=== block 1 ===
Figure 1. M1 wires (block 1).
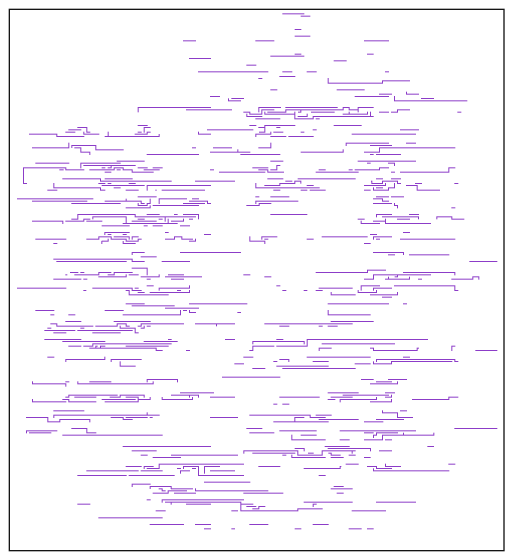

File: src/rtl/multicycle_control.sv
// Multi-cycle sequencer for the RV32 subset datapath (R/I-type ALU, lw, sw, beq).
// Drives every datapath enable and mux select and stalls on the memory ready handshake.
module multicycle_control #(
  parameter int unsigned RETIRED_WIDTH = 32
) (
  input  logic                     clock,
  input  logic                     reset,
  input  logic [6:0]               opcode,
  input  logic                     aluZero,
  input  logic                     memReady,
  output logic                     pcWrite,
  output logic                     irWrite,
  output logic                     iorD,
  output logic                     memRead,
  output logic                     memWrite,
  output logic                     memtoReg,
  output logic                     regWrite,
  output logic [1:0]               aluSrcA,
  output logic [1:0]               aluSrcB,
  output logic [1:0]               aluOp,
  output logic                     pcSource,
  output logic                     halted,
  output logic [RETIRED_WIDTH-1:0] retired,
  output logic [3:0]               state
);

  localparam logic [6:0] OP_R   = 7'b0110011;
  localparam logic [6:0] OP_I   = 7'b0010011;
  localparam logic [6:0] OP_LW  = 7'b0000011;
  localparam logic [6:0] OP_SW  = 7'b0100011;
  localparam logic [6:0] OP_BEQ = 7'b1100011;

  typedef enum logic [3:0] {
    S_FETCH    = 4'd0,
    S_DECODE   = 4'd1,
    S_MEMADDR  = 4'd2,
    S_MEMREAD  = 4'd3,
    S_MEMWB    = 4'd4,
    S_MEMWRITE = 4'd5,
    S_EXECUTE  = 4'd6,
    S_ALUWB    = 4'd7,
    S_BRANCH   = 4'd8,
    S_HALT     = 4'd9
  } state_e;

  state_e state_q;
  state_e state_d;
  logic   retire_c;

  // State register and retired-instruction counter
  always_ff @(posedge clock or posedge reset) begin
    if (reset) begin
      state_q <= S_FETCH;
      retired <= '0;
    end else begin
      state_q <= state_d;
      if (retire_c) retired <= retired + RETIRED_WIDTH'(1);
    end
  end

  // Next-state and Moore output decode; pcWrite/irWrite gated by same-cycle inputs
  always_comb begin
    state_d  = state_q;
    retire_c = 1'b0;
    pcWrite  = 1'b0;
    irWrite  = 1'b0;
    iorD     = 1'b0;
    memRead  = 1'b0;
    memWrite = 1'b0;
    memtoReg = 1'b0;
    regWrite = 1'b0;
    aluSrcA  = 2'b00;
    aluSrcB  = 2'b00;
    aluOp    = 2'b00;
    pcSource = 1'b0;
    halted   = 1'b0;
    case (state_q)
      S_FETCH: begin
        memRead = 1'b1;
        aluSrcB = 2'b01;
        if (memReady) begin
          irWrite = 1'b1;
          pcWrite = 1'b1;
          state_d = S_DECODE;
        end
      end
      S_DECODE: begin
        aluSrcA = 2'b01;
        aluSrcB = 2'b10;
        case (opcode)
          OP_R, OP_I:   state_d = S_EXECUTE;
          OP_LW, OP_SW: state_d = S_MEMADDR;
          OP_BEQ:       state_d = S_BRANCH;
          default:      state_d = S_HALT;
        endcase
      end
      S_EXECUTE: begin
        aluSrcA = 2'b10;
        aluOp   = 2'b10;
        aluSrcB = (opcode == OP_R) ? 2'b00 : 2'b10;
        state_d = S_ALUWB;
      end
      S_ALUWB: begin
        regWrite = 1'b1;
        retire_c = 1'b1;
        state_d  = S_FETCH;
      end
      S_MEMADDR: begin
        aluSrcA = 2'b10;
        aluSrcB = 2'b10;
        state_d = (opcode == OP_LW) ? S_MEMREAD : S_MEMWRITE;
      end
      S_MEMREAD: begin
        memRead = 1'b1;
        iorD    = 1'b1;
        if (memReady) state_d = S_MEMWB;
      end
      S_MEMWB: begin
        regWrite = 1'b1;
        memtoReg = 1'b1;
        retire_c = 1'b1;
        state_d  = S_FETCH;
      end
      S_MEMWRITE: begin
        memWrite = 1'b1;
        iorD     = 1'b1;
        if (memReady) begin
          retire_c = 1'b1;
          state_d  = S_FETCH;
        end
      end
      S_BRANCH: begin
        aluSrcA  = 2'b10;
        aluOp    = 2'b01;
        pcSource = 1'b1;
        pcWrite  = aluZero;
        retire_c = 1'b1;
        state_d  = S_FETCH;
      end
      S_HALT: halted = 1'b1;
      default: state_d = S_HALT;
    endcase
    // Architectural write strobes never fire while reset is held
    if (reset) begin
      pcWrite  = 1'b0;
      irWrite  = 1'b0;
      regWrite = 1'b0;
      memWrite = 1'b0;
    end
  end

  assign state = state_q;

endmodule

File: config.mk
export PLATFORM = sky130hd
export DESIGN_NAME = multicycle_control
export DESIGN_NICKNAME = d
export VERILOG_FILES = /design/src/rtl/multicycle_control.sv
export SDC_FILE = /design/constraint.sdc
export NUM_CORES = 1
export LEC_CHECK = 0
export CAP_MARGIN = 25
export CORE_ASPECT_RATIO = 1.1
export CORE_MARGIN = 2
export CORE_UTILIZATION = 35
export DETAILED_ROUTE_END_ITERATION = 6
export GPL_TIMING_DRIVEN = 0
export SYNTH_ARGS = -nofsm -noshare
export SYNTH_HDL_FRONTEND = slang
export SYNTH_SLANG_ARGS = --single-unit
File: constraint.sdc
create_clock -name clock -period 2.9 [get_ports clock]
set_input_delay 0.58 -clock clock [delete_from_list [all_inputs] [get_ports clock]]
set_output_delay 0.58 -clock clock [all_outputs]
set_load 0.05 [all_outputs]
=== block 2 ===
==> src/rtl/event_counter_bank.sv <==
// event_counter_bank
//   Bank of NUM_CH independent WIDTH-bit event counters. Each channel has
//   its own enable, up/down direction, synchronous clear and load, a
//   one-cycle terminal-count pulse and a sticky overflow flag. SATURATE
//   selects wrap-around (0) or hold-at-limit (1) behaviour.
//
// Ports
//   clk_i       system clock, rising edge
//   reset_ni    asynchronous active-low reset
//   cnt_en_i    per-channel count enable
//   dir_i       per-channel direction, 1 = up, 0 = down
//   clr_i       per-channel synchronous clear to INIT_VAL (also clears ovf)
//   load_i      per-channel synchronous load from load_val_i
//   load_val_i  load values, channel n in [n*WIDTH +: WIDTH]
//   cnt_o       registered counter values, same packing as load_val_i
//   tc_o        registered one-cycle terminal-count pulse per channel
//   ovf_o       registered sticky overflow/underflow flag per channel
//   active_o    combinational OR of cnt_en_i
module event_counter_bank #(
   parameter int unsigned      NUM_CH   = 4,
   parameter int unsigned      WIDTH    = 8,
   parameter int unsigned      SATURATE = 0,
   parameter logic [WIDTH-1:0] INIT_VAL = '0
) (
   input  logic                    clk_i,
   input  logic                    reset_ni,
   input  logic [NUM_CH-1:0]       cnt_en_i,
   input  logic [NUM_CH-1:0]       dir_i,
   input  logic [NUM_CH-1:0]       clr_i,
   input  logic [NUM_CH-1:0]       load_i,
   input  logic [NUM_CH*WIDTH-1:0] load_val_i,
   output logic [NUM_CH*WIDTH-1:0] cnt_o,
   output logic [NUM_CH-1:0]       tc_o,
   output logic [NUM_CH-1:0]       ovf_o,
   output logic                    active_o
);

   localparam logic [WIDTH-1:0] ONE = {{(WIDTH-1){1'b0}}, 1'b1};

   assign active_o = |cnt_en_i;

   for (genvar n = 0; n < NUM_CH; n++) begin : g_ch
      logic [WIDTH-1:0] cnt_q, cnt_d, cnt_inc, cnt_dec;
      logic             tc_q, tc_d;
      logic             ovf_q, ovf_d;
      logic             pin_q, pin_d;
      logic             at_limit;

      assign cnt_inc  = cnt_q + ONE;
      assign cnt_dec  = cnt_q - ONE;
      assign at_limit = dir_i[n] ? (cnt_q == '1) : (cnt_q == '0);

      // Saturating mode: pin_q marks a counter that has already reported
      // its arrival at the current limit (by stepping onto it or by a first
      // attempt past it). While pinned, further attempts past the limit
      // set ovf but stay silent on tc. Clear, load or a step away unpins.
      always_comb begin
         cnt_d = cnt_q;
         tc_d  = 1'b0;
         ovf_d = ovf_q;
         pin_d = pin_q;
         if (clr_i[n]) begin
            cnt_d = INIT_VAL;
            ovf_d = 1'b0;
            pin_d = 1'b0;
         end else if (load_i[n]) begin
            cnt_d = load_val_i[n*WIDTH +: WIDTH];
            pin_d = 1'b0;
         end else if (cnt_en_i[n]) begin
            if (at_limit) begin
               ovf_d = 1'b1;
               if (SATURATE != 0) begin
                  tc_d  = ~pin_q;
                  pin_d = 1'b1;
               end else begin
                  cnt_d = dir_i[n] ? '0 : '1;
                  tc_d  = 1'b1;
               end
            end else begin
               cnt_d = dir_i[n] ? cnt_inc : cnt_dec;
               if (SATURATE != 0) begin
                  tc_d  = dir_i[n] ? (cnt_inc == '1) : (cnt_dec == '0);
                  pin_d = tc_d;
               end
            end
         end
      end

      always_ff @(posedge clk_i or negedge reset_ni) begin
         if (!reset_ni) begin
            cnt_q <= INIT_VAL;
            tc_q  <= 1'b0;
            ovf_q <= 1'b0;
            pin_q <= 1'b0;
         end else begin
            cnt_q <= cnt_d;
            tc_q  <= tc_d;
            ovf_q <= ovf_d;
            pin_q <= pin_d;
         end
      end

      assign cnt_o[n*WIDTH +: WIDTH] = cnt_q;
      assign tc_o[n]                 = tc_q;
      assign ovf_o[n]                = ovf_q;
   end

endmodule

==> config.mk <==
export PLATFORM = sky130hd
export DESIGN_NAME = event_counter_bank
export DESIGN_NICKNAME = d
export VERILOG_FILES = /design/src/rtl/event_counter_bank.sv
export SDC_FILE = /design/constraint.sdc
export NUM_CORES = 1
export LEC_CHECK = 0
export CAP_MARGIN = 15
export CORE_MARGIN = 2
export CORE_UTILIZATION = 55
export CTS_BUF_LIST = sky130_fd_sc_hd__clkbuf_4 sky130_fd_sc_hd__clkbuf_8
export CTS_CLUSTER_DIAMETER = 60
export DETAILED_ROUTE_END_ITERATION = 7
export PLACE_DENSITY = 0.89
export SYNTH_ARGS = -nofsm -noshare
export SYNTH_HDL_FRONTEND = slang
export SYNTH_SLANG_ARGS = --single-unit
export TNS_END_PERCENT = 30
==> constraint.sdc <==
create_clock -name clk_i -period 3.2 [get_ports clk_i]
set_input_delay 0.64 -clock clk_i [delete_from_list [all_inputs] [get_ports clk_i]]
set_output_delay 0.64 -clock clk_i [all_outputs]
set_load 0.05 [all_outputs]
=== block 3 ===
--- config.mk ---
export PLATFORM = sky130hd
export DESIGN_NAME = ntt_cmd_dispatcher
export DESIGN_NICKNAME = d
export VERILOG_FILES = /design/src/rtl/ntt_cmd_dispatcher.sv
export SDC_FILE = /design/constraint.sdc
export NUM_CORES = 1
export LEC_CHECK = 0
export CORE_MARGIN = 10
export CORE_UTILIZATION = 57
export CTS_CLUSTER_SIZE = 28
export DETAILED_ROUTE_END_ITERATION = 10
export MAX_ROUTING_LAYER = met4
export PLACE_DENSITY = 0.78
export SLEW_MARGIN = 10
export SYNTH_ARGS = -nofsm -noshare
export SYNTH_HDL_FRONTEND = slang
export SYNTH_SLANG_ARGS = --single-unit
--- constraint.sdc ---
create_clock -name clk -period 9.8 [get_ports clk]
set_input_delay 0.98 -clock clk [delete_from_list [all_inputs] [get_ports clk]]
set_output_delay 0.98 -clock clk [all_outputs]
set_load 0.02 [all_outputs]
--- src/rtl/ntt_cmd_dispatcher.sv ---
// Command FIFO and issue sequencer in front of the NTT engine: queues host
// LOAD/STORE/NTT/INTT commands and hands them to the engine one at a time.
module ntt_cmd_dispatcher #(
    parameter int DEPTH   = 8,
    parameter int TIMEOUT = 65536
) (
    input  logic                     clk,
    input  logic                     rst,
    input  logic                     host_valid,
    output logic                     host_ready,
    input  logic [7:0]               host_opcode,
    input  logic [3:0]               host_slot,
    input  logic [47:0]              host_dma_addr,
    output logic                     eng_cmd_valid,
    output logic [7:0]               eng_cmd_opcode,
    output logic [3:0]               eng_cmd_slot,
    output logic [47:0]              eng_cmd_dma_addr,
    input  logic                     eng_ready,
    input  logic                     err_clr,
    output logic [$clog2(DEPTH):0]   queue_level,
    output logic                     idle,
    output logic                     done_pulse,
    output logic [31:0]              done_count,
    output logic                     err_illegal,
    output logic                     err_timeout
);

    localparam int AW = $clog2(DEPTH);
    localparam int LW = AW + 1;
    localparam int CW = $clog2(TIMEOUT + 1);
    localparam int EW = 8 + 4 + 48;

    localparam logic [AW-1:0] PTR_ONE      = AW'(1);
    localparam logic [LW-1:0] LVL_ONE      = LW'(1);
    localparam logic [LW-1:0] LVL_FULL     = LW'(DEPTH);
    localparam logic [CW-1:0] CNT_ONE      = CW'(1);
    localparam logic [CW-1:0] TIMEOUT_LAST = CW'(TIMEOUT - 1);

    localparam logic [7:0] OP_LOAD  = 8'h02;
    localparam logic [7:0] OP_STORE = 8'h03;
    localparam logic [7:0] OP_NTT   = 8'h10;
    localparam logic [7:0] OP_INTT  = 8'h11;

    typedef enum logic [1:0] {
        S_IDLE,
        S_ISSUE,
        S_WAIT_LOW,
        S_WAIT_HIGH
    } state_t;

    state_t         state_q, state_d;
    logic [AW-1:0]  wr_ptr_q, wr_ptr_d;
    logic [AW-1:0]  rd_ptr_q, rd_ptr_d;
    logic [LW-1:0]  level_q, level_d;
    logic           cmd_valid_q, cmd_valid_d;
    logic [7:0]     cmd_opcode_q, cmd_opcode_d;
    logic [3:0]     cmd_slot_q, cmd_slot_d;
    logic [47:0]    cmd_addr_q, cmd_addr_d;
    logic [CW-1:0]  wait_cnt_q, wait_cnt_d;
    logic           done_pulse_q, done_pulse_d;
    logic [31:0]    done_count_q, done_count_d;
    logic           err_illegal_q, err_illegal_d;
    logic           err_timeout_q, err_timeout_d;

    logic [EW-1:0]  fifo_mem [DEPTH];
    logic [EW-1:0]  head_entry;

    logic opcode_legal;
    logic fifo_empty;
    logic fifo_full;
    logic host_accept;
    logic push;
    logic pop;
    logic illegal_evt;
    logic timeout_evt;

    always_comb begin
        opcode_legal = (host_opcode == OP_LOAD)  || (host_opcode == OP_STORE) ||
                       (host_opcode == OP_NTT)   || (host_opcode == OP_INTT);
        fifo_empty   = (level_q == '0);
        fifo_full    = (level_q == LVL_FULL);
        host_accept  = host_valid && !fifo_full;
        push         = host_accept && opcode_legal;
        illegal_evt  = host_accept && !opcode_legal;
        head_entry   = fifo_mem[rd_ptr_q];
    end

    // Illegal opcodes are swallowed here so they never occupy a FIFO entry.
    always_ff @(posedge clk) begin
        if (push) begin
            fifo_mem[wr_ptr_q] <= {host_opcode, host_slot, host_dma_addr};
        end
    end

    always_comb begin
        state_d      = state_q;
        pop          = 1'b0;
        cmd_valid_d  = 1'b0;
        cmd_opcode_d = cmd_opcode_q;
        cmd_slot_d   = cmd_slot_q;
        cmd_addr_d   = cmd_addr_q;
        wait_cnt_d   = wait_cnt_q;
        done_pulse_d = 1'b0;
        done_count_d = done_count_q;
        timeout_evt  = 1'b0;

        case (state_q)
            S_IDLE: begin
                if (!fifo_empty && eng_ready) begin
                    pop          = 1'b1;
                    cmd_valid_d  = 1'b1;
                    cmd_opcode_d = head_entry[59:52];
                    cmd_slot_d   = head_entry[51:48];
                    cmd_addr_d   = head_entry[47:0];
                    state_d      = S_ISSUE;
                end
            end
            S_ISSUE: begin
                wait_cnt_d = '0;
                state_d    = S_WAIT_LOW;
            end
            S_WAIT_LOW: begin
                if (!eng_ready) begin
                    wait_cnt_d = '0;
                    state_d    = S_WAIT_HIGH;
                end else if (wait_cnt_q == TIMEOUT_LAST) begin
                    timeout_evt = 1'b1;
                    wait_cnt_d  = '0;
                    state_d     = S_IDLE;
                end else begin
                    wait_cnt_d = wait_cnt_q + CNT_ONE;
                end
            end
            S_WAIT_HIGH: begin
                if (eng_ready) begin
                    done_pulse_d = 1'b1;
                    done_count_d = done_count_q + 32'd1;
                    state_d      = S_IDLE;
                end else if (wait_cnt_q == TIMEOUT_LAST) begin
                    timeout_evt = 1'b1;
                    wait_cnt_d  = '0;
                    state_d     = S_IDLE;
                end else begin
                    wait_cnt_d = wait_cnt_q + CNT_ONE;
                end
            end
            default: begin
                state_d = S_IDLE;
            end
        endcase
    end

    always_comb begin
        wr_ptr_d = push ? (wr_ptr_q + PTR_ONE) : wr_ptr_q;
        rd_ptr_d = pop  ? (rd_ptr_q + PTR_ONE) : rd_ptr_q;
        case ({push, pop})
            2'b10:   level_d = level_q + LVL_ONE;
            2'b01:   level_d = level_q - LVL_ONE;
            default: level_d = level_q;
        endcase
    end

    // A new error event in the same cycle as err_clr keeps the flag set.
    always_comb begin
        err_illegal_d = err_illegal_q;
        err_timeout_d = err_timeout_q;
        if (err_clr) begin
            err_illegal_d = 1'b0;
            err_timeout_d = 1'b0;
        end
        if (illegal_evt) begin
            err_illegal_d = 1'b1;
        end
        if (timeout_evt) begin
            err_timeout_d = 1'b1;
        end
    end

    always_ff @(posedge clk or posedge rst) begin
        if (rst) begin
            state_q       <= S_IDLE;
            wr_ptr_q      <= '0;
            rd_ptr_q      <= '0;
            level_q       <= '0;
            cmd_valid_q   <= 1'b0;
            cmd_opcode_q  <= '0;
            cmd_slot_q    <= '0;
            cmd_addr_q    <= '0;
            wait_cnt_q    <= '0;
            done_pulse_q  <= 1'b0;
            done_count_q  <= '0;
            err_illegal_q <= 1'b0;
            err_timeout_q <= 1'b0;
        end else begin
            state_q       <= state_d;
            wr_ptr_q      <= wr_ptr_d;
            rd_ptr_q      <= rd_ptr_d;
            level_q       <= level_d;
            cmd_valid_q   <= cmd_valid_d;
            cmd_opcode_q  <= cmd_opcode_d;
            cmd_slot_q    <= cmd_slot_d;
            cmd_addr_q    <= cmd_addr_d;
            wait_cnt_q    <= wait_cnt_d;
            done_pulse_q  <= done_pulse_d;
            done_count_q  <= done_count_d;
            err_illegal_q <= err_illegal_d;
            err_timeout_q <= err_timeout_d;
        end
    end

    always_comb begin
        host_ready       = !fifo_full;
        eng_cmd_valid    = cmd_valid_q;
        eng_cmd_opcode   = cmd_opcode_q;
        eng_cmd_slot     = cmd_slot_q;
        eng_cmd_dma_addr = cmd_addr_q;
        queue_level      = level_q;
        idle             = fifo_empty && (state_q == S_IDLE);
        done_pulse       = done_pulse_q;
        done_count       = done_count_q;
        err_illegal      = err_illegal_q;
        err_timeout      = err_timeout_q;
    end

endmodule


==> layout pictures side by side <==
Sequential cells grouped by signal name.
picture 1
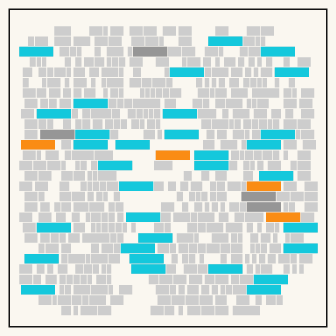
picture 2
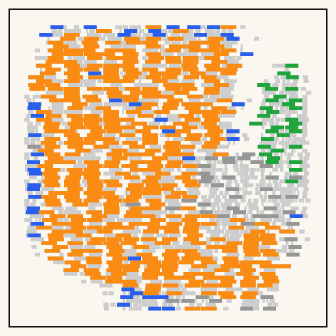
picture 3
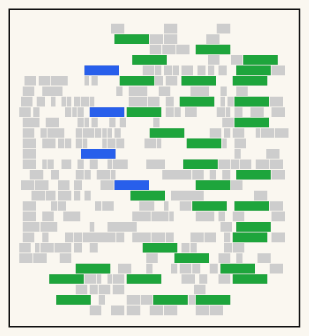
| picture | from |
|---|---|
| picture 1 | block 2 |
| picture 2 | block 3 |
| picture 3 | block 1 |
The one with the most sequential cells is picture 2.

Key to picture 3:
signal	colour	flops
retired	green	32
state	blue	4

Figure 2. Placed standard cells (block 1).
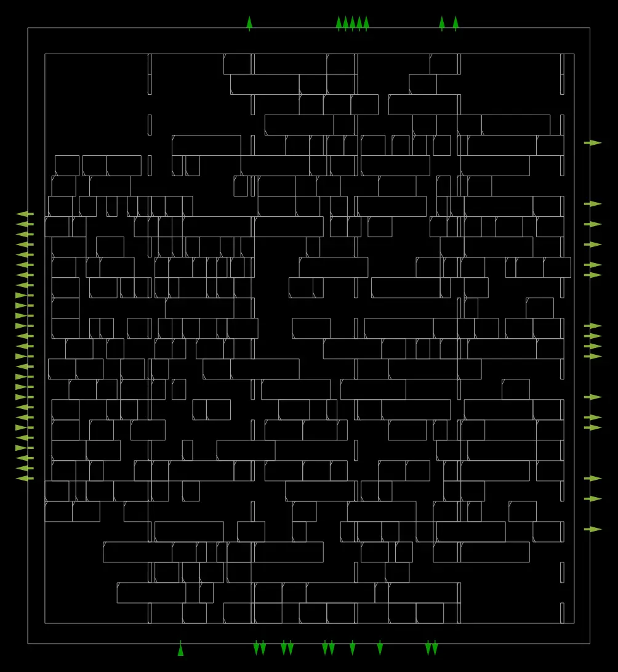
well tap count: 75
share of the core filled with cells in the final layout: 0.5165

Notes on Figure 1 above:
nets with wire on the layer	226
longest straight run	18.4 µm

==> results_dict.tcl, block 1 <==
# collected from the flow reports
set metrics [dict create \
    power_frac_seq 0.291 \
    antennaDiodeCount 0 \
    filler_cell_count 527 \
    post_synth_instance_area_um2 1954 \
    cts-hold-fix-buffers 0 \
    grt.met2_usage 0.2561 \
    largest_cell_class "logic gates" \
    end_kind "output port" \
    non_clock_buffer_count 70 \
    post_synth_ao_oa_area_fraction 0.06338 \
    topCombFamilyByArea "simple AND/OR/NAND/NOR gates" \
    critical_path_type "input port to output port" \
    most_frequent_cells_after_synthesis "sky130_fd_sc_hd__dfrtp_1 (36), sky130_fd_sc_hd__xnor2_1 (28), sky130_fd_sc_hd__nand3_1 (18), sky130_fd_sc_hd__nor2_1 (10), sky130_fd_sc_hd__nand2_1 (9)" \
    drt_pass1_iterations 6 \
    synth_top_area_share 0.4609 \
    yosys_instances 192 \
    synth_top_cell_by_area "sky130_fd_sc_hd__dfrtp_1" \
    io_pins 62 \
    worstReg2RegEnd "retired[25]$_DFFE_PP0P_" \
    power_clock_uw 378 \
    dr.max_layer_used "met4" \
    slowest_delay_ns 0.54 \
    numPortBuffers 61 \
    worstPathArrival_ns 2.21 \
    cts-resized-gates 13 \
    stdcell_area_um2 2786 \
    comb_cell_power_uw 1100 \
    dieWidth_um 75.25 \
    area.growth.synth_to_final_pct 42.57 \
    met3_wirelength_um 271 \
    run_status "finished, final reports clean" \
    power_leader "combinational logic" \
    required_ns 2.32 \
    y_dimension_of_the_die_um 82.38 \
    buffer_area_frac 0.2317 \
    dpl.hpwl_um 3233 \
    initial_core_util 0.3622 \
    clock_cell_area_share 0.03458 \
]
## block 1: stage by stage
step           cells  total power, µW  utilization  setup TNS (ns)  setup WS, ns
2_1_floorplan    192             1421            -         -0.2717       -0.2704
3_3_place_gp     328             1756       0.4993          -1.551        -1.049
3_5_place_dp     328             1753       0.4993          -1.035       -0.5440
4_1_cts          335             2113       0.5160               0      0.006726
5_1_grt          335             2205       0.5165               0      0.008988
6_report         335             2087       0.5165               0        0.1054
## block 1: state kept, by name, summed over array words and instances (netlist names)
name     flops
retired     32
state        4
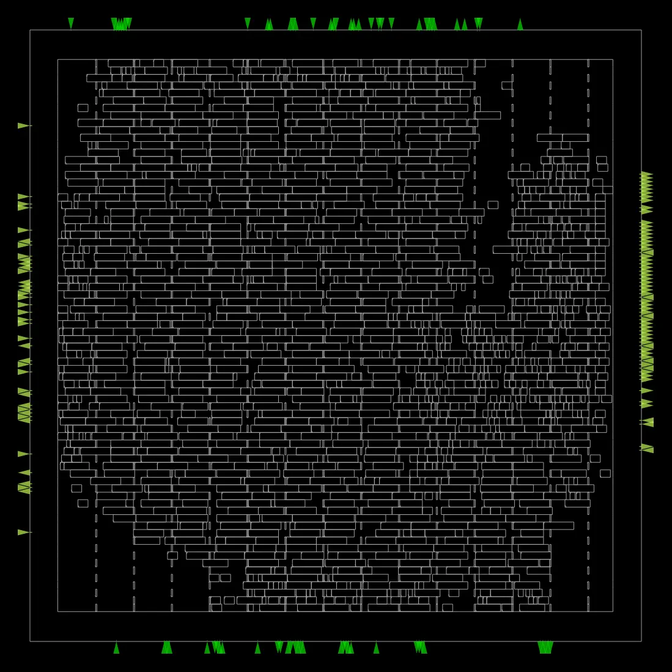
Figure 3: block 3, placed standard cells.
well tap count: 532
count of sequential standard cells: 605

==> results_dict.tcl, block 3 <==
# collected from the flow reports
set metrics [dict create \
    seq-cell-share 0.6355 \
    setup.worst_path.start_class "input port" \
    met3_usage 0.04119 \
    required_ns 10.03 \
    worstSetupPathDepth 6 \
    critical_path.slowest_cell "sky130_fd_sc_hd__buf_4" \
    worst_hold_path_cells 1 \
    num-multi-input-gates 564 \
    slowest_delay_ns 0.82 \
    drc 0 \
    area.growth.synth_to_final_pct 17.69 \
    stdcell_area_um2 27620 \
    num-nets-final 1496 \
    postLayoutSetupSlackWorst_ns 5.706 \
    numPortBuffers 166 \
    cpLargestDelayFamily "simple AND/OR/NAND/NOR gates" \
    met2_wirelength_um 24280 \
    detail_route.wl_per_cell_um 24.51 \
    global_route.usage.total 0.2055 \
    cts-hold-fix-buffers 0 \
    crit_top_cell "sky130_fd_sc_hd__nor3_2" \
    final_min_period_over_clock_period 0.4178 \
    worst_min_path_start "done_count[31]$_DFFE_PP0P_" \
    reg2reg_from "queue_level[0]$_DFFE_PP0P_" \
    largest_cell_class "flip-flops and latches" \
    yosysWarningCount 0 \
    core_area_um2 40740 \
    pwr_density_cell_nw_per_um2 263.0 \
    run_status "finished, final reports clean" \
    yosys_instances 1246 \
    largest_register "fifo_mem" \
    gp_congestion 0.7789 \
    ys_chip_area_um2 23470 \
    syn-num-nets 1318 \
    y_dimension_of_the_die_um 222.9 \
    max_ffs_per_register 480 \
    route.detailed.vias_per_inst 6.084 \
    p_int_uw 5164 \
    postSynth.topFlopCell "sky130_fd_sc_hd__edfxtp_1" \
    drt_pass1_iterations 5 \
]
-- block 3: kinds of logic after synthesis --
kind of cell               Yosys count  share of synthesized area
DFF                                605                     0.7474
and+or+nand+nor                    214                    0.04665
muxes                              185                     0.1431
AOI/OAI and AO/OA                  113                    0.02772
buffers and inverters               77                    0.01455
xor gates and xnor gates            45                    0.01679
adders and majority gates            7                   0.003732
-- block 3: power groups by stage --
stage	sequential (µW)	clock (µW)	combinational (µW)
global placement	3260	0	1820
global route	3250	2350	1990
floorplan	3260	0	1190
detailed placement	3260	0	1850
CTS	3210	2250	1870
finish	3210	2220	1840
Figure 4. M1 wires (block 2).
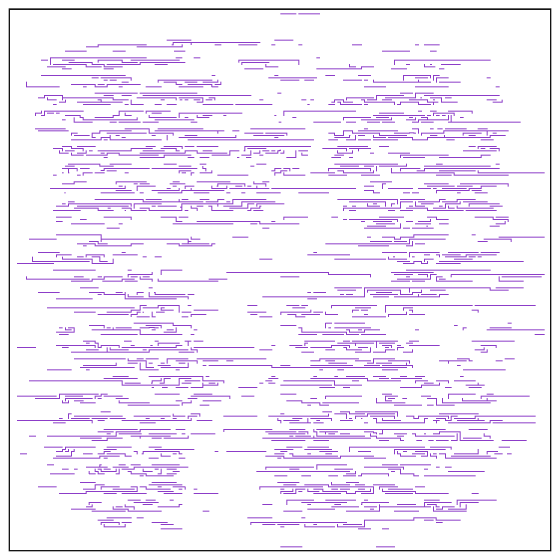
share of all routed wire	43%
main direction	horizontal

==> results_dict.tcl, block 2 <==
# collected from the flow reports
set metrics [dict create \
    io_pins 91 \
    grt.met2_usage 0.4787 \
    power.combinational.fraction 0.451 \
    met2_wirelength_um 4675 \
    topCellsByArea "sky130_fd_sc_hd__dfrtp_1 (29%), sky130_fd_sc_hd__ha_1 (8.7%), sky130_fd_sc_hd__a21oi_1 (6.7%)" \
    cts-htree-levels 2 \
    synth_async_sr_flop_share 1.000 \
    largest_cell_class "logic gates" \
    power_sequential_uw 610 \
    maxCapViolations 0 \
    reg2reg_from "g_ch[3].cnt_q[0]$_DFFE_PN0P_" \
    nNonClkInverters 24 \
    power_clock_uw 335 \
    final_min_period_over_clock_period 0.8343 \
    finalCriticalPeriod_ns 2.670 \
    power_frac_seq 0.355 \
    crit_buf_inv 2 \
    p_sw_uw 695.0 \
    power_leader "combinational logic" \
    timing.critical_path.to "g_ch[0].cnt_q[7]$_DFFE_PN0P_" \
    reg.largest.list "g_ch.cnt_q: 32 flops, g_ch.ovf_q: 4 flops, g_ch.tc_q: 4 flops" \
    comb_area_share 0.5045 \
    dr.max_layer_used "met4" \
    max_slew.worst_pin.slew_ns 0.9158 \
    share_clk_of_total_power 0.195 \
    filler_cell_count 467 \
    initial_core_util 0.5733 \
    num-multi-input-gates 337 \
    synth-seq-cells 40 \
    register_area_um2 1001 \
    run_status "finished, final reports clean" \
    non_clock_buffer_count 94 \
    yosysWarningCount 0 \
    cts_made_buffers 5 \
    synth_top_cell_by_area "sky130_fd_sc_hd__dfrtp_1" \
    globalRoute.totalOverflow 0 \
    most_frequent_cells_after_synthesis "sky130_fd_sc_hd__a21oi_1 (46), sky130_fd_sc_hd__dfrtp_1 (40), sky130_fd_sc_hd__nor2_1 (39), sky130_fd_sc_hd__nand2_1 (27), sky130_fd_sc_hd__o21ai_0 (27)" \
    clock_cell_area_share 0.01840 \
    warning_count 26 \
]
## block 2: worst reg2reg max path, delay by kind of cell (launching register included)
kind	cells	cell delay, ns
and+or+nand+nor	1	0.16
adders and majority gates	1	0.44
muxes	1	0.12
DFF	1	0.58
AOI/OAI and AO/OA	3	0.72
buffers and inverters	1	0.14
## block 2: cell families (layout without fill, tap and decap cells)
family          count (synthesis)  in the layout  synth area share
flops                          40             40            0.2914
xor+xnor                       18             18           0.04590
compound gates                132            132            0.2404
buf+inv                        46            125           0.05938
fa+ha+maj                      28             28            0.1107
mux                             5              5           0.01457
simple gates                  154            154            0.2375

=== block 4 ===
Figure 5. M1 wires (block 4).
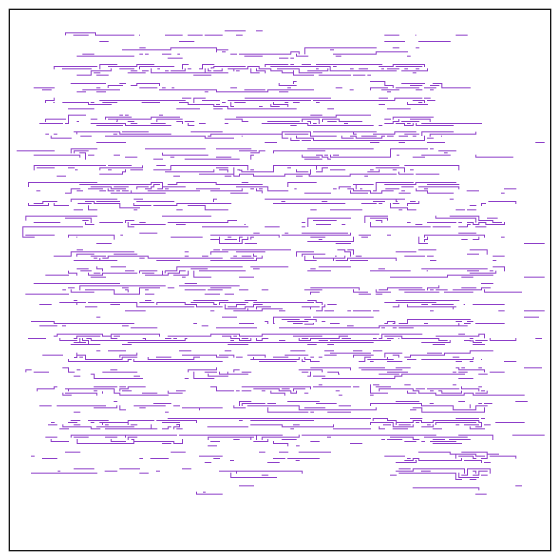

## config.mk

```make
export PLATFORM = sky130hd
export DESIGN_NAME = prog_sequencer
export DESIGN_NICKNAME = d
export VERILOG_FILES = /design/src/rtl/cpu_pkg.sv /design/src/rtl/run_timer.sv /design/src/rtl/prog_sequencer.sv
export SDC_FILE = /design/constraint.sdc
export NUM_CORES = 1
export LEC_CHECK = 0
export CAP_MARGIN = 40
export CORE_MARGIN = 2
export CORE_UTILIZATION = 55
export CTS_CLUSTER_SIZE = 28
export DETAILED_ROUTE_END_ITERATION = 12
export GPL_TIMING_DRIVEN = 1
export PLACE_DENSITY = 0.78
export SYNTH_ARGS = -nofsm -noshare
export SYNTH_HDL_FRONTEND = slang
export SYNTH_SLANG_ARGS = --single-unit
```

## constraint.sdc

```tcl
create_clock -name CLK -period 5.45 [get_ports CLK]
set_clock_uncertainty 0.1 [all_clocks]
set_input_delay 0.545 -clock CLK [delete_from_list [all_inputs] [get_ports CLK]]
set_output_delay 0.545 -clock CLK [all_outputs]
set_load 0.02 [all_outputs]
```

## src/rtl/cpu_pkg.sv

```systemverilog
// Shared types and widths for the program sequencer and its run timer.
//   ADDR_W      : program-counter address width
//   CNT_W       : RUN-cycle counter width
//   seq_state_t : sequencer FSM states
package cpu_pkg;

    localparam int ADDR_W = 10;
    localparam int CNT_W  = 16;

    typedef enum logic [2:0] {
        ST_IDLE,
        ST_LOAD,
        ST_RUN,
        ST_DRAIN,
        ST_DONE
    } seq_state_t;

endpackage

```

## src/rtl/run_timer.sv

```systemverilog
// RUN-cycle counter with timeout compare.
//   CLK      : clock
//   init_n   : synchronous active-low reset
//   clr      : clear the counter (asserted in LOAD)
//   en       : count this cycle (asserted in RUN)
//   cnt      : completed RUN cycles so far
//   at_limit : the current RUN cycle is number TIMEOUT
module run_timer
    import cpu_pkg::*;
#(
    parameter logic [CNT_W-1:0] TIMEOUT = 16'hFFFF
) (
    input  logic             CLK,
    input  logic             init_n,
    input  logic             clr,
    input  logic             en,
    output logic [CNT_W-1:0] cnt,
    output logic             at_limit
);

    logic [CNT_W-1:0] cnt_inc;

    // cnt holds completed cycles, so the cycle in progress is cnt+1;
    // this makes the first RUN cycle count as 1 for the compare.
    assign cnt_inc  = cnt + CNT_W'(1);
    assign at_limit = en && (cnt_inc == TIMEOUT);

    always_ff @(posedge CLK) begin
        if (!init_n || clr) begin
            cnt <= '0;
        end else if (en) begin
            cnt <= cnt_inc;
        end
    end

endmodule

```

## src/rtl/prog_sequencer.sv

```systemverilog
// Runs NUM_PROGS programs back to back on start: LOAD the PC, RUN until
// halt or timeout, DRAIN to latch the cycle count, then the next program.
//   CLK           : clock
//   init_n        : synchronous active-low reset
//   start         : run all programs (ignored while busy)
//   abort         : return to IDLE
//   halt          : core finished the current program
//   rd_sel        : program index for rd_cycles
//   core_init     : hold fetch unit / core in init
//   pc_load       : load pc_load_addr into PC this cycle
//   pc_load_addr  : start address of the current program
//   prog_id       : current program index
//   busy          : in LOAD, RUN or DRAIN
//   done          : all programs completed
//   timeout_flags : bit i set if program i timed out
//   rd_cycles     : latched RUN-cycle count of program rd_sel
module prog_sequencer
    import cpu_pkg::*;
#(
    parameter int                NUM_PROGS  = 3,
    parameter logic [ADDR_W-1:0] PROG1_ADDR = 10'd0,
    parameter logic [ADDR_W-1:0] PROG2_ADDR = 10'd219,
    parameter logic [ADDR_W-1:0] PROG3_ADDR = 10'd220,
    parameter logic [CNT_W-1:0]  TIMEOUT    = 16'hFFFF
) (
    input  logic              CLK,
    input  logic              init_n,
    input  logic              start,
    input  logic              abort,
    input  logic              halt,
    input  logic [1:0]        rd_sel,
    output logic              core_init,
    output logic              pc_load,
    output logic [ADDR_W-1:0] pc_load_addr,
    output logic [1:0]        prog_id,
    output logic              busy,
    output logic              done,
    output logic [2:0]        timeout_flags,
    output logic [CNT_W-1:0]  rd_cycles
);

    localparam logic [1:0] LAST_ID = 2'(NUM_PROGS - 1);

    seq_state_t             state;
    logic [3:0][CNT_W-1:0]  count;
    logic [CNT_W-1:0]       run_cnt;
    logic                   at_limit;
    logic                   tmr_clr;
    logic                   tmr_en;

    assign tmr_clr = (state == ST_LOAD);
    assign tmr_en  = (state == ST_RUN);

    run_timer #(.TIMEOUT(TIMEOUT)) u_run_timer (
        .CLK      (CLK),
        .init_n   (init_n),
        .clr      (tmr_clr),
        .en       (tmr_en),
        .cnt      (run_cnt),
        .at_limit (at_limit)
    );

    always_comb begin
        case (prog_id)
            2'd0:    pc_load_addr = PROG1_ADDR;
            2'd1:    pc_load_addr = PROG2_ADDR;
            default: pc_load_addr = PROG3_ADDR;
        endcase
    end

    // Unused program slots read back as zero.
    assign rd_cycles = ({1'b0, rd_sel} < 3'(NUM_PROGS)) ? count[rd_sel] : '0;

    always_ff @(posedge CLK) begin
        if (!init_n) begin
            state         <= ST_IDLE;
            prog_id       <= '0;
            count         <= '0;
            timeout_flags <= '0;
            done          <= 1'b0;
            busy          <= 1'b0;
            pc_load       <= 1'b0;
            core_init     <= 1'b1;
        end else if (abort) begin
            // Leaves counts and flags alone: nothing is latched this cycle.
            state     <= ST_IDLE;
            prog_id   <= '0;
            done      <= 1'b0;
            busy      <= 1'b0;
            pc_load   <= 1'b0;
            core_init <= 1'b1;
        end else begin
            case (state)
                ST_IDLE, ST_DONE: begin
                    if (start) begin
                        state         <= ST_LOAD;
                        prog_id       <= '0;
                        count         <= '0;
                        timeout_flags <= '0;
                        done          <= 1'b0;
                        busy          <= 1'b1;
                        pc_load       <= 1'b1;
                        core_init     <= 1'b1;
                    end
                end
                ST_LOAD: begin
                    state     <= ST_RUN;
                    pc_load   <= 1'b0;
                    core_init <= 1'b0;
                end
                ST_RUN: begin
                    // halt wins over a timeout landing on the same cycle.
                    if (halt || at_limit) begin
                        state     <= ST_DRAIN;
                        core_init <= 1'b1;
                        if (!halt) begin
                            timeout_flags <= timeout_flags | (3'b001 << prog_id);
                        end
                    end
                end
                ST_DRAIN: begin
                    count[prog_id] <= run_cnt;
                    if (prog_id == LAST_ID) begin
                        state <= ST_DONE;
                        done  <= 1'b1;
                        busy  <= 1'b0;
                    end else begin
                        state   <= ST_LOAD;
                        prog_id <= prog_id + 2'd1;
                        pc_load <= 1'b1;
                    end
                end
                default: state <= ST_IDLE;
            endcase
        end
    end

endmodule
```

=== block 5 ===
===== src/rtl/draw_rect_physics_ctl.sv =====
// rtl/draw_rect_physics_ctl.sv - rectangle follows mouse, drops on click, falls and bounces to rest
module draw_rect_physics_ctl #(
  parameter int SCREEN_W   = 800,
  parameter int SCREEN_H   = 600,
  parameter int RECT_W     = 48,
  parameter int RECT_H     = 64,
  parameter int COORD_W    = 12,
  parameter int FRAC_W     = 8,
  parameter int TICK_DIV   = 65000,
  parameter int ACCEL      = 16,
  parameter int DAMP_SHIFT = 1,
  parameter int REST_VEL   = 64
) (
  input  logic               clk,
  input  logic               rst,
  input  logic               mouse_left,
  input  logic [COORD_W-1:0] mouse_x_position,
  input  logic [COORD_W-1:0] mouse_y_position,
  output logic [COORD_W-1:0] xpos,
  output logic [COORD_W-1:0] ypos,
  output logic [1:0]         state,
  output logic               at_rest
);

  localparam int ACC_W = COORD_W + FRAC_W;
  localparam int CNT_W = $clog2(TICK_DIV);

  localparam logic [COORD_W-1:0] FLOOR     = COORD_W'(SCREEN_H - RECT_H);
  localparam logic [COORD_W-1:0] XMAX      = COORD_W'(SCREEN_W - RECT_W);
  localparam logic [ACC_W-1:0]   ACCEL_V   = ACC_W'(ACCEL);
  localparam logic [ACC_W-1:0]   REST_V    = ACC_W'(REST_VEL);
  localparam logic [ACC_W-1:0]   FLOOR_ACC = {FLOOR, {FRAC_W{1'b0}}};
  localparam logic [CNT_W-1:0]   TICK_LAST = CNT_W'(TICK_DIV - 1);

  typedef enum logic [1:0] {
    ST_FOLLOW = 2'b00,
    ST_FALL   = 2'b01,
    ST_RISE   = 2'b10,
    ST_REST   = 2'b11
  } state_t;

  state_t             st, st_next;
  logic [ACC_W-1:0]   y_acc, y_acc_next;
  logic [ACC_W-1:0]   vel, vel_next;
  logic [COORD_W-1:0] xpos_next, ypos_next;
  logic               mouse_left_d;
  logic               click;
  logic               tick;
  logic [CNT_W-1:0]   tick_cnt;

  // Extra top bit on the sums catches overflow so the floor test and the
  // velocity saturation never see a wrapped value.
  logic [ACC_W:0]     fall_sum;
  logic [ACC_W:0]     vel_inc;
  logic [ACC_W-1:0]   vel_damped;
  logic [ACC_W-1:0]   rise_acc;

  assign click      = mouse_left & ~mouse_left_d;
  assign tick       = (tick_cnt == TICK_LAST);
  assign fall_sum   = {1'b0, y_acc} + {1'b0, vel};
  assign vel_inc    = {1'b0, vel} + {1'b0, ACCEL_V};
  assign vel_damped = vel >> DAMP_SHIFT;
  // Moving up past the top edge pins the accumulator at zero instead of wrapping.
  assign rise_acc   = (vel >= y_acc) ? '0 : (y_acc - vel);

  assign state   = st;
  assign at_rest = (st == ST_REST);

  // Register stage: FSM state, position, physics accumulators and click edge detector.
  always_ff @(posedge clk) begin
    if (rst) begin
      st           <= ST_FOLLOW;
      xpos         <= '0;
      ypos         <= '0;
      y_acc        <= '0;
      vel          <= '0;
      mouse_left_d <= 1'b0;
    end else begin
      st           <= st_next;
      xpos         <= xpos_next;
      ypos         <= ypos_next;
      y_acc        <= y_acc_next;
      vel          <= vel_next;
      mouse_left_d <= mouse_left;
    end
  end

  // Physics tick divider; restarts on every state change so the first step lands TICK_DIV clocks in.
  always_ff @(posedge clk) begin
    if (rst) begin
      tick_cnt <= '0;
    end else if (st_next != st || tick) begin
      tick_cnt <= '0;
    end else begin
      tick_cnt <= tick_cnt + CNT_W'(1);
    end
  end

  // Next-state and datapath: a click outside FOLLOW always wins over a physics tick.
  always_comb begin
    st_next    = st;
    xpos_next  = xpos;
    ypos_next  = ypos;
    y_acc_next = y_acc;
    vel_next   = vel;
    case (st)
      ST_FOLLOW: begin
        if (click) begin
          st_next    = ST_FALL;
          vel_next   = '0;
          y_acc_next = {ypos, {FRAC_W{1'b0}}};
        end else begin
          xpos_next = (mouse_x_position > XMAX)  ? XMAX  : mouse_x_position;
          ypos_next = (mouse_y_position > FLOOR) ? FLOOR : mouse_y_position;
        end
      end
      ST_FALL: begin
        if (click) begin
          st_next  = ST_FOLLOW;
          vel_next = '0;
        end else if (tick) begin
          if (fall_sum[ACC_W:FRAC_W] >= {1'b0, FLOOR}) begin
            ypos_next  = FLOOR;
            y_acc_next = FLOOR_ACC;
            if (vel_damped >= REST_V) begin
              st_next  = ST_RISE;
              vel_next = vel_damped;
            end else begin
              st_next  = ST_REST;
              vel_next = '0;
            end
          end else begin
            y_acc_next = fall_sum[ACC_W-1:0];
            ypos_next  = fall_sum[ACC_W-1:FRAC_W];
            vel_next   = vel_inc[ACC_W] ? '1 : vel_inc[ACC_W-1:0];
          end
        end
      end
      ST_RISE: begin
        if (click) begin
          st_next  = ST_FOLLOW;
          vel_next = '0;
        end else if (tick) begin
          if (vel <= ACCEL_V) begin
            st_next  = ST_FALL;
            vel_next = '0;
          end else begin
            y_acc_next = rise_acc;
            ypos_next  = rise_acc[ACC_W-1:FRAC_W];
            vel_next   = vel - ACCEL_V;
          end
        end
      end
      ST_REST: begin
        if (click) begin
          st_next  = ST_FOLLOW;
          vel_next = '0;
        end else begin
          ypos_next = FLOOR;
        end
      end
    endcase
  end

endmodule


===== config.mk =====
export PLATFORM = sky130hd
export DESIGN_NAME = draw_rect_physics_ctl
export DESIGN_NICKNAME = d
export VERILOG_FILES = /design/src/rtl/draw_rect_physics_ctl.sv
export SDC_FILE = /design/constraint.sdc
export NUM_CORES = 1
export LEC_CHECK = 0
export ABC_AREA = 1
export CELL_PAD_IN_SITES_DETAIL_PLACEMENT = 0
export CELL_PAD_IN_SITES_GLOBAL_PLACEMENT = 1
export CORE_UTILIZATION = 50
export DETAILED_ROUTE_END_ITERATION = 10
export DONT_BUFFER_PORTS = 1
export MAX_ROUTING_LAYER = met4
export PLACE_DENSITY_LB_ADDON = 0.1
export SETUP_SLACK_MARGIN = 0.2
export SLEW_MARGIN = 30
export SYNTH_ARGS = -nofsm -noshare
export SYNTH_HDL_FRONTEND = slang
export SYNTH_SLANG_ARGS = --single-unit

===== constraint.sdc =====
create_clock -name clk -period 4.3 [get_ports clk]
set_input_delay 0.86 -clock clk [delete_from_list [all_inputs] [get_ports clk]]
set_output_delay 0.86 -clock clk [all_outputs]
set_load 0.05 [all_outputs]

=== block 6 ===
[config.mk]
export PLATFORM = sky130hd
export DESIGN_NAME = iiitb_sd_serializer
export DESIGN_NICKNAME = d
export VERILOG_FILES = /design/src/rtl/iiitb_sd_serializer.sv
export SDC_FILE = /design/constraint.sdc
export NUM_CORES = 1
export LEC_CHECK = 0
export CAP_MARGIN = 20
export CELL_PAD_IN_SITES_DETAIL_PLACEMENT = 1
export CELL_PAD_IN_SITES_GLOBAL_PLACEMENT = 2
export CORE_UTILIZATION = 36
export DETAILED_ROUTE_END_ITERATION = 10
export PLACE_DENSITY_LB_ADDON = 0.1
export SLEW_MARGIN = 20
export SYNTH_ARGS = -nofsm -noshare
export SYNTH_HDL_FRONTEND = slang
export SYNTH_SLANG_ARGS = --single-unit
export TNS_END_PERCENT = 10
[constraint.sdc]
create_clock -name clock -period 3.4 [get_ports clock]
set_clock_uncertainty 0.05 [all_clocks]
set_input_delay 0.68 -clock clock [delete_from_list [all_inputs] [get_ports clock]]
set_output_delay 0.68 -clock clock [all_outputs]
set_load 0.05 [all_outputs]
[src/rtl/iiitb_sd_serializer.sv]
// iiitb_sd_serializer
// Parallel-to-serial front end for the sequence detector. Takes one
// WIDTH-bit word at a time over a valid/ready handshake, buffers one word
// in a holding register, and shifts the active word out one bit per enabled
// cycle on sequence_out. Words arriving back to back leave the shifter with
// no idle bit between them.
//
// Handshake: a word is accepted on a rising edge where in_valid && in_ready.
// in_ready is the registered "holding register empty" flag only. It has no
// combinational path from in_valid or shift_en.
//
// Build option: define SD_LSB_FIRST_EN to serialize LSB first. The default
// build serializes MSB first. Handshake and timing are the same in both.
//
// o_dbg_state shows the current FSM state (0 = IDLE, 1 = SHIFT).
module iiitb_sd_serializer #(
    parameter int WIDTH = 8
) (
    input  logic             clock,
    input  logic             reset,
    input  logic [WIDTH-1:0] in_data,
    input  logic             in_valid,
    output logic             in_ready,
    input  logic             shift_en,
    output logic             sequence_out,
    output logic             bit_valid,
    output logic             word_done,
    output logic             busy,
    output logic             o_dbg_state
);

    localparam int CW = $clog2(WIDTH);
    localparam logic [CW-1:0] LAST_CNT = CW'(WIDTH - 1);

    typedef enum logic {
        S_IDLE  = 1'b0,
        S_SHIFT = 1'b1
    } state_t;

    state_t           r_state;
    state_t           w_state_nxt;
    logic [WIDTH-1:0] r_hold;
    logic             r_hold_full;
    logic [WIDTH-1:0] r_shreg;
    logic [CW-1:0]    r_bit_cnt;
    logic             r_word_done;

    logic             w_shifting;
    logic             w_last;
    logic             w_accept;
    logic             w_transfer;

    // Event decode: a consumed bit, the final bit of a word, an accept, a transfer
    always_comb begin
        w_shifting = (r_state == S_SHIFT) && shift_en;
        w_last     = w_shifting && (r_bit_cnt == LAST_CNT);
        w_accept   = in_valid && !r_hold_full;
        w_transfer = r_hold_full && ((r_state == S_IDLE) || w_last);
    end

    // Next state: a transfer always starts a word; finishing with nothing buffered idles
    always_comb begin
        w_state_nxt = r_state;
        if (w_transfer) begin
            w_state_nxt = S_SHIFT;
        end else if (w_last) begin
            w_state_nxt = S_IDLE;
        end
    end

    // State register
    always_ff @(posedge clock or negedge reset) begin
        if (!reset) begin
            r_state <= S_IDLE;
        end else begin
            r_state <= w_state_nxt;
        end
    end

    // Holding register: accept and transfer never both apply on one edge
    always_ff @(posedge clock or negedge reset) begin
        if (!reset) begin
            r_hold      <= '0;
            r_hold_full <= 1'b0;
        end else begin
            if (w_accept) begin
                r_hold      <= in_data;
                r_hold_full <= 1'b1;
            end else if (w_transfer) begin
                r_hold_full <= 1'b0;
            end
        end
    end

    // Shift register and bit counter: load on transfer, advance on each non-final enabled bit
    always_ff @(posedge clock or negedge reset) begin
        if (!reset) begin
            r_shreg   <= '0;
            r_bit_cnt <= '0;
        end else begin
            if (w_transfer) begin
                r_shreg   <= r_hold;
                r_bit_cnt <= '0;
            end else if (w_shifting && !w_last) begin
`ifdef SD_LSB_FIRST_EN
                r_shreg   <= {1'b0, r_shreg[WIDTH-1:1]};
`else
                r_shreg   <= {r_shreg[WIDTH-2:0], 1'b0};
`endif
                r_bit_cnt <= r_bit_cnt + 1'b1;
            end
        end
    end

    // Word-done pulse for the cycle after the last bit is consumed
    always_ff @(posedge clock or negedge reset) begin
        if (!reset) begin
            r_word_done <= 1'b0;
        end else begin
            r_word_done <= w_last;
        end
    end

    // Outputs decoded from registers only
    always_comb begin
        in_ready    = !r_hold_full;
        bit_valid   = (r_state == S_SHIFT);
        busy        = (r_state == S_SHIFT) || r_hold_full;
        word_done   = r_word_done;
        o_dbg_state = r_state;
        sequence_out = 1'b0;
        if (r_state == S_SHIFT) begin
`ifdef SD_LSB_FIRST_EN
            sequence_out = r_shreg[0];
`else
            sequence_out = r_shreg[WIDTH-1];
`endif
        end
    end

endmodule

=== block 7 ===
[config.mk]
export PLATFORM = sky130hd
export DESIGN_NAME = poly_result_unloader
export DESIGN_NICKNAME = d
export VERILOG_FILES = /design/src/rtl/poly_result_unloader.sv
export SDC_FILE = /design/constraint.sdc
export NUM_CORES = 1
export LEC_CHECK = 0
export CAP_MARGIN = 20
export CORE_ASPECT_RATIO = 1.4
export CORE_UTILIZATION = 35
export CTS_CLUSTER_SIZE = 12
export DETAILED_ROUTE_END_ITERATION = 10
export PLACE_DENSITY = 0.63
export SKIP_LAST_GASP = 1
export SYNTH_ARGS = -nofsm -noshare
export SYNTH_HDL_FRONTEND = slang
export SYNTH_SLANG_ARGS = --single-unit
[constraint.sdc]
create_clock -name clk -period 3.1 [get_ports clk]
set_input_delay 0.62 -clock clk [delete_from_list [all_inputs] [get_ports clk]]
set_output_delay 0.62 -clock clk [all_outputs]
set_load 0.005 [all_outputs]
[src/rtl/poly_result_unloader.sv]
// poly_result_unloader
//   Captures one packed polynomial-multiplier result vector and streams its
//   coefficients out one per beat over a valid/ready handshake. When CSUM_EN
//   is set, a final beat carries the modulo-2^W sum of all coefficients.
//
// Ports
//   clk        : single clock, rising edge
//   reset      : synchronous, active-high
//   cap_valid  : w_in holds a complete result
//   cap_ready  : block is idle and can capture
//   w_in       : packed coefficients, coefficient k in bits [k*W +: W]
//   out_data   : current coefficient or checksum
//   out_valid  : out_data is valid
//   out_ready  : downstream accepts this cycle
//   out_index  : coefficient index (0 on the checksum beat)
//   out_csum   : high on the checksum beat only
//   out_last   : high on the final beat of a vector only
module poly_result_unloader #(
    parameter int unsigned NCOEF   = 4,
    parameter int unsigned W       = 4,
    parameter int unsigned CSUM_EN = 1
) (
    input  logic                       clk,
    input  logic                       reset,
    input  logic                       cap_valid,
    output logic                       cap_ready,
    input  logic [NCOEF*W-1:0]         w_in,
    output logic [W-1:0]               out_data,
    output logic                       out_valid,
    input  logic                       out_ready,
    output logic [$clog2(NCOEF)-1:0]   out_index,
    output logic                       out_csum,
    output logic                       out_last
);

    localparam int unsigned IW = $clog2(NCOEF);

    typedef enum logic [1:0] {
        IDLE = 2'd0,
        SEND = 2'd1,
        CSUM = 2'd2
    } state_t;

    state_t         state_q, state_d;
    logic [IW-1:0]  idx_q, idx_d;
    logic [W-1:0]   coef_q [NCOEF];
    logic [W-1:0]   coef_d [NCOEF];
    logic [W-1:0]   csum_q, csum_d;

    logic capture;
    logic last_idx;

    assign capture  = cap_valid && (state_q == IDLE);
    assign last_idx = (idx_q == IW'(NCOEF - 1));

    // State register
    always_ff @(posedge clk) begin
        if (reset) begin
            state_q <= IDLE;
            idx_q   <= '0;
            csum_q  <= '0;
            for (int unsigned k = 0; k < NCOEF; k++) begin
                coef_q[k] <= '0;
            end
        end else begin
            state_q <= state_d;
            idx_q   <= idx_d;
            csum_q  <= csum_d;
            for (int unsigned k = 0; k < NCOEF; k++) begin
                coef_q[k] <= coef_d[k];
            end
        end
    end

    // Capture datapath: checksum is formed from w_in at capture so the
    // CSUM beat needs no adder on the output path.
    always_comb begin
        logic [W-1:0] sum;
        sum = '0;
        for (int unsigned k = 0; k < NCOEF; k++) begin
            coef_d[k] = coef_q[k];
        end
        csum_d = csum_q;
        if (capture) begin
            for (int unsigned k = 0; k < NCOEF; k++) begin
                coef_d[k] = w_in[k*W +: W];
                sum       = sum + w_in[k*W +: W];
            end
            csum_d = sum;
        end
    end

    // Next-state logic
    always_comb begin
        state_d = state_q;
        idx_d   = idx_q;
        case (state_q)
            IDLE: begin
                if (capture) begin
                    state_d = SEND;
                    idx_d   = '0;
                end
            end
            SEND: begin
                if (out_ready) begin
                    if (last_idx) begin
                        state_d = (CSUM_EN != 0) ? CSUM : IDLE;
                    end else begin
                        idx_d = idx_q + 1'b1;
                    end
                end
            end
            CSUM: begin
                if (out_ready) begin
                    state_d = IDLE;
                end
            end
            default: state_d = IDLE;
        endcase
    end

    // Output logic
    always_comb begin
        cap_ready = 1'b0;
        out_valid = 1'b0;
        out_data  = '0;
        out_index = '0;
        out_csum  = 1'b0;
        out_last  = 1'b0;
        case (state_q)
            IDLE: begin
                cap_ready = 1'b1;
            end
            SEND: begin
                out_valid = 1'b1;
                out_data  = coef_q[idx_q];
                out_index = idx_q;
                out_last  = (CSUM_EN == 0) && last_idx;
            end
            CSUM: begin
                out_valid = 1'b1;
                out_data  = csum_q;
                out_csum  = 1'b1;
                out_last  = 1'b1;
            end
            default: ;
        endcase
    end

endmodule
Figure 6. M1 wires (block 5).
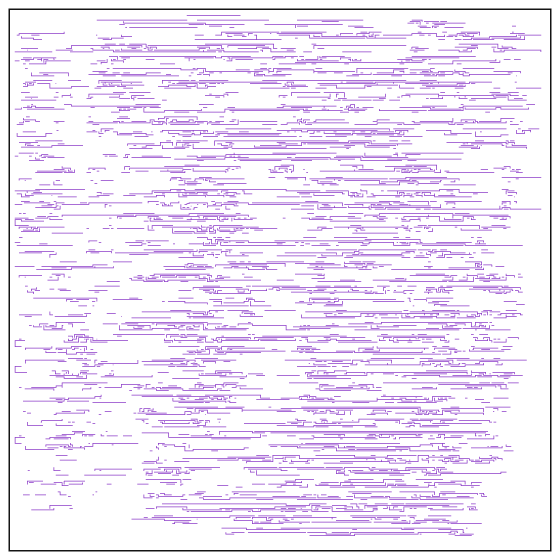
wire length on this layer	9830 µm
share of all routed wire	47%
main direction	horizontal

==> results_dict.tcl, block 5 <==
# collected from the flow reports
set metrics [dict create \
    finalCriticalPeriod_ns 3.484 \
    globalRoute.totalOverflow 0 \
    detailroute.via_count 7054 \
    finalPower_uw 3057 \
    placed_cell_area_um2 7194 \
    synthesis.instances 1099 \
    maxCapViolations 0 \
    run_status "finished, final reports clean" \
    topCellsByArea "sky130_fd_sc_hd__dfxtp_1 (23%), sky130_fd_sc_hd__nand2_1 (12%), sky130_fd_sc_hd__ha_1 (8.4%)" \
    synth_async_sr_flop_share 0 \
    synth_top_cell_by_area "sky130_fd_sc_hd__dfxtp_1" \
    cts_buffer_depth 2 \
    required_ns 4.54 \
    maximum_number_of_pins_on_one_net_before_global_route_repair 42 \
    warning_count 51 \
    worstSetupPathDepth 19 \
    worst_skew_pair.late_latency_ns 0.35 \
    fin_tns_setup_ns 0 \
    cts_tree "done" \
    largest_cell_class "logic gates" \
    first_global_vias 6400 \
    max-slew-margin-rel 0.4163 \
    power.static_leakage_uw 0.003396 \
    timing.critical_path.to "vel[2]$_SDFFE_PP0P_" \
    ant_nets 0 \
    ys_chip_area_um2 7131 \
    dp_cell_count 1245 \
    final_min_period_over_clock_period 0.8103 \
    crit_buf_inv 3 \
    cts_made_buffers 9 \
    hold_path.class "flop to flop" \
    largest_vdd_supply_drop_mv 0.2597 \
    antennaDiodeCount 0 \
    cpLargestDelayFamily "simple AND/OR/NAND/NOR gates" \
    floorplan.rows 43 \
    drt_pass1_iterations 6 \
    initial_core_util 0.5137 \
    max_slew.worst_pin.slew_ns 0.8634 \
    p_int_uw 1767 \
    critical_path_type "flop to flop" \
    num_tap_cells 180 \
    finish.cell_count_without_fillers 1261 \
]
block 5: logic make-up after synthesis:
kind of cell    count (synthesis)  synth area share
simple gates                  471            0.2976
compound gates                262            0.2069
buf+inv                       179            0.1063
flops                          83            0.2330
xor+xnor                       54           0.06633
fa+ha+maj                      50           0.08984
block 5: metal layers:
metal / wire (µm) / part of all wire / vias up / global-route usage
met5: 0 / 0 / - / -
met3: 1129 / 0.054 / 23 / 0.05639
met2: 9722 / 0.46 / 222 / 0.4773
met1: 9833 / 0.47 / 3212 / 0.3982
li1: - / - / 3597 / -
met4: 321 / 0.015 / 0 / 0.07253
Figure 7. M2 wires (block 4).
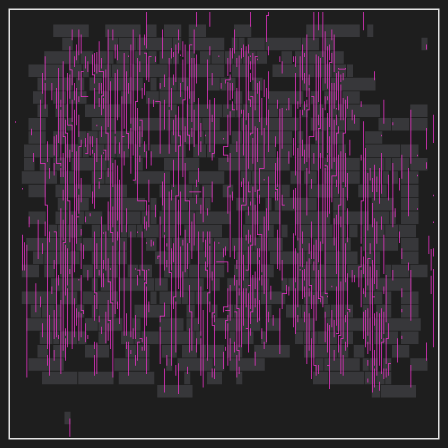
longest straight run	46.7 µm
wire length on this layer	4200 µm

## Picture notes: Figure 5
longest straight run	39.6 µm
share of all routed wire	44%
main direction	horizontal
wire length on this layer	3810 µm

==> results_dict.tcl, block 4 <==
# collected from the flow reports
set metrics [dict create \
    global_route.usage.total 0.2421 \
    num-multi-input-gates 318 \
    run_status "finished, final reports clean" \
    power.static_leakage_uw 0.001391 \
    yosysWarningCount 0 \
    finish.utilization 0.6272 \
    p_int_uw 746.1 \
    synth_cell_types 47 \
    worst_setup_hold_path_clk_slew_ns 0.08 \
    largest_vdd_supply_drop_mv 0.1712 \
    drt_pass1_iterations 5 \
    synth_top_cell_by_area "sky130_fd_sc_hd__dfxtp_1" \
    area.growth.synth_to_final_pct 11.38 \
    worstReg2RegEnd "count[10]$_SDFFE_PN0P_" \
    timing.critical_path.fanout_max 17 \
    unrepaired_setup_endpoints_after_global_routing "no" \
    detailroute.via_count 3122 \
    detail_route.iter0.violations 203 \
    clock_cell_area_share 0.03986 \
    synth-seq-cells 76 \
    setup_viol_count_final 0 \
    p_sw_frac 0.2548 \
    critical_path.slowest_cell "sky130_fd_sc_hd__clkdlybuf4s50_1" \
    route.detailed.vias_per_inst 5.803 \
    warning_count 30 \
    stdcell_area_um2 4238 \
    first_global_vias 2928 \
    initial_core_util 0.5631 \
    synth_async_sr_flop_share 0 \
    worst_slack_at_placement_ns 2.214 \
    share_clk_of_total_power 0.377 \
    critPathLaunch "rd_sel[0]" \
    topCombFamilyByArea "simple AND/OR/NAND/NOR gates" \
]
block 4: flip-flops by register name (all words and copies together), names as in the netlist:
name,flops
prog_id,2
state,3
u_run_timer.cnt,16
core_init,1
busy,1
timeout_flags,3
done,1
count,48
pc_load,1
block 4: tightest hold or removal path: cells and delay by family (launching register included):
kind             cells  cell delay [ns]
flip-flops           1             0.31
AND/OR/NAND/NOR      1             0.05
AND-OR/OR-AND        1             0.05
block 4: metal layers:
layer,wire (µm),global-route usage,up-vias
li1,-,-,1536
met1,3809,0.3149,1478
met2,4201,0.3949,97
met3,542,0.06635,11
met4,104,0.06993,0
met5,0,0,-
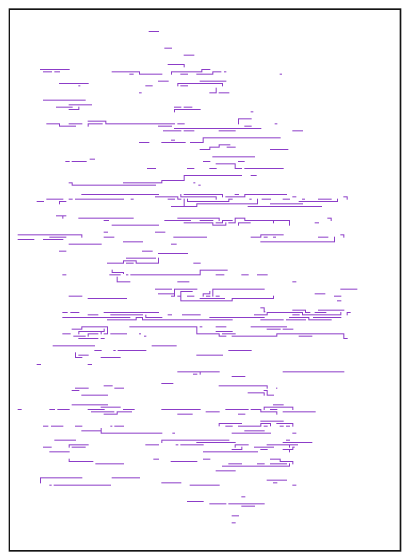
Figure 8: block 7, M1 wires.
nets with wire on the layer	154
main direction	horizontal
share of all routed wire	38%
wire length on this layer	975 µm
longest straight run	12.9 µm

==> results_dict.tcl, block 7 <==
# collected from the flow reports
set metrics [dict create \
    global_route.usage.total 0.1277 \
    comb_area_share 0.3697 \
    postSynth.topFlopCell "sky130_fd_sc_hd__edfxtp_1" \
    post_synth.cell_area_avg_um2 12.26 \
    postLayoutSetupSlackWorst_ns 0.07045 \
    maximum_number_of_pins_on_one_net_before_global_route_repair 17 \
    warning_count 28 \
    topCellsByArea "sky130_fd_sc_hd__edfxtp_1 (34%), sky130_fd_sc_hd__dfxtp_1 (14%), sky130_fd_sc_hd__fa_1 (8.4%)" \
    grt.met2_usage 0.2333 \
    finalPower_uw 883.1 \
    combinational_area_um2 691.9 \
    route.detailed.vias_per_inst 5.005 \
    run_status "finished, final reports clean" \
    synthesis.instances 117 \
    internal_reg_to_reg_setup_slack_ns 1.32 \
    cts-hold-fix-buffers 0 \
    pwr_density_cell_nw_per_um2 471.8 \
    power.static_leakage_uw 0.0007566 \
    yosysWarningCount 0 \
    fin_tns_setup_ns 0 \
    p_sw_frac 0.2691 \
    dieWidth_um 56.10 \
    num-nets-final 186 \
    required_ns 3.27 \
    synth_async_sr_flop_share 0 \
    comb_cell_power_uw 257 \
    dpl.hpwl_um 2062 \
    worst_min_path_start "csum_q[2]$_SDFFE_PP0P_" \
    seq-cell-share 0.3636 \
    layout_top_cell_excl_fill_tap "sky130_fd_sc_hd__clkdlybuf4s50_1" \
    numPortBuffers 29 \
    largest_cell_class "logic gates" \
    postSynthSeqShare 0.4747 \
]
block 7: sequential cells by signal, indices dropped and copies added (netlist names), named ones only:
signal   cells
coef_q      16
idx_q        2
csum_q       4
state_q      2
block 7: kinds of logic after synthesis:
family / Yosys count / share of synthesized area
AND-OR/OR-AND: 14 / 0.07593
XOR/XNOR: 6 / 0.03665
adder cells (fa/ha/maj): 12 / 0.1361
buffers and inverters: 18 / 0.05148
flip-flops: 26 / 0.4747
multiplexers: 7 / 0.09424
AND/OR/NAND/NOR: 34 / 0.1309
Figure 9. Placed standard cells (block 6).
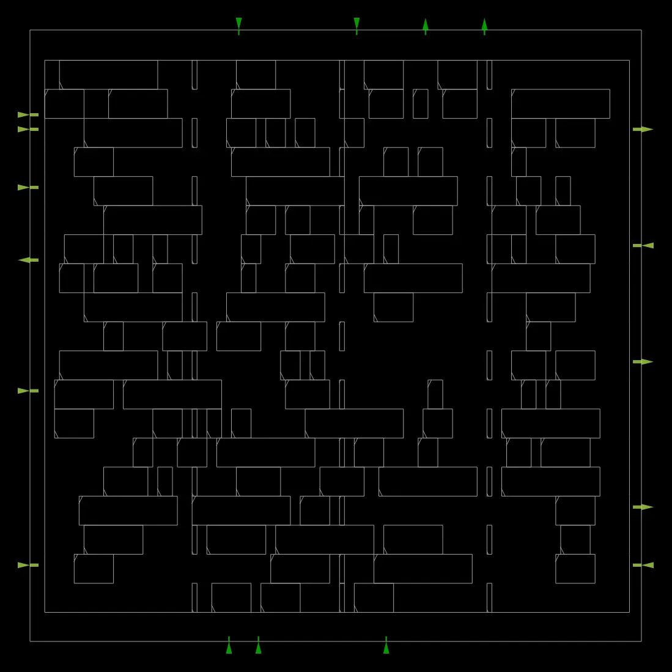
fill cell count: 302
count of sequential standard cells: 22
share of the core filled with cells in the final layout: 0.4595
well tap count: 31
area inside the core boundary: 2829 µm²

==> results_dict.tcl, block 6 <==
# collected from the flow reports
set metrics [dict create \
    synth_cell_types 27 \
    power_frac_seq 0.474 \
    cts-resized-gates 0 \
    post_synth_ao_oa_area_fraction 0.1686 \
    power.combinational.fraction 0.404 \
    area_share_of_fa_ha_maj_cells_after_synthesis 0.02278 \
    end_kind "output port" \
    maxCapViolations 0 \
    synth-xor-area-share 0 \
    detail_route.iter0.violations 8 \
    global_route.usage.total 0.1610 \
    detail_route.wl_per_cell_um 16.33 \
    unrepaired_setup_endpoints_after_global_routing "no" \
    worstPathArrival_ns 2.02 \
    pwr_density_cell_nw_per_um2 765.9 \
    slowest_delay_ns 0.79 \
    worst_skew_pair.late_latency_ns 0.32 \
    numPortBuffers 17 \
    synthesis.instances 93 \
    most_frequent_cells_after_synthesis "sky130_fd_sc_hd__dfrtp_1 (22), sky130_fd_sc_hd__mux2_4 (8), sky130_fd_sc_hd__nor2_1 (8), sky130_fd_sc_hd__o21ai_0 (8)" \
    post_synth.cell_area_avg_um2 11.81 \
    fin_hold_ws_ns 0.4808 \
    antennaDiodeCount 0 \
    max_slew.worst_pin.slew_ns 0.6921 \
    grt_pass1_wl_um 3905 \
    finalCriticalPeriod_ns 2.753 \
    grt_antenna_before_repair 0 \
    worstReg2RegEnd "r_shreg[6]$_DFFE_PN0P_" \
    buffer_area_frac 0.1367 \
    power_leader "registers" \
    required_ns 2.67 \
    cts_sinks 22 \
    yosysWarningCount 0 \
    cts_made_buffers 3 \
    dieWidth_um 57.24 \
    critical_path.slowest_cell "sky130_fd_sc_hd__clkdlybuf4s50_1" \
    holdPathEnd "r_hold[0]$_DFFE_PN0P_" \
    run_status "finished, final reports clean" \
]
[block 6: per-layer routing]
| metal | share of wire | vias up | global-route usage |
|---|---|---|---|
| met2 | 0.45 | 18 | 0.2471 |
| met5 | 0 | - | 0 |
| met4 | 0.020 | 0 | 0.07317 |
| met1 | 0.49 | 412 | 0.2238 |
| met3 | 0.037 | 5 | 0.02721 |
| li1 | - | 365 | - |
[block 6: flip-flops by register name, indices dropped and copies added, names as in the netlist]
| signal | count |
|---|---|
| r_bit_cnt | 3 |
| bit_valid | 1 |
| r_hold | 8 |
| word_done | 1 |
| r_hold_full | 1 |
| r_shreg | 8 |

=== block 8 ===
$ cat config.mk
export PLATFORM = sky130hd
export DESIGN_NAME = log_unit_arbiter
export DESIGN_NICKNAME = d
export VERILOG_FILES = /design/src/rtl/log_unit_arbiter.sv
export SDC_FILE = /design/constraint.sdc
export NUM_CORES = 1
export LEC_CHECK = 0
export ABC_CLOCK_PERIOD_IN_PS = 2100
export CORE_ASPECT_RATIO = 0.75
export CORE_MARGIN = 5
export CORE_UTILIZATION = 63
export DETAILED_ROUTE_END_ITERATION = 6
export DONT_BUFFER_PORTS = 1
export PLACE_DENSITY = 0.79
export REMOVE_ABC_BUFFERS = 1
export SETUP_SLACK_MARGIN = 0.4
export SLEW_MARGIN = 20
export SYNTH_ARGS = -nofsm -noshare
export SYNTH_HDL_FRONTEND = slang
export SYNTH_SLANG_ARGS = --single-unit
$ cat constraint.sdc
create_clock -name clk -period 2.1 [get_ports clk]
set_input_delay 0.42 -clock clk [delete_from_list [all_inputs] [get_ports clk]]
set_output_delay 0.42 -clock clk [all_outputs]
set_load 0.01 [all_outputs]
$ cat src/rtl/log_unit_arbiter.sv
// Round-robin arbiter sharing one iterative log-fraction unit between NUM_CH requesters,
// with a WAIT-state watchdog that flushes a hung unit and returns an error response.
module log_unit_arbiter #(
  parameter int NUM_CH     = 4,
  parameter int NORM_WIDTH = 17,
  parameter int CH_W       = (NUM_CH > 1) ? $clog2(NUM_CH) : 1,
  parameter int TIMEOUT    = 64
) (
  input  logic                         clk,
  input  logic                         reset,
  input  logic [NUM_CH-1:0]            req_valid,
  output logic [NUM_CH-1:0]            req_ready,
  input  logic [NUM_CH*NORM_WIDTH-1:0] req_data,
  output logic [NUM_CH-1:0]            rsp_valid,
  input  logic [NUM_CH-1:0]            rsp_ready,
  output logic [NORM_WIDTH-1:0]        rsp_data,
  output logic                         rsp_err,
  output logic                         calc_in_valid,
  input  logic                         calc_in_ready,
  output logic [NORM_WIDTH-1:0]        calc_data,
  input  logic                         calc_out_valid,
  output logic                         calc_out_ready,
  input  logic [NORM_WIDTH-1:0]        calc_result,
  output logic                         calc_flush,
  output logic                         busy,
  output logic                         err_sticky
);

  localparam int TMR_W = $clog2(TIMEOUT);
  localparam logic [NUM_CH-1:0] CH_ONE = NUM_CH'(1);

  typedef enum logic [1:0] {S_IDLE, S_ISSUE, S_WAIT, S_RESP} state_e;

  state_e                  state_q, state_d;
  logic [CH_W-1:0]         last_grant_q, last_grant_d;
  logic [CH_W-1:0]         grant_q, grant_d;
  logic [TMR_W-1:0]        timer_q, timer_d;
  logic [NORM_WIDTH-1:0]   operand_q, operand_d;
  logic [NORM_WIDTH-1:0]   result_q, result_d;
  logic                    rsp_err_q, rsp_err_d;
  logic                    err_sticky_q, err_sticky_d;
  logic                    calc_flush_q, calc_flush_d;

  logic                    found;
  logic [CH_W-1:0]         sel;
  logic [CH_W-1:0]         cand;

  // First requester at or after last_grant+1, wrapping; earlier hits take priority.
  always_comb begin
    // NOTE: every variable gets a default before any conditional write so no latch is inferred.
    found = 1'b0;
    sel   = '0;
    cand  = '0;
    for (int k = 0; k < NUM_CH; k++) begin
      cand = CH_W'((int'(last_grant_q) + 1 + k) % NUM_CH);
      if (!found && req_valid[cand]) begin
        found = 1'b1;
        sel   = cand;
      end
    end
  end

  always_comb begin
    state_d      = state_q;
    last_grant_d = last_grant_q;
    grant_d      = grant_q;
    timer_d      = timer_q;
    operand_d    = operand_q;
    result_d     = result_q;
    rsp_err_d    = rsp_err_q;
    err_sticky_d = err_sticky_q;
    calc_flush_d = 1'b0;

    case (state_q)
      S_IDLE: begin
        if (found) begin
          grant_d   = sel;
          operand_d = req_data[sel*NORM_WIDTH +: NORM_WIDTH];
          state_d   = S_ISSUE;
        end
      end
      S_ISSUE: begin
        if (calc_in_ready) begin
          timer_d = '0;
          state_d = S_WAIT;
        end
      end
      S_WAIT: begin
        // A result arriving on the timeout cycle wins over the flush.
        if (calc_out_valid) begin
          result_d  = calc_result;
          rsp_err_d = 1'b0;
          state_d   = S_RESP;
        end else if (timer_q == TMR_W'(TIMEOUT - 1)) begin
          calc_flush_d = 1'b1;
          err_sticky_d = 1'b1;
          result_d     = '0;
          rsp_err_d    = 1'b1;
          state_d      = S_RESP;
        end else begin
          timer_d = timer_q + 1'b1;
        end
      end
      S_RESP: begin
        if (rsp_ready[grant_q]) begin
          last_grant_d = grant_q;
          state_d      = S_IDLE;
        end
      end
      default: state_d = S_IDLE;
    endcase
  end

  always_ff @(posedge clk) begin
    // NOTE: non-blocking assignments keep every flop sampling pre-edge values.
    if (reset) begin
      state_q      <= S_IDLE;
      last_grant_q <= CH_W'(NUM_CH - 1);
      grant_q      <= '0;
      timer_q      <= '0;
      operand_q    <= '0;
      result_q     <= '0;
      rsp_err_q    <= 1'b0;
      err_sticky_q <= 1'b0;
      calc_flush_q <= 1'b0;
    end else begin
      state_q      <= state_d;
      last_grant_q <= last_grant_d;
      grant_q      <= grant_d;
      timer_q      <= timer_d;
      operand_q    <= operand_d;
      result_q     <= result_d;
      rsp_err_q    <= rsp_err_d;
      err_sticky_q <= err_sticky_d;
      calc_flush_q <= calc_flush_d;
    end
  end

  assign req_ready      = (state_q == S_IDLE && found) ? (CH_ONE << sel) : '0;
  assign rsp_valid      = (state_q == S_RESP) ? (CH_ONE << grant_q) : '0;
  assign rsp_data       = result_q;
  assign rsp_err        = rsp_err_q;
  assign calc_in_valid  = (state_q == S_ISSUE);
  assign calc_out_ready = (state_q == S_WAIT);
  assign calc_data      = operand_q;
  assign calc_flush     = calc_flush_q;
  assign busy           = (state_q != S_IDLE);
  assign err_sticky     = err_sticky_q;

endmodule

=== block 9 ===
<file path="src/rtl/approx_mult_err_monitor.sv">
// approx_mult_err_monitor
// ---------------------------------------------------------------------------
// Error-metric collector for approximate multipliers. Each accepted sample
// (a, b, y_approx) flows through a three-stage pipeline. The stages are:
//   s1 : register the operands and the approximate product
//   s2 : recompute the exact product and register the error distance
//        |exact - y_approx|
//   s3 : fold the sample into saturating statistics
// A start/done controller (IDLE -> RUN -> DRAIN -> DONE) bounds each
// measurement to run_len samples.
//
// Ports
//   clk, rst          rising-edge clock, synchronous active-high reset
//   start, run_len    one-cycle run start pulse and the run's sample count
//   in_valid/in_ready sample handshake; in_ready depends only on the state,
//                     the accepted-sample count and the latched run length
//   a, b, y_approx    operands and the product returned by the design under test
//   busy, done        busy in RUN/DRAIN; done is a one-cycle pulse when the
//                     statistics are final
//   sample_cnt, err_cnt, sum_ed, max_ed, max_a, max_b
//                     run statistics, which hold until the next start or reset
// ---------------------------------------------------------------------------
module approx_mult_err_monitor #(
  parameter int W     = 16,
  parameter int CNT_W = 32,
  parameter int SUM_W = 64
) (
  input  logic               clk,
  input  logic               rst,
  input  logic               start,
  input  logic [CNT_W-1:0]   run_len,
  input  logic               in_valid,
  output logic               in_ready,
  input  logic [W-1:0]       a,
  input  logic [W-1:0]       b,
  input  logic [2*W-1:0]     y_approx,
  output logic               busy,
  output logic               done,
  output logic [CNT_W-1:0]   sample_cnt,
  output logic [CNT_W-1:0]   err_cnt,
  output logic [SUM_W-1:0]   sum_ed,
  output logic [2*W-1:0]     max_ed,
  output logic [W-1:0]       max_a,
  output logic [W-1:0]       max_b
);

  typedef enum logic [1:0] {
    ST_IDLE  = 2'd0,
    ST_RUN   = 2'd1,
    ST_DRAIN = 2'd2,
    ST_DONE  = 2'd3
  } state_t;

  // The adder is wide enough for either operand plus a carry, so an
  // overflow past all-ones is visible before clamping.
  localparam int ADD_W = ((SUM_W > 2 * W) ? SUM_W : 2 * W) + 1;
  localparam logic [SUM_W-1:0] SUM_MAX = {SUM_W{1'b1}};

  // Saturating increment: a full counter sticks at all-ones.
  function automatic logic [CNT_W-1:0] sat_inc(input logic [CNT_W-1:0] v);
    logic [CNT_W-1:0] r;
    if (v == {CNT_W{1'b1}}) begin
      r = v;
    end else begin
      r = v + {{(CNT_W-1){1'b0}}, 1'b1};
    end
    return r;
  endfunction

  state_t             state_r;
  logic [CNT_W-1:0]   run_len_r;
  logic [CNT_W-1:0]   accept_cnt_r;
  logic               busy_r;
  logic               done_r;

  logic               s1_valid_r;
  logic [W-1:0]       s1_a_r;
  logic [W-1:0]       s1_b_r;
  logic [2*W-1:0]     s1_y_r;

  logic               s2_valid_r;
  logic [W-1:0]       s2_a_r;
  logic [W-1:0]       s2_b_r;
  logic [2*W-1:0]     s2_ed_r;

  logic [CNT_W-1:0]   sample_cnt_r;
  logic [CNT_W-1:0]   err_cnt_r;
  logic [SUM_W-1:0]   sum_ed_r;
  logic [2*W-1:0]     max_ed_r;
  logic [W-1:0]       max_a_r;
  logic [W-1:0]       max_b_r;

  logic               in_ready_s;
  logic               accept_s;
  logic               start_ok_s;
  logic [2*W-1:0]     exact_s;
  logic [2*W-1:0]     ed_s;
  logic [ADD_W-1:0]   sum_full_s;
  logic [SUM_W-1:0]   sum_next_s;

  // Handshake and start qualification; start only counts in IDLE or DONE.
  always_comb begin
    in_ready_s = 1'b0;
    start_ok_s = 1'b0;
    if (state_r == ST_RUN) begin
      in_ready_s = (accept_cnt_r < run_len_r);
    end else begin
      in_ready_s = 1'b0;
    end
    if ((state_r == ST_IDLE) || (state_r == ST_DONE)) begin
      start_ok_s = start;
    end else begin
      start_ok_s = 1'b0;
    end
    accept_s = in_valid & in_ready_s;
  end

  // Exact product and error distance; compare before subtracting so it never wraps.
  always_comb begin
    exact_s = {{W{1'b0}}, s1_a_r} * {{W{1'b0}}, s1_b_r};
    if (exact_s >= s1_y_r) begin
      ed_s = exact_s - s1_y_r;
    end else begin
      ed_s = s1_y_r - exact_s;
    end
  end

  // Saturating error-distance accumulation.
  always_comb begin
    sum_full_s = ADD_W'(sum_ed_r) + ADD_W'(s2_ed_r);
    if (sum_full_s > ADD_W'(SUM_MAX)) begin
      sum_next_s = SUM_MAX;
    end else begin
      sum_next_s = sum_full_s[SUM_W-1:0];
    end
  end

  // Run controller with registered busy/done.
  always_ff @(posedge clk) begin
    if (rst) begin
      state_r      <= ST_IDLE;
      run_len_r    <= {CNT_W{1'b0}};
      accept_cnt_r <= {CNT_W{1'b0}};
      busy_r       <= 1'b0;
      done_r       <= 1'b0;
    end else begin
      case (state_r)
        ST_IDLE, ST_DONE: begin
          done_r <= 1'b0;
          if (start_ok_s) begin
            state_r      <= ST_RUN;
            run_len_r    <= run_len;
            accept_cnt_r <= {CNT_W{1'b0}};
            busy_r       <= 1'b1;
          end else begin
            state_r <= ST_IDLE;
            busy_r  <= 1'b0;
          end
        end
        ST_RUN: begin
          if (accept_s) begin
            accept_cnt_r <= accept_cnt_r + {{(CNT_W-1){1'b0}}, 1'b1};
          end
          // A run with the full count moves to DRAIN on the next edge.
          if (accept_cnt_r == run_len_r) begin
            state_r <= ST_DRAIN;
          end
        end
        ST_DRAIN: begin
          if (!s1_valid_r && !s2_valid_r) begin
            state_r <= ST_DONE;
            busy_r  <= 1'b0;
            done_r  <= 1'b1;
          end
        end
        default: begin
          state_r <= ST_IDLE;
          busy_r  <= 1'b0;
          done_r  <= 1'b0;
        end
      endcase
    end
  end

  // Pipeline stages s1 (capture) and s2 (error distance).
  always_ff @(posedge clk) begin
    if (rst) begin
      s1_valid_r <= 1'b0;
      s1_a_r     <= {W{1'b0}};
      s1_b_r     <= {W{1'b0}};
      s1_y_r     <= {(2*W){1'b0}};
      s2_valid_r <= 1'b0;
      s2_a_r     <= {W{1'b0}};
      s2_b_r     <= {W{1'b0}};
      s2_ed_r    <= {(2*W){1'b0}};
    end else begin
      s1_valid_r <= accept_s;
      if (accept_s) begin
        s1_a_r <= a;
        s1_b_r <= b;
        s1_y_r <= y_approx;
      end
      s2_valid_r <= s1_valid_r;
      if (s1_valid_r) begin
        s2_a_r  <= s1_a_r;
        s2_b_r  <= s1_b_r;
        s2_ed_r <= ed_s;
      end
    end
  end

  // Statistics (stage s3): cleared by an accepted start, updated per s2 sample.
  always_ff @(posedge clk) begin
    if (rst || start_ok_s) begin
      sample_cnt_r <= {CNT_W{1'b0}};
      err_cnt_r    <= {CNT_W{1'b0}};
      sum_ed_r     <= {SUM_W{1'b0}};
      max_ed_r     <= {(2*W){1'b0}};
      max_a_r      <= {W{1'b0}};
      max_b_r      <= {W{1'b0}};
    end else if (s2_valid_r) begin
      sample_cnt_r <= sat_inc(sample_cnt_r);
      if (s2_ed_r != {(2*W){1'b0}}) begin
        err_cnt_r <= sat_inc(err_cnt_r);
      end
      sum_ed_r <= sum_next_s;
      // Strictly greater: ties keep the earlier sample's operands.
      if (s2_ed_r > max_ed_r) begin
        max_ed_r <= s2_ed_r;
        max_a_r  <= s2_a_r;
        max_b_r  <= s2_b_r;
      end
    end
  end

  assign in_ready   = in_ready_s;
  assign busy       = busy_r;
  assign done       = done_r;
  assign sample_cnt = sample_cnt_r;
  assign err_cnt    = err_cnt_r;
  assign sum_ed     = sum_ed_r;
  assign max_ed     = max_ed_r;
  assign max_a      = max_a_r;
  assign max_b      = max_b_r;

endmodule

</file>
<file path="config.mk">
export PLATFORM = sky130hd
export DESIGN_NAME = approx_mult_err_monitor
export DESIGN_NICKNAME = d
export VERILOG_FILES = /design/src/rtl/approx_mult_err_monitor.sv
export SDC_FILE = /design/constraint.sdc
export NUM_CORES = 2
export LEC_CHECK = 0
export CAP_MARGIN = 15
export CORE_MARGIN = 2
export CORE_UTILIZATION = 28
export CTS_BUF_LIST = sky130_fd_sc_hd__clkbuf_8
export CTS_CLUSTER_SIZE = 20
export DETAILED_ROUTE_END_ITERATION = 10
export HOLD_SLACK_MARGIN = 0.1
export MAX_ROUTING_LAYER = met4
export PLACE_DENSITY_LB_ADDON = 0.08
export SYNTH_ARGS = -nofsm -noshare
export SYNTH_HDL_FRONTEND = slang
export SYNTH_SLANG_ARGS = --single-unit
</file>
<file path="constraint.sdc">
create_clock -name clk -period 8.6 [get_ports clk]
set_clock_uncertainty 0.1 [all_clocks]
set_input_delay 1.72 -clock clk [delete_from_list [all_inputs] [get_ports clk]]
set_output_delay 1.72 -clock clk [all_outputs]
set_load 0.005 [all_outputs]
</file>
=== block 10 ===
## config.mk

```make
export PLATFORM = sky130hd
export DESIGN_NAME = bcd_converter
export DESIGN_NICKNAME = d
export VERILOG_FILES = /design/src/rtl/bcd_pkg.sv /design/src/rtl/bcd_digit_dec.sv /design/src/rtl/bcd_converter.sv
export SDC_FILE = /design/constraint.sdc
export NUM_CORES = 1
export LEC_CHECK = 0
export ABC_AREA = 0
export CELL_PAD_IN_SITES_DETAIL_PLACEMENT = 1
export CELL_PAD_IN_SITES_GLOBAL_PLACEMENT = 1
export CORE_MARGIN = 4
export CORE_UTILIZATION = 39
export DETAILED_ROUTE_END_ITERATION = 8
export PLACE_DENSITY_LB_ADDON = 0.08
export SLEW_MARGIN = 20
export SYNTH_ARGS = -nofsm -noshare
export SYNTH_HDL_FRONTEND = slang
export SYNTH_SLANG_ARGS = --single-unit
export TNS_END_PERCENT = 30
```

## constraint.sdc

```tcl
create_clock -name clk -period 3 [get_ports clk]
set_input_delay 0.9 -clock clk [delete_from_list [all_inputs] [get_ports clk]]
set_output_delay 0.9 -clock clk [all_outputs]
set_load 0.05 [all_outputs]
```

## src/rtl/bcd_pkg.sv

```systemverilog
// bcd_pkg: shared constants, state encoding and helpers for the binary-to-BCD
// converter and its one-hot digit decoder.
package bcd_pkg;

  localparam int DIG_W = 4;                  // bits per BCD digit
  localparam logic [DIG_W-1:0] DIGIT_NINE = 4'h9;

  typedef enum logic [1:0] {
    S_IDLE  = 2'd0,
    S_SHIFT = 2'd1,
    S_DONE  = 2'd2
  } state_e;

  // 10**n at 32 bits; with n <= 8 this never wraps.
  function automatic logic [31:0] pow10(input int n);
    logic [31:0] r;
    r = 32'd1;
    for (int i = 0; i < n; i++) r = r * 32'd10;
    return r;
  endfunction

endpackage

```

## src/rtl/bcd_digit_dec.sv

```systemverilog
// bcd_digit_dec: 4-bit BCD digit to 10-bit one-hot, purely combinational.
//   bcd    in  4   BCD digit
//   onehot out 10  bit k set when bcd == k; all zero for codes 10..15
module bcd_digit_dec (
  input  logic [3:0] bcd,
  output logic [9:0] onehot
);

  assign onehot = (bcd <= 4'd9) ? (10'd1 << bcd) : 10'd0;

endmodule

```

## src/rtl/bcd_converter.sv

```systemverilog
// bcd_converter: iterative double-dabble binary-to-BCD converter with a
// start/done handshake, saturation to all-9s on out-of-range input, and a
// one-hot decode of a selectable result digit.
//   clk, rst_n  clock, synchronous active-low reset
//   start       request conversion (only sampled while idle)
//   bin_in      unsigned value, captured on the accepted start
//   busy        conversion in progress (SHIFT and DONE)
//   done        one-cycle pulse, bcd_out/overflow valid from this cycle
//   bcd_out     packed BCD result, digit 0 in [3:0], held until next done
//   overflow    last captured value exceeded 10^DIGITS-1
//   dec_sel     digit index to decode; >= DIGITS selects nothing
//   dec_onehot  one-hot of the selected bcd_out digit
module bcd_converter
  import bcd_pkg::*;
#(
  parameter int BIN_W  = 14,
  parameter int DIGITS = 4
) (
  input  logic                    clk,
  input  logic                    rst_n,
  input  logic                    start,
  input  logic [BIN_W-1:0]        bin_in,
  output logic                    busy,
  output logic                    done,
  output logic [DIG_W*DIGITS-1:0] bcd_out,
  output logic                    overflow,
  input  logic [2:0]              dec_sel,
  output logic [9:0]              dec_onehot
);

  localparam int          ACC_W   = DIG_W * DIGITS;
  localparam int          CNT_W   = $clog2(BIN_W);
  localparam logic [31:0] MAX_VAL = pow10(DIGITS) - 32'd1;

  state_e             state_q, state_d;
  logic [CNT_W-1:0]   cnt_q, cnt_d;
  logic [BIN_W-1:0]   sr_q, sr_d;
  logic [ACC_W-1:0]   acc_q, acc_d;
  logic [ACC_W-1:0]   bcd_q, bcd_d;
  logic               ovf_q, ovf_d;
  logic               overflow_q, overflow_d;

  logic [ACC_W-1:0]   acc_adj, acc_shift;

  // Add-3 correction on every digit >= 5, then shift in the next binary bit.
  // Bits leaving the top digit are dropped; saturation covers those values.
  always_comb begin
    acc_adj = '0;
    for (int i = 0; i < DIGITS; i++) begin
      if (acc_q[i*DIG_W +: DIG_W] >= 4'd5)
        acc_adj[i*DIG_W +: DIG_W] = acc_q[i*DIG_W +: DIG_W] + 4'd3;
      else
        acc_adj[i*DIG_W +: DIG_W] = acc_q[i*DIG_W +: DIG_W];
    end
    acc_shift = (acc_adj << 1) | ACC_W'(sr_q[BIN_W-1]);
  end

  always_comb begin
    state_d    = state_q;
    cnt_d      = cnt_q;
    sr_d       = sr_q;
    acc_d      = acc_q;
    bcd_d      = bcd_q;
    ovf_d      = ovf_q;
    overflow_d = overflow_q;
    case (state_q)
      S_IDLE: begin
        if (start) begin
          sr_d    = bin_in;
          acc_d   = '0;
          // Widen both sides so a 32-bit input is compared without truncation.
          ovf_d   = 64'(bin_in) > 64'(MAX_VAL);
          cnt_d   = CNT_W'(BIN_W - 1);
          state_d = S_SHIFT;
        end
      end
      S_SHIFT: begin
        acc_d = acc_shift;
        sr_d  = sr_q << 1;
        if (cnt_q == '0) begin
          // Result registers load on the edge entering DONE so they are
          // already valid while done is high.
          state_d    = S_DONE;
          bcd_d      = ovf_q ? {DIGITS{DIGIT_NINE}} : acc_shift;
          overflow_d = ovf_q;
        end else begin
          cnt_d = cnt_q - CNT_W'(1);
        end
      end
      S_DONE:  state_d = S_IDLE;
      default: state_d = S_IDLE;
    endcase
  end

  always_ff @(posedge clk) begin
    if (!rst_n) begin
      state_q    <= S_IDLE;
      cnt_q      <= '0;
      sr_q       <= '0;
      acc_q      <= '0;
      bcd_q      <= '0;
      ovf_q      <= 1'b0;
      overflow_q <= 1'b0;
    end else begin
      state_q    <= state_d;
      cnt_q      <= cnt_d;
      sr_q       <= sr_d;
      acc_q      <= acc_d;
      bcd_q      <= bcd_d;
      ovf_q      <= ovf_d;
      overflow_q <= overflow_d;
    end
  end

  assign busy     = (state_q != S_IDLE);
  assign done     = (state_q == S_DONE);
  assign bcd_out  = bcd_q;
  assign overflow = overflow_q;

  // Digit select for the single shared decoder.
  logic [DIG_W-1:0] sel_digit;
  logic             sel_ok;
  logic [9:0]       dec_raw;

  always_comb begin
    sel_digit = '0;
    sel_ok    = 1'b0;
    for (int i = 0; i < DIGITS; i++) begin
      if (dec_sel == 3'(i)) begin
        sel_digit = bcd_q[i*DIG_W +: DIG_W];
        sel_ok    = 1'b1;
      end
    end
  end

  bcd_digit_dec u_dec (
    .bcd    (sel_digit),
    .onehot (dec_raw)
  );

  assign dec_onehot = sel_ok ? dec_raw : 10'd0;

endmodule
```

=== block 11 ===
===== src/rtl/norm_shift.sv =====
// Pipelined normalizing left shifter: Mant = Sum << NormCnt over $clog2(WIDTH) valid/ready stages.
// Define NORM_EXP_EN to add the exponent adjust path (Exp, ExpOut, Uflow).
module norm_shift #(
  parameter int unsigned WIDTH = 64,
  localparam int unsigned LW = $clog2(WIDTH)
`ifdef NORM_EXP_EN
  , parameter int unsigned EW = 11
`endif
) (
  input  logic             clk,
  input  logic             reset_n,
  input  logic             InValid,
  output logic             InReady,
  input  logic [WIDTH-1:0] Sum,
  input  logic [LW-1:0]    NormCnt,
  input  logic             NzIn,
`ifdef NORM_EXP_EN
  input  logic [EW-1:0]    Exp,
  output logic [EW-1:0]    ExpOut,
  output logic             Uflow,
`endif
  output logic             OutValid,
  input  logic             OutReady,
  output logic [WIDTH-1:0] Mant,
  output logic             Zero
);

`ifdef NORM_EXP_EN
  // Exponent result is fully known at entry; it then rides along with the data.
  localparam int unsigned CW = (EW > LW) ? EW : LW;
  logic [CW-1:0] exp_w, cnt_w;
  logic          uf0;
  logic [EW-1:0] eo0;

  assign exp_w = CW'(Exp);
  assign cnt_w = CW'(NormCnt);
  assign uf0   = NzIn & (cnt_w > exp_w);
  assign eo0   = (NzIn & ~uf0) ? EW'(exp_w - cnt_w) : '0;
`endif

  for (genvar k = 0; k < LW; k++) begin : g_stg
    localparam int unsigned B  = LW - 1 - k;
    localparam int unsigned SH = 1 << B;

    logic             v_in, z_in, rdy, v_q, z_q;
    logic [WIDTH-1:0] d_in, d_q;
    logic [B:0]       c_in;
`ifdef NORM_EXP_EN
    logic [EW-1:0]    e_in, e_q;
    logic             u_in, u_q;
`endif

    if (k == 0) begin : g_src
      assign v_in = InValid;
      assign d_in = NzIn ? Sum : '0;
      assign c_in = NormCnt;
      assign z_in = ~NzIn;
`ifdef NORM_EXP_EN
      assign e_in = eo0;
      assign u_in = uf0;
`endif
    end else begin : g_src
      assign v_in = g_stg[k-1].v_q;
      assign d_in = g_stg[k-1].d_q;
      assign c_in = g_stg[k-1].g_cnt.c_q;
      assign z_in = g_stg[k-1].z_q;
`ifdef NORM_EXP_EN
      assign e_in = g_stg[k-1].e_q;
      assign u_in = g_stg[k-1].u_q;
`endif
    end

    // Combinational ready chain: a full stage still loads if its successor drains.
    if (k == LW - 1) begin : g_rdy
      assign rdy = ~v_q | OutReady;
    end else begin : g_rdy
      assign rdy = ~v_q | g_stg[k+1].rdy;
    end

    always_ff @(posedge clk or negedge reset_n) begin
      if (!reset_n) begin
        v_q <= 1'b0;
        d_q <= '0;
        z_q <= 1'b0;
`ifdef NORM_EXP_EN
        e_q <= '0;
        u_q <= 1'b0;
`endif
      end else if (rdy) begin
        v_q <= v_in;
        d_q <= c_in[B] ? (d_in << SH) : d_in;
        z_q <= z_in;
`ifdef NORM_EXP_EN
        e_q <= e_in;
        u_q <= u_in;
`endif
      end
    end

    // Only the count bits still needed by later stages are carried forward.
    if (B > 0) begin : g_cnt
      logic [B-1:0] c_q;
      always_ff @(posedge clk or negedge reset_n) begin
        if (!reset_n) c_q <= '0;
        else if (rdy) c_q <= c_in[B-1:0];
      end
    end
  end

  assign InReady  = g_stg[0].rdy;
  assign OutValid = g_stg[LW-1].v_q;
  assign Mant     = g_stg[LW-1].d_q;
  assign Zero     = g_stg[LW-1].z_q;
`ifdef NORM_EXP_EN
  assign ExpOut   = g_stg[LW-1].e_q;
  assign Uflow    = g_stg[LW-1].u_q;
`endif

endmodule

===== config.mk =====
export PLATFORM = sky130hd
export DESIGN_NAME = norm_shift
export DESIGN_NICKNAME = d
export VERILOG_FILES = /design/src/rtl/norm_shift.sv
export SDC_FILE = /design/constraint.sdc
export NUM_CORES = 1
export LEC_CHECK = 0
export ABC_AREA = 0
export CAP_MARGIN = 20
export CORE_UTILIZATION = 45
export CTS_BUF_LIST = sky130_fd_sc_hd__clkbuf_8
export CTS_CLUSTER_SIZE = 20
export DETAILED_ROUTE_END_ITERATION = 12
export SKIP_LAST_GASP = 1
export SYNTH_ARGS = -nofsm -noshare
export SYNTH_HDL_FRONTEND = slang
export SYNTH_SLANG_ARGS = --single-unit

===== constraint.sdc =====
create_clock -name clk -period 5.22 [get_ports clk]
set_input_delay 1.566 -clock clk [delete_from_list [all_inputs] [get_ports clk]]
set_output_delay 1.566 -clock clk [all_outputs]
set_load 0.02 [all_outputs]


==> layout pictures side by side <==
Placement density heat map.
shot_01.png
34 x 34 tiles, from white (low) to dark blue (high), 0 to 100% covered.
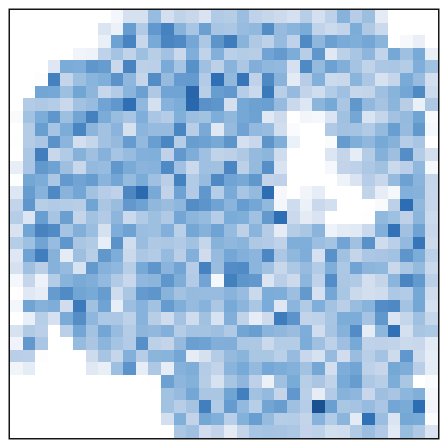
shot_02.png
8 x 6 tiles, from white (low) to dark blue (high), 0 to 100% covered.
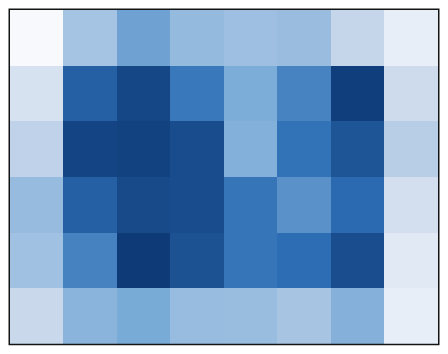
shot_03.png
9 x 9 tiles, from white (low) to dark blue (high), 0 to 100% covered.
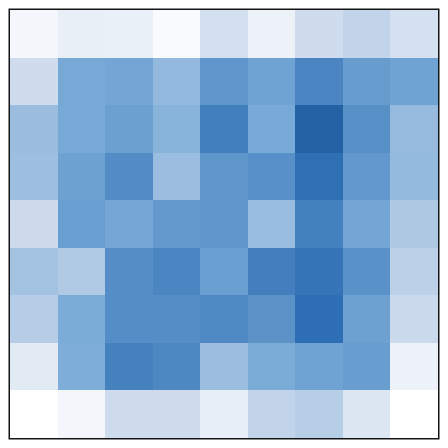
shot_04.png
21 x 21 tiles, from white (low) to dark blue (high), 0 to 100% covered.
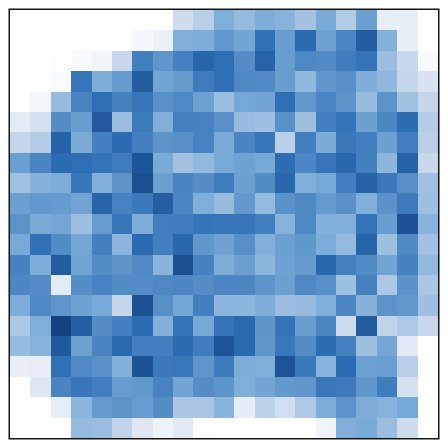
Block 8 is shot_02.png.
Block 9 is shot_01.png.
Block 11 is shot_04.png.
Block 10 is shot_03.png.
Of these, lowest utilization: shot_01.png
Of these, highest utilization: shot_02.png

Figure 10. M2 wires (block 8).
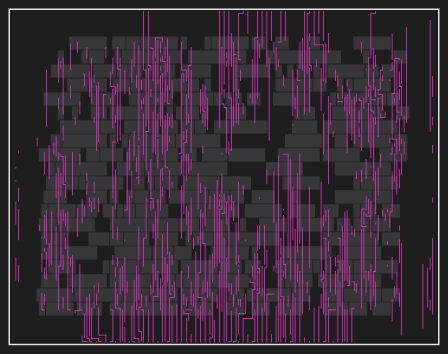
longest straight run	36.0 µm
wire length on this layer	3100 µm

==> results_dict.tcl, block 8 <==
# collected from the flow reports
set metrics [dict create \
    run_status "finished, final reports clean" \
    stdcell_area_um2 3027 \
    critical_path_type "flop to output port" \
    proportion_of_synthesized_area_in_mux_cells 0.1513 \
    finish.utilization 0.7655 \
    power.combinational.fraction 0.376 \
    power_clock_uw 558 \
    ant_nets 0 \
    synth.cellmix.simpleShare 0.1508 \
    worstPathArrival_ns 1.45 \
    final_layout_size_suffix_gt1_frac 0.3233 \
    end_kind "output port" \
    final_hold_viol_count 0 \
    met3_usage 0.08640 \
    post_synth_instance_area_um2 2531 \
    postSynth.topFlopCell "sky130_fd_sc_hd__dfxtp_1" \
    worst_skew_pair.late_latency_ns 0.30 \
    synth-edff-count 0 \
    m1_wl_um 2695 \
    dpl.hpwl_um 4398 \
    synth-seq-cells 49 \
    cpLargestDelayFamily "flip-flops" \
    chipArea_um2 5399 \
    p_sw_uw 1189 \
    grt_busiest_layer "met2" \
]
==> block 8: sequential cells by signal, summed over array words and instances (netlist names) <==
register,count
calc_data,17
rsp_data,17
timer_q,6
grant_q,2
last_grant_q,2
state_q,2
calc_flush,1
err_sticky,1
rsp_err,1
==> block 8: final cells by class <==
cell class                 count  area (µm²)
clock buffer                   5       68.82
clock inverter                 3       22.52
fill                         267       927.1
inverter                      10       37.54
multi-input combinational    184        1639
sequential                    49       997.2
tap                           55       68.82
timing repair buffer          15       192.7
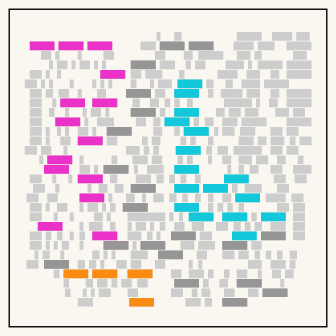
Figure 11: block 10, sequential cells grouped by signal name.
signal	colour	flops
cnt_q	orange	4
bcd_out	cyan	16
sr_q	magenta	14

==> results_dict.tcl, block 10 <==
# collected from the flow reports
set metrics [dict create \
    route.detailed.vias_per_inst 5.757 \
    drt_pass1_iterations 4 \
    nNonClkInverters 15 \
    global_route.usage.total 0.1802 \
    seq-cell-share 0.2992 \
    power_sequential_uw 795 \
    holdPathEnd "overflow$_SDFFE_PN0P_" \
    run_status "finished, violations left" \
    violations "negative setup slack" \
    p_int_uw 1153 \
    detail_route.wl_per_cell_um 16.30 \
    power_leader "registers" \
    ys_chip_area_um2 2656 \
    final-max-slew-violation-count 0 \
    chipArea_um2 8196 \
    p_sw_frac 0.3045 \
    cts_buffer_depth 2 \
    final_min_period_over_clock_period 1.051 \
    worstReg2RegEnd "acc_q[13]$_SDFFE_PN0P_" \
    postLayoutSetupSlackWorst_ns -0.1519 \
    io_pins 49 \
    antennaDiodeCount 0 \
    setup_viol_count_final 10 \
    synth_top_area_share 0.4070 \
    timing.critical_path.fanout_max 4 \
]
[block 10: kinds of logic after synthesis]
group / share of synthesized area
simple gates: 0.2049
compound gates: 0.2332
flops: 0.4070
buf+inv: 0.05794
fa+ha+maj: 0.04239
mux: 0.04145
xor+xnor: 0.01319
[block 10: per-layer routing]
layer,up-vias,share of wire,GRT usage
met1,1214,0.46,0.2235
met3,8,0.050,0.03667
met2,63,0.48,0.3119
li1,1231,-,-
met5,-,0,0
met4,0,0.015,0.05612
[block 10: timing repair]
item / in CTS / in global routing
setup endpoints to repair: 10 / 10
setup buffers: 0 / 1
pin swaps: 8 / 3
resized: 17 / 3
Figure 12. M2 wires (block 9).
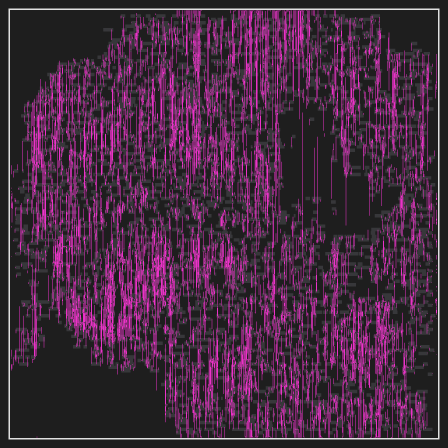
wire length on this layer	48.3 mm
nets with wire on the layer	3927
longest straight run	84.0 µm
main direction	vertical

==> results_dict.tcl, block 9 <==
# collected from the flow reports
set metrics [dict create \
    run_status "finished, final reports clean" \
    setup.worst_path.start_class "flop" \
    seq-cell-share 0.1983 \
    power.combinational.fraction 0.520 \
    finish.cell_count_without_fillers 5744 \
    num-nets-final 4756 \
    y_dimension_of_the_die_um 337.9 \
    detail_route.iter0.violations 1565 \
    clock-root-buffer "sky130_fd_sc_hd__clkbuf_8" \
    area.growth.synth_to_final_pct 27.00 \
    pwr_density_cell_nw_per_um2 217.2 \
    io_pins 295 \
    synth.cellmix.simpleShare 0.1989 \
    maximum_number_of_pins_on_one_net_before_global_route_repair 157 \
    final_layout_size_suffix_gt1_frac 0.1277 \
    worstPathArrival_ns 8.99 \
    first_global_vias 27230 \
    postSynthSeqShare 0.2501 \
    synth-seq-cells 390 \
    yosysWarningCount 0 \
    postSynth.topFlopCell "sky130_fd_sc_hd__dfxtp_1" \
    final_min_period_over_clock_period 0.9877 \
    filler_cell_count 11650 \
    required_ns 9.09 \
    dpl.hpwl_um 82530 \
    global_route.usage.total 0.1882 \
    maximum_frequency_from_static_timing_analysis_mhz 117.7 \
    timing.critical_path.fanout_max 7 \
    cts_sinks 390 \
    maxCapViolations 0 \
    num_tap_cells 1488 \
    hold_path.class "flop to flop" \
    worst_min_path_start "s2_b_r[10]$_SDFFE_PP0P_" \
    comb_area_share 0.5479 \
    final-max-slew-violation-count 0 \
    power_clock_uw 2060 \
    synthesis.instances 3759 \
    post_cts_setup_buffers 6 \
    worst_slack_at_placement_ns -0.3947 \
    cts-htree-levels 3 \
    area_share_of_fa_ha_maj_cells_after_synthesis 0.2338 \
    combinational_area_um2 21720 \
]
block 9: final timing paths:
kind / to / slack (ns) / depth (start not counted)
setup / recovery: s2_ed_r[3]$_SDFFE_PP0P_ / 0.11 / 34
hold / removal: max_b[10]$_SDFFE_PP0P_ / 0.32 / 2
setup reg to reg: s2_ed_r[3]$_SDFFE_PP0P_ / 0.11 / 34
hold reg to reg: max_b[10]$_SDFFE_PP0P_ / 0.32 / 2
block 9: layer usage:
metal	up-vias	track usage	wire length, µm
met5	-	-	0
met2	558	0.2919	48330
met3	135	0.02591	4335
li1	13640	-	-
met4	0	0.04851	2246
met1	13320	0.2567	50480
Figure 13. M1 wires (block 11).
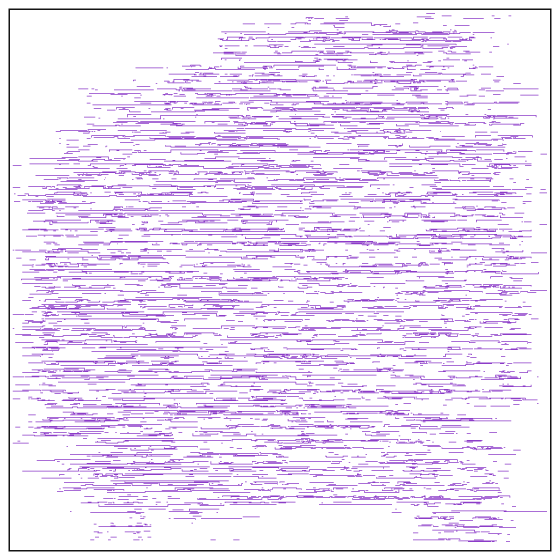
nets with wire on the layer	1707
main direction	horizontal
longest straight run	54.7 µm
share of all routed wire	51%
wire length on this layer	21.3 mm

==> results_dict.tcl, block 11 <==
# collected from the flow reports
set metrics [dict create \
    max_slew.worst_pin.slew_ns 1.037 \
    critical_path.slowest_cell "sky130_fd_sc_hd__clkdlybuf4s50_1" \
    postLayoutSetupSlackWorst_ns 0.4122 \
    y_dimension_of_the_die_um 208.5 \
    route.final.wire_length_um 41490 \
    crit_chain "clkdlybuf4s50_1, nand4b_4, nor2_4, inv_1, clkdlybuf4s50_1" \
    comb_cell_power_uw 2510 \
    netlist.top_cell.by_instances "sky130_fd_sc_hd__dfrtp_1" \
    max_ffs_per_register 320 \
    timing.critical_path.fanout_max 4 \
    end_kind "output port" \
    worst_slack_at_placement_ns 0.3755 \
    detail_route.wl_per_cell_um 17.35 \
    reg2reg_from "g_stg[4].v_q$_DFFE_PN0P_" \
    finish.utilization 0.5299 \
    power_sequential_uw 4610 \
    timing.critical_path.to "InReady" \
    post_synth.cell_area_avg_um2 11.38 \
    maximum_frequency_from_static_timing_analysis_mhz 208.0 \
    combinational_area_um2 8066 \
    non_clock_buffer_count 169 \
    warning_count 30 \
    comb_area_share 0.3621 \
    num-nets-final 1875 \
    clock_cell_area_share 0.06454 \
    finish.cell_count_without_fillers 2391 \
    synth_async_sr_flop_share 1.000 \
    run_status "finished, final reports clean" \
    fin_hold_ws_ns 0.4696 \
    cts_made_buffers 70 \
    internal_reg_to_reg_setup_slack_ns 2.79 \
    cts-htree-levels 3 \
    max-slew-margin-rel 0.3084 \
]
## block 11: logic make-up (layout without fill, tap and decap cells)
| logic type | after synthesis | after routing | share of synthesized area |
|---|---|---|---|
| buffers and inverters | 161 | 327 | 0.04428 |
| multiplexers | 451 | 451 | 0.2582 |
| AND/OR/NAND/NOR | 397 | 397 | 0.09208 |
| flip-flops | 411 | 411 | 0.5360 |
| AND-OR/OR-AND | 266 | 266 | 0.06938 |
## block 11: routing by layer
metal,track usage,share of wire
met1,0.2984,0.51
met2,0.2842,0.43
met3,0.03155,0.039
met4,0.06641,0.021
met5,0,0


==> layout pictures side by side <==
Sequential cells grouped by signal name.
image #1
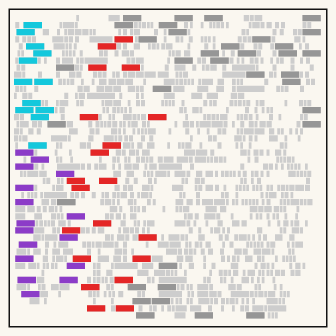
image #2
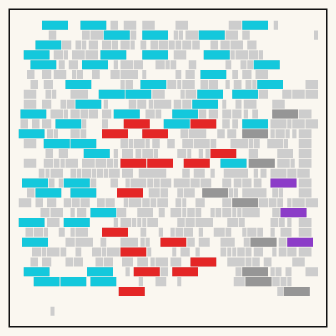
image #3
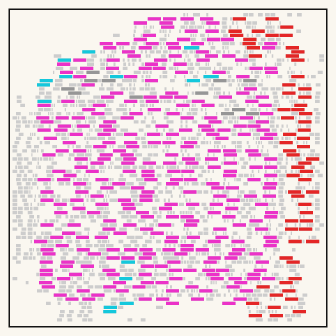
image #4
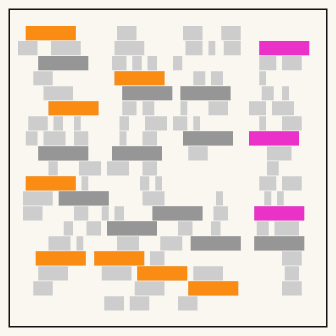
image #5
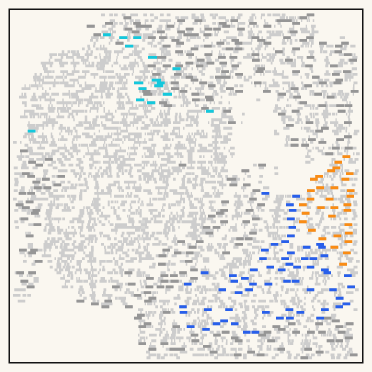
image #6
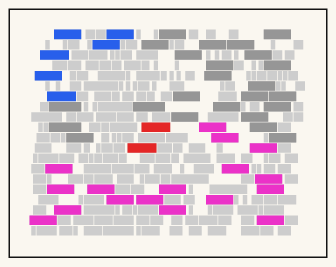
image #5 -> block 9
image #2 -> block 4
image #4 -> block 6
image #6 -> block 8
image #1 -> block 5
image #3 -> block 11
Of these, most cells: image #5
Of these, fewest sequential cells: image #4


## Gallery

M2 wires.
panel A
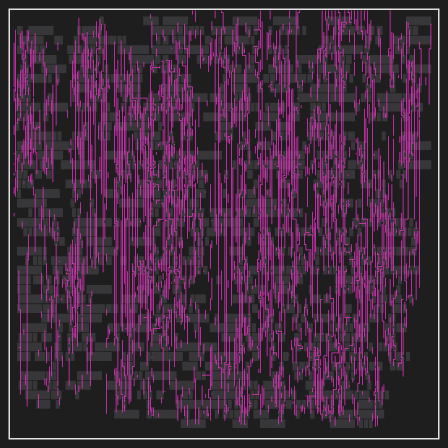
panel B
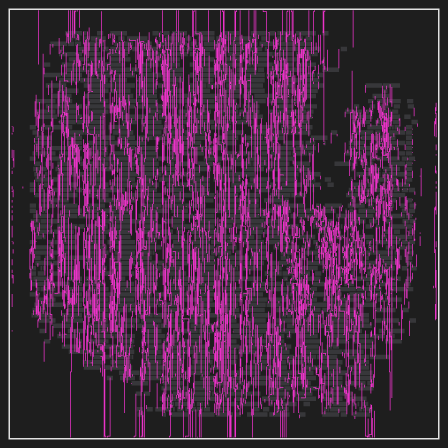
panel C
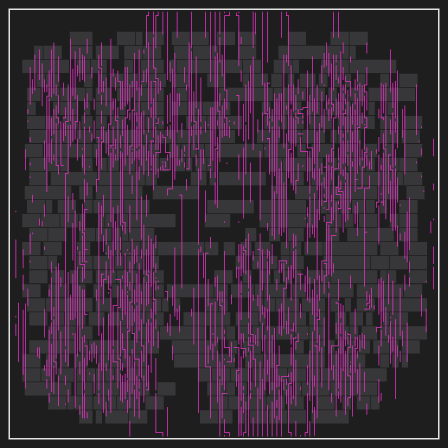
panel D
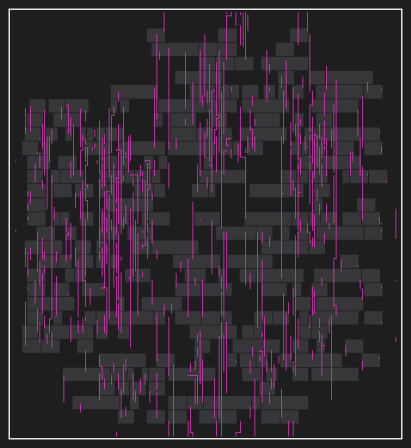
panel E
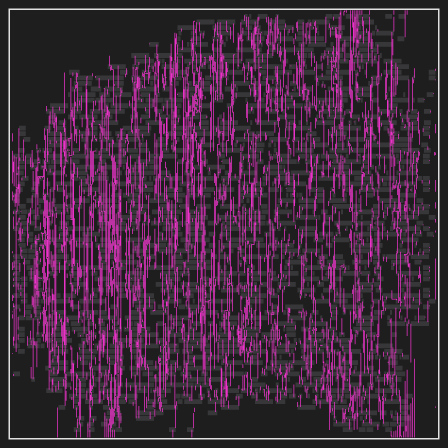
panel F
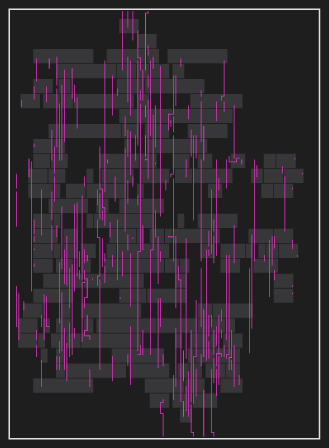
block 2 -> panel C
block 5 -> panel A
block 7 -> panel F
block 11 -> panel E
block 3 -> panel B
block 1 -> panel D

Power is estimated from default activity; no workload was simulated.
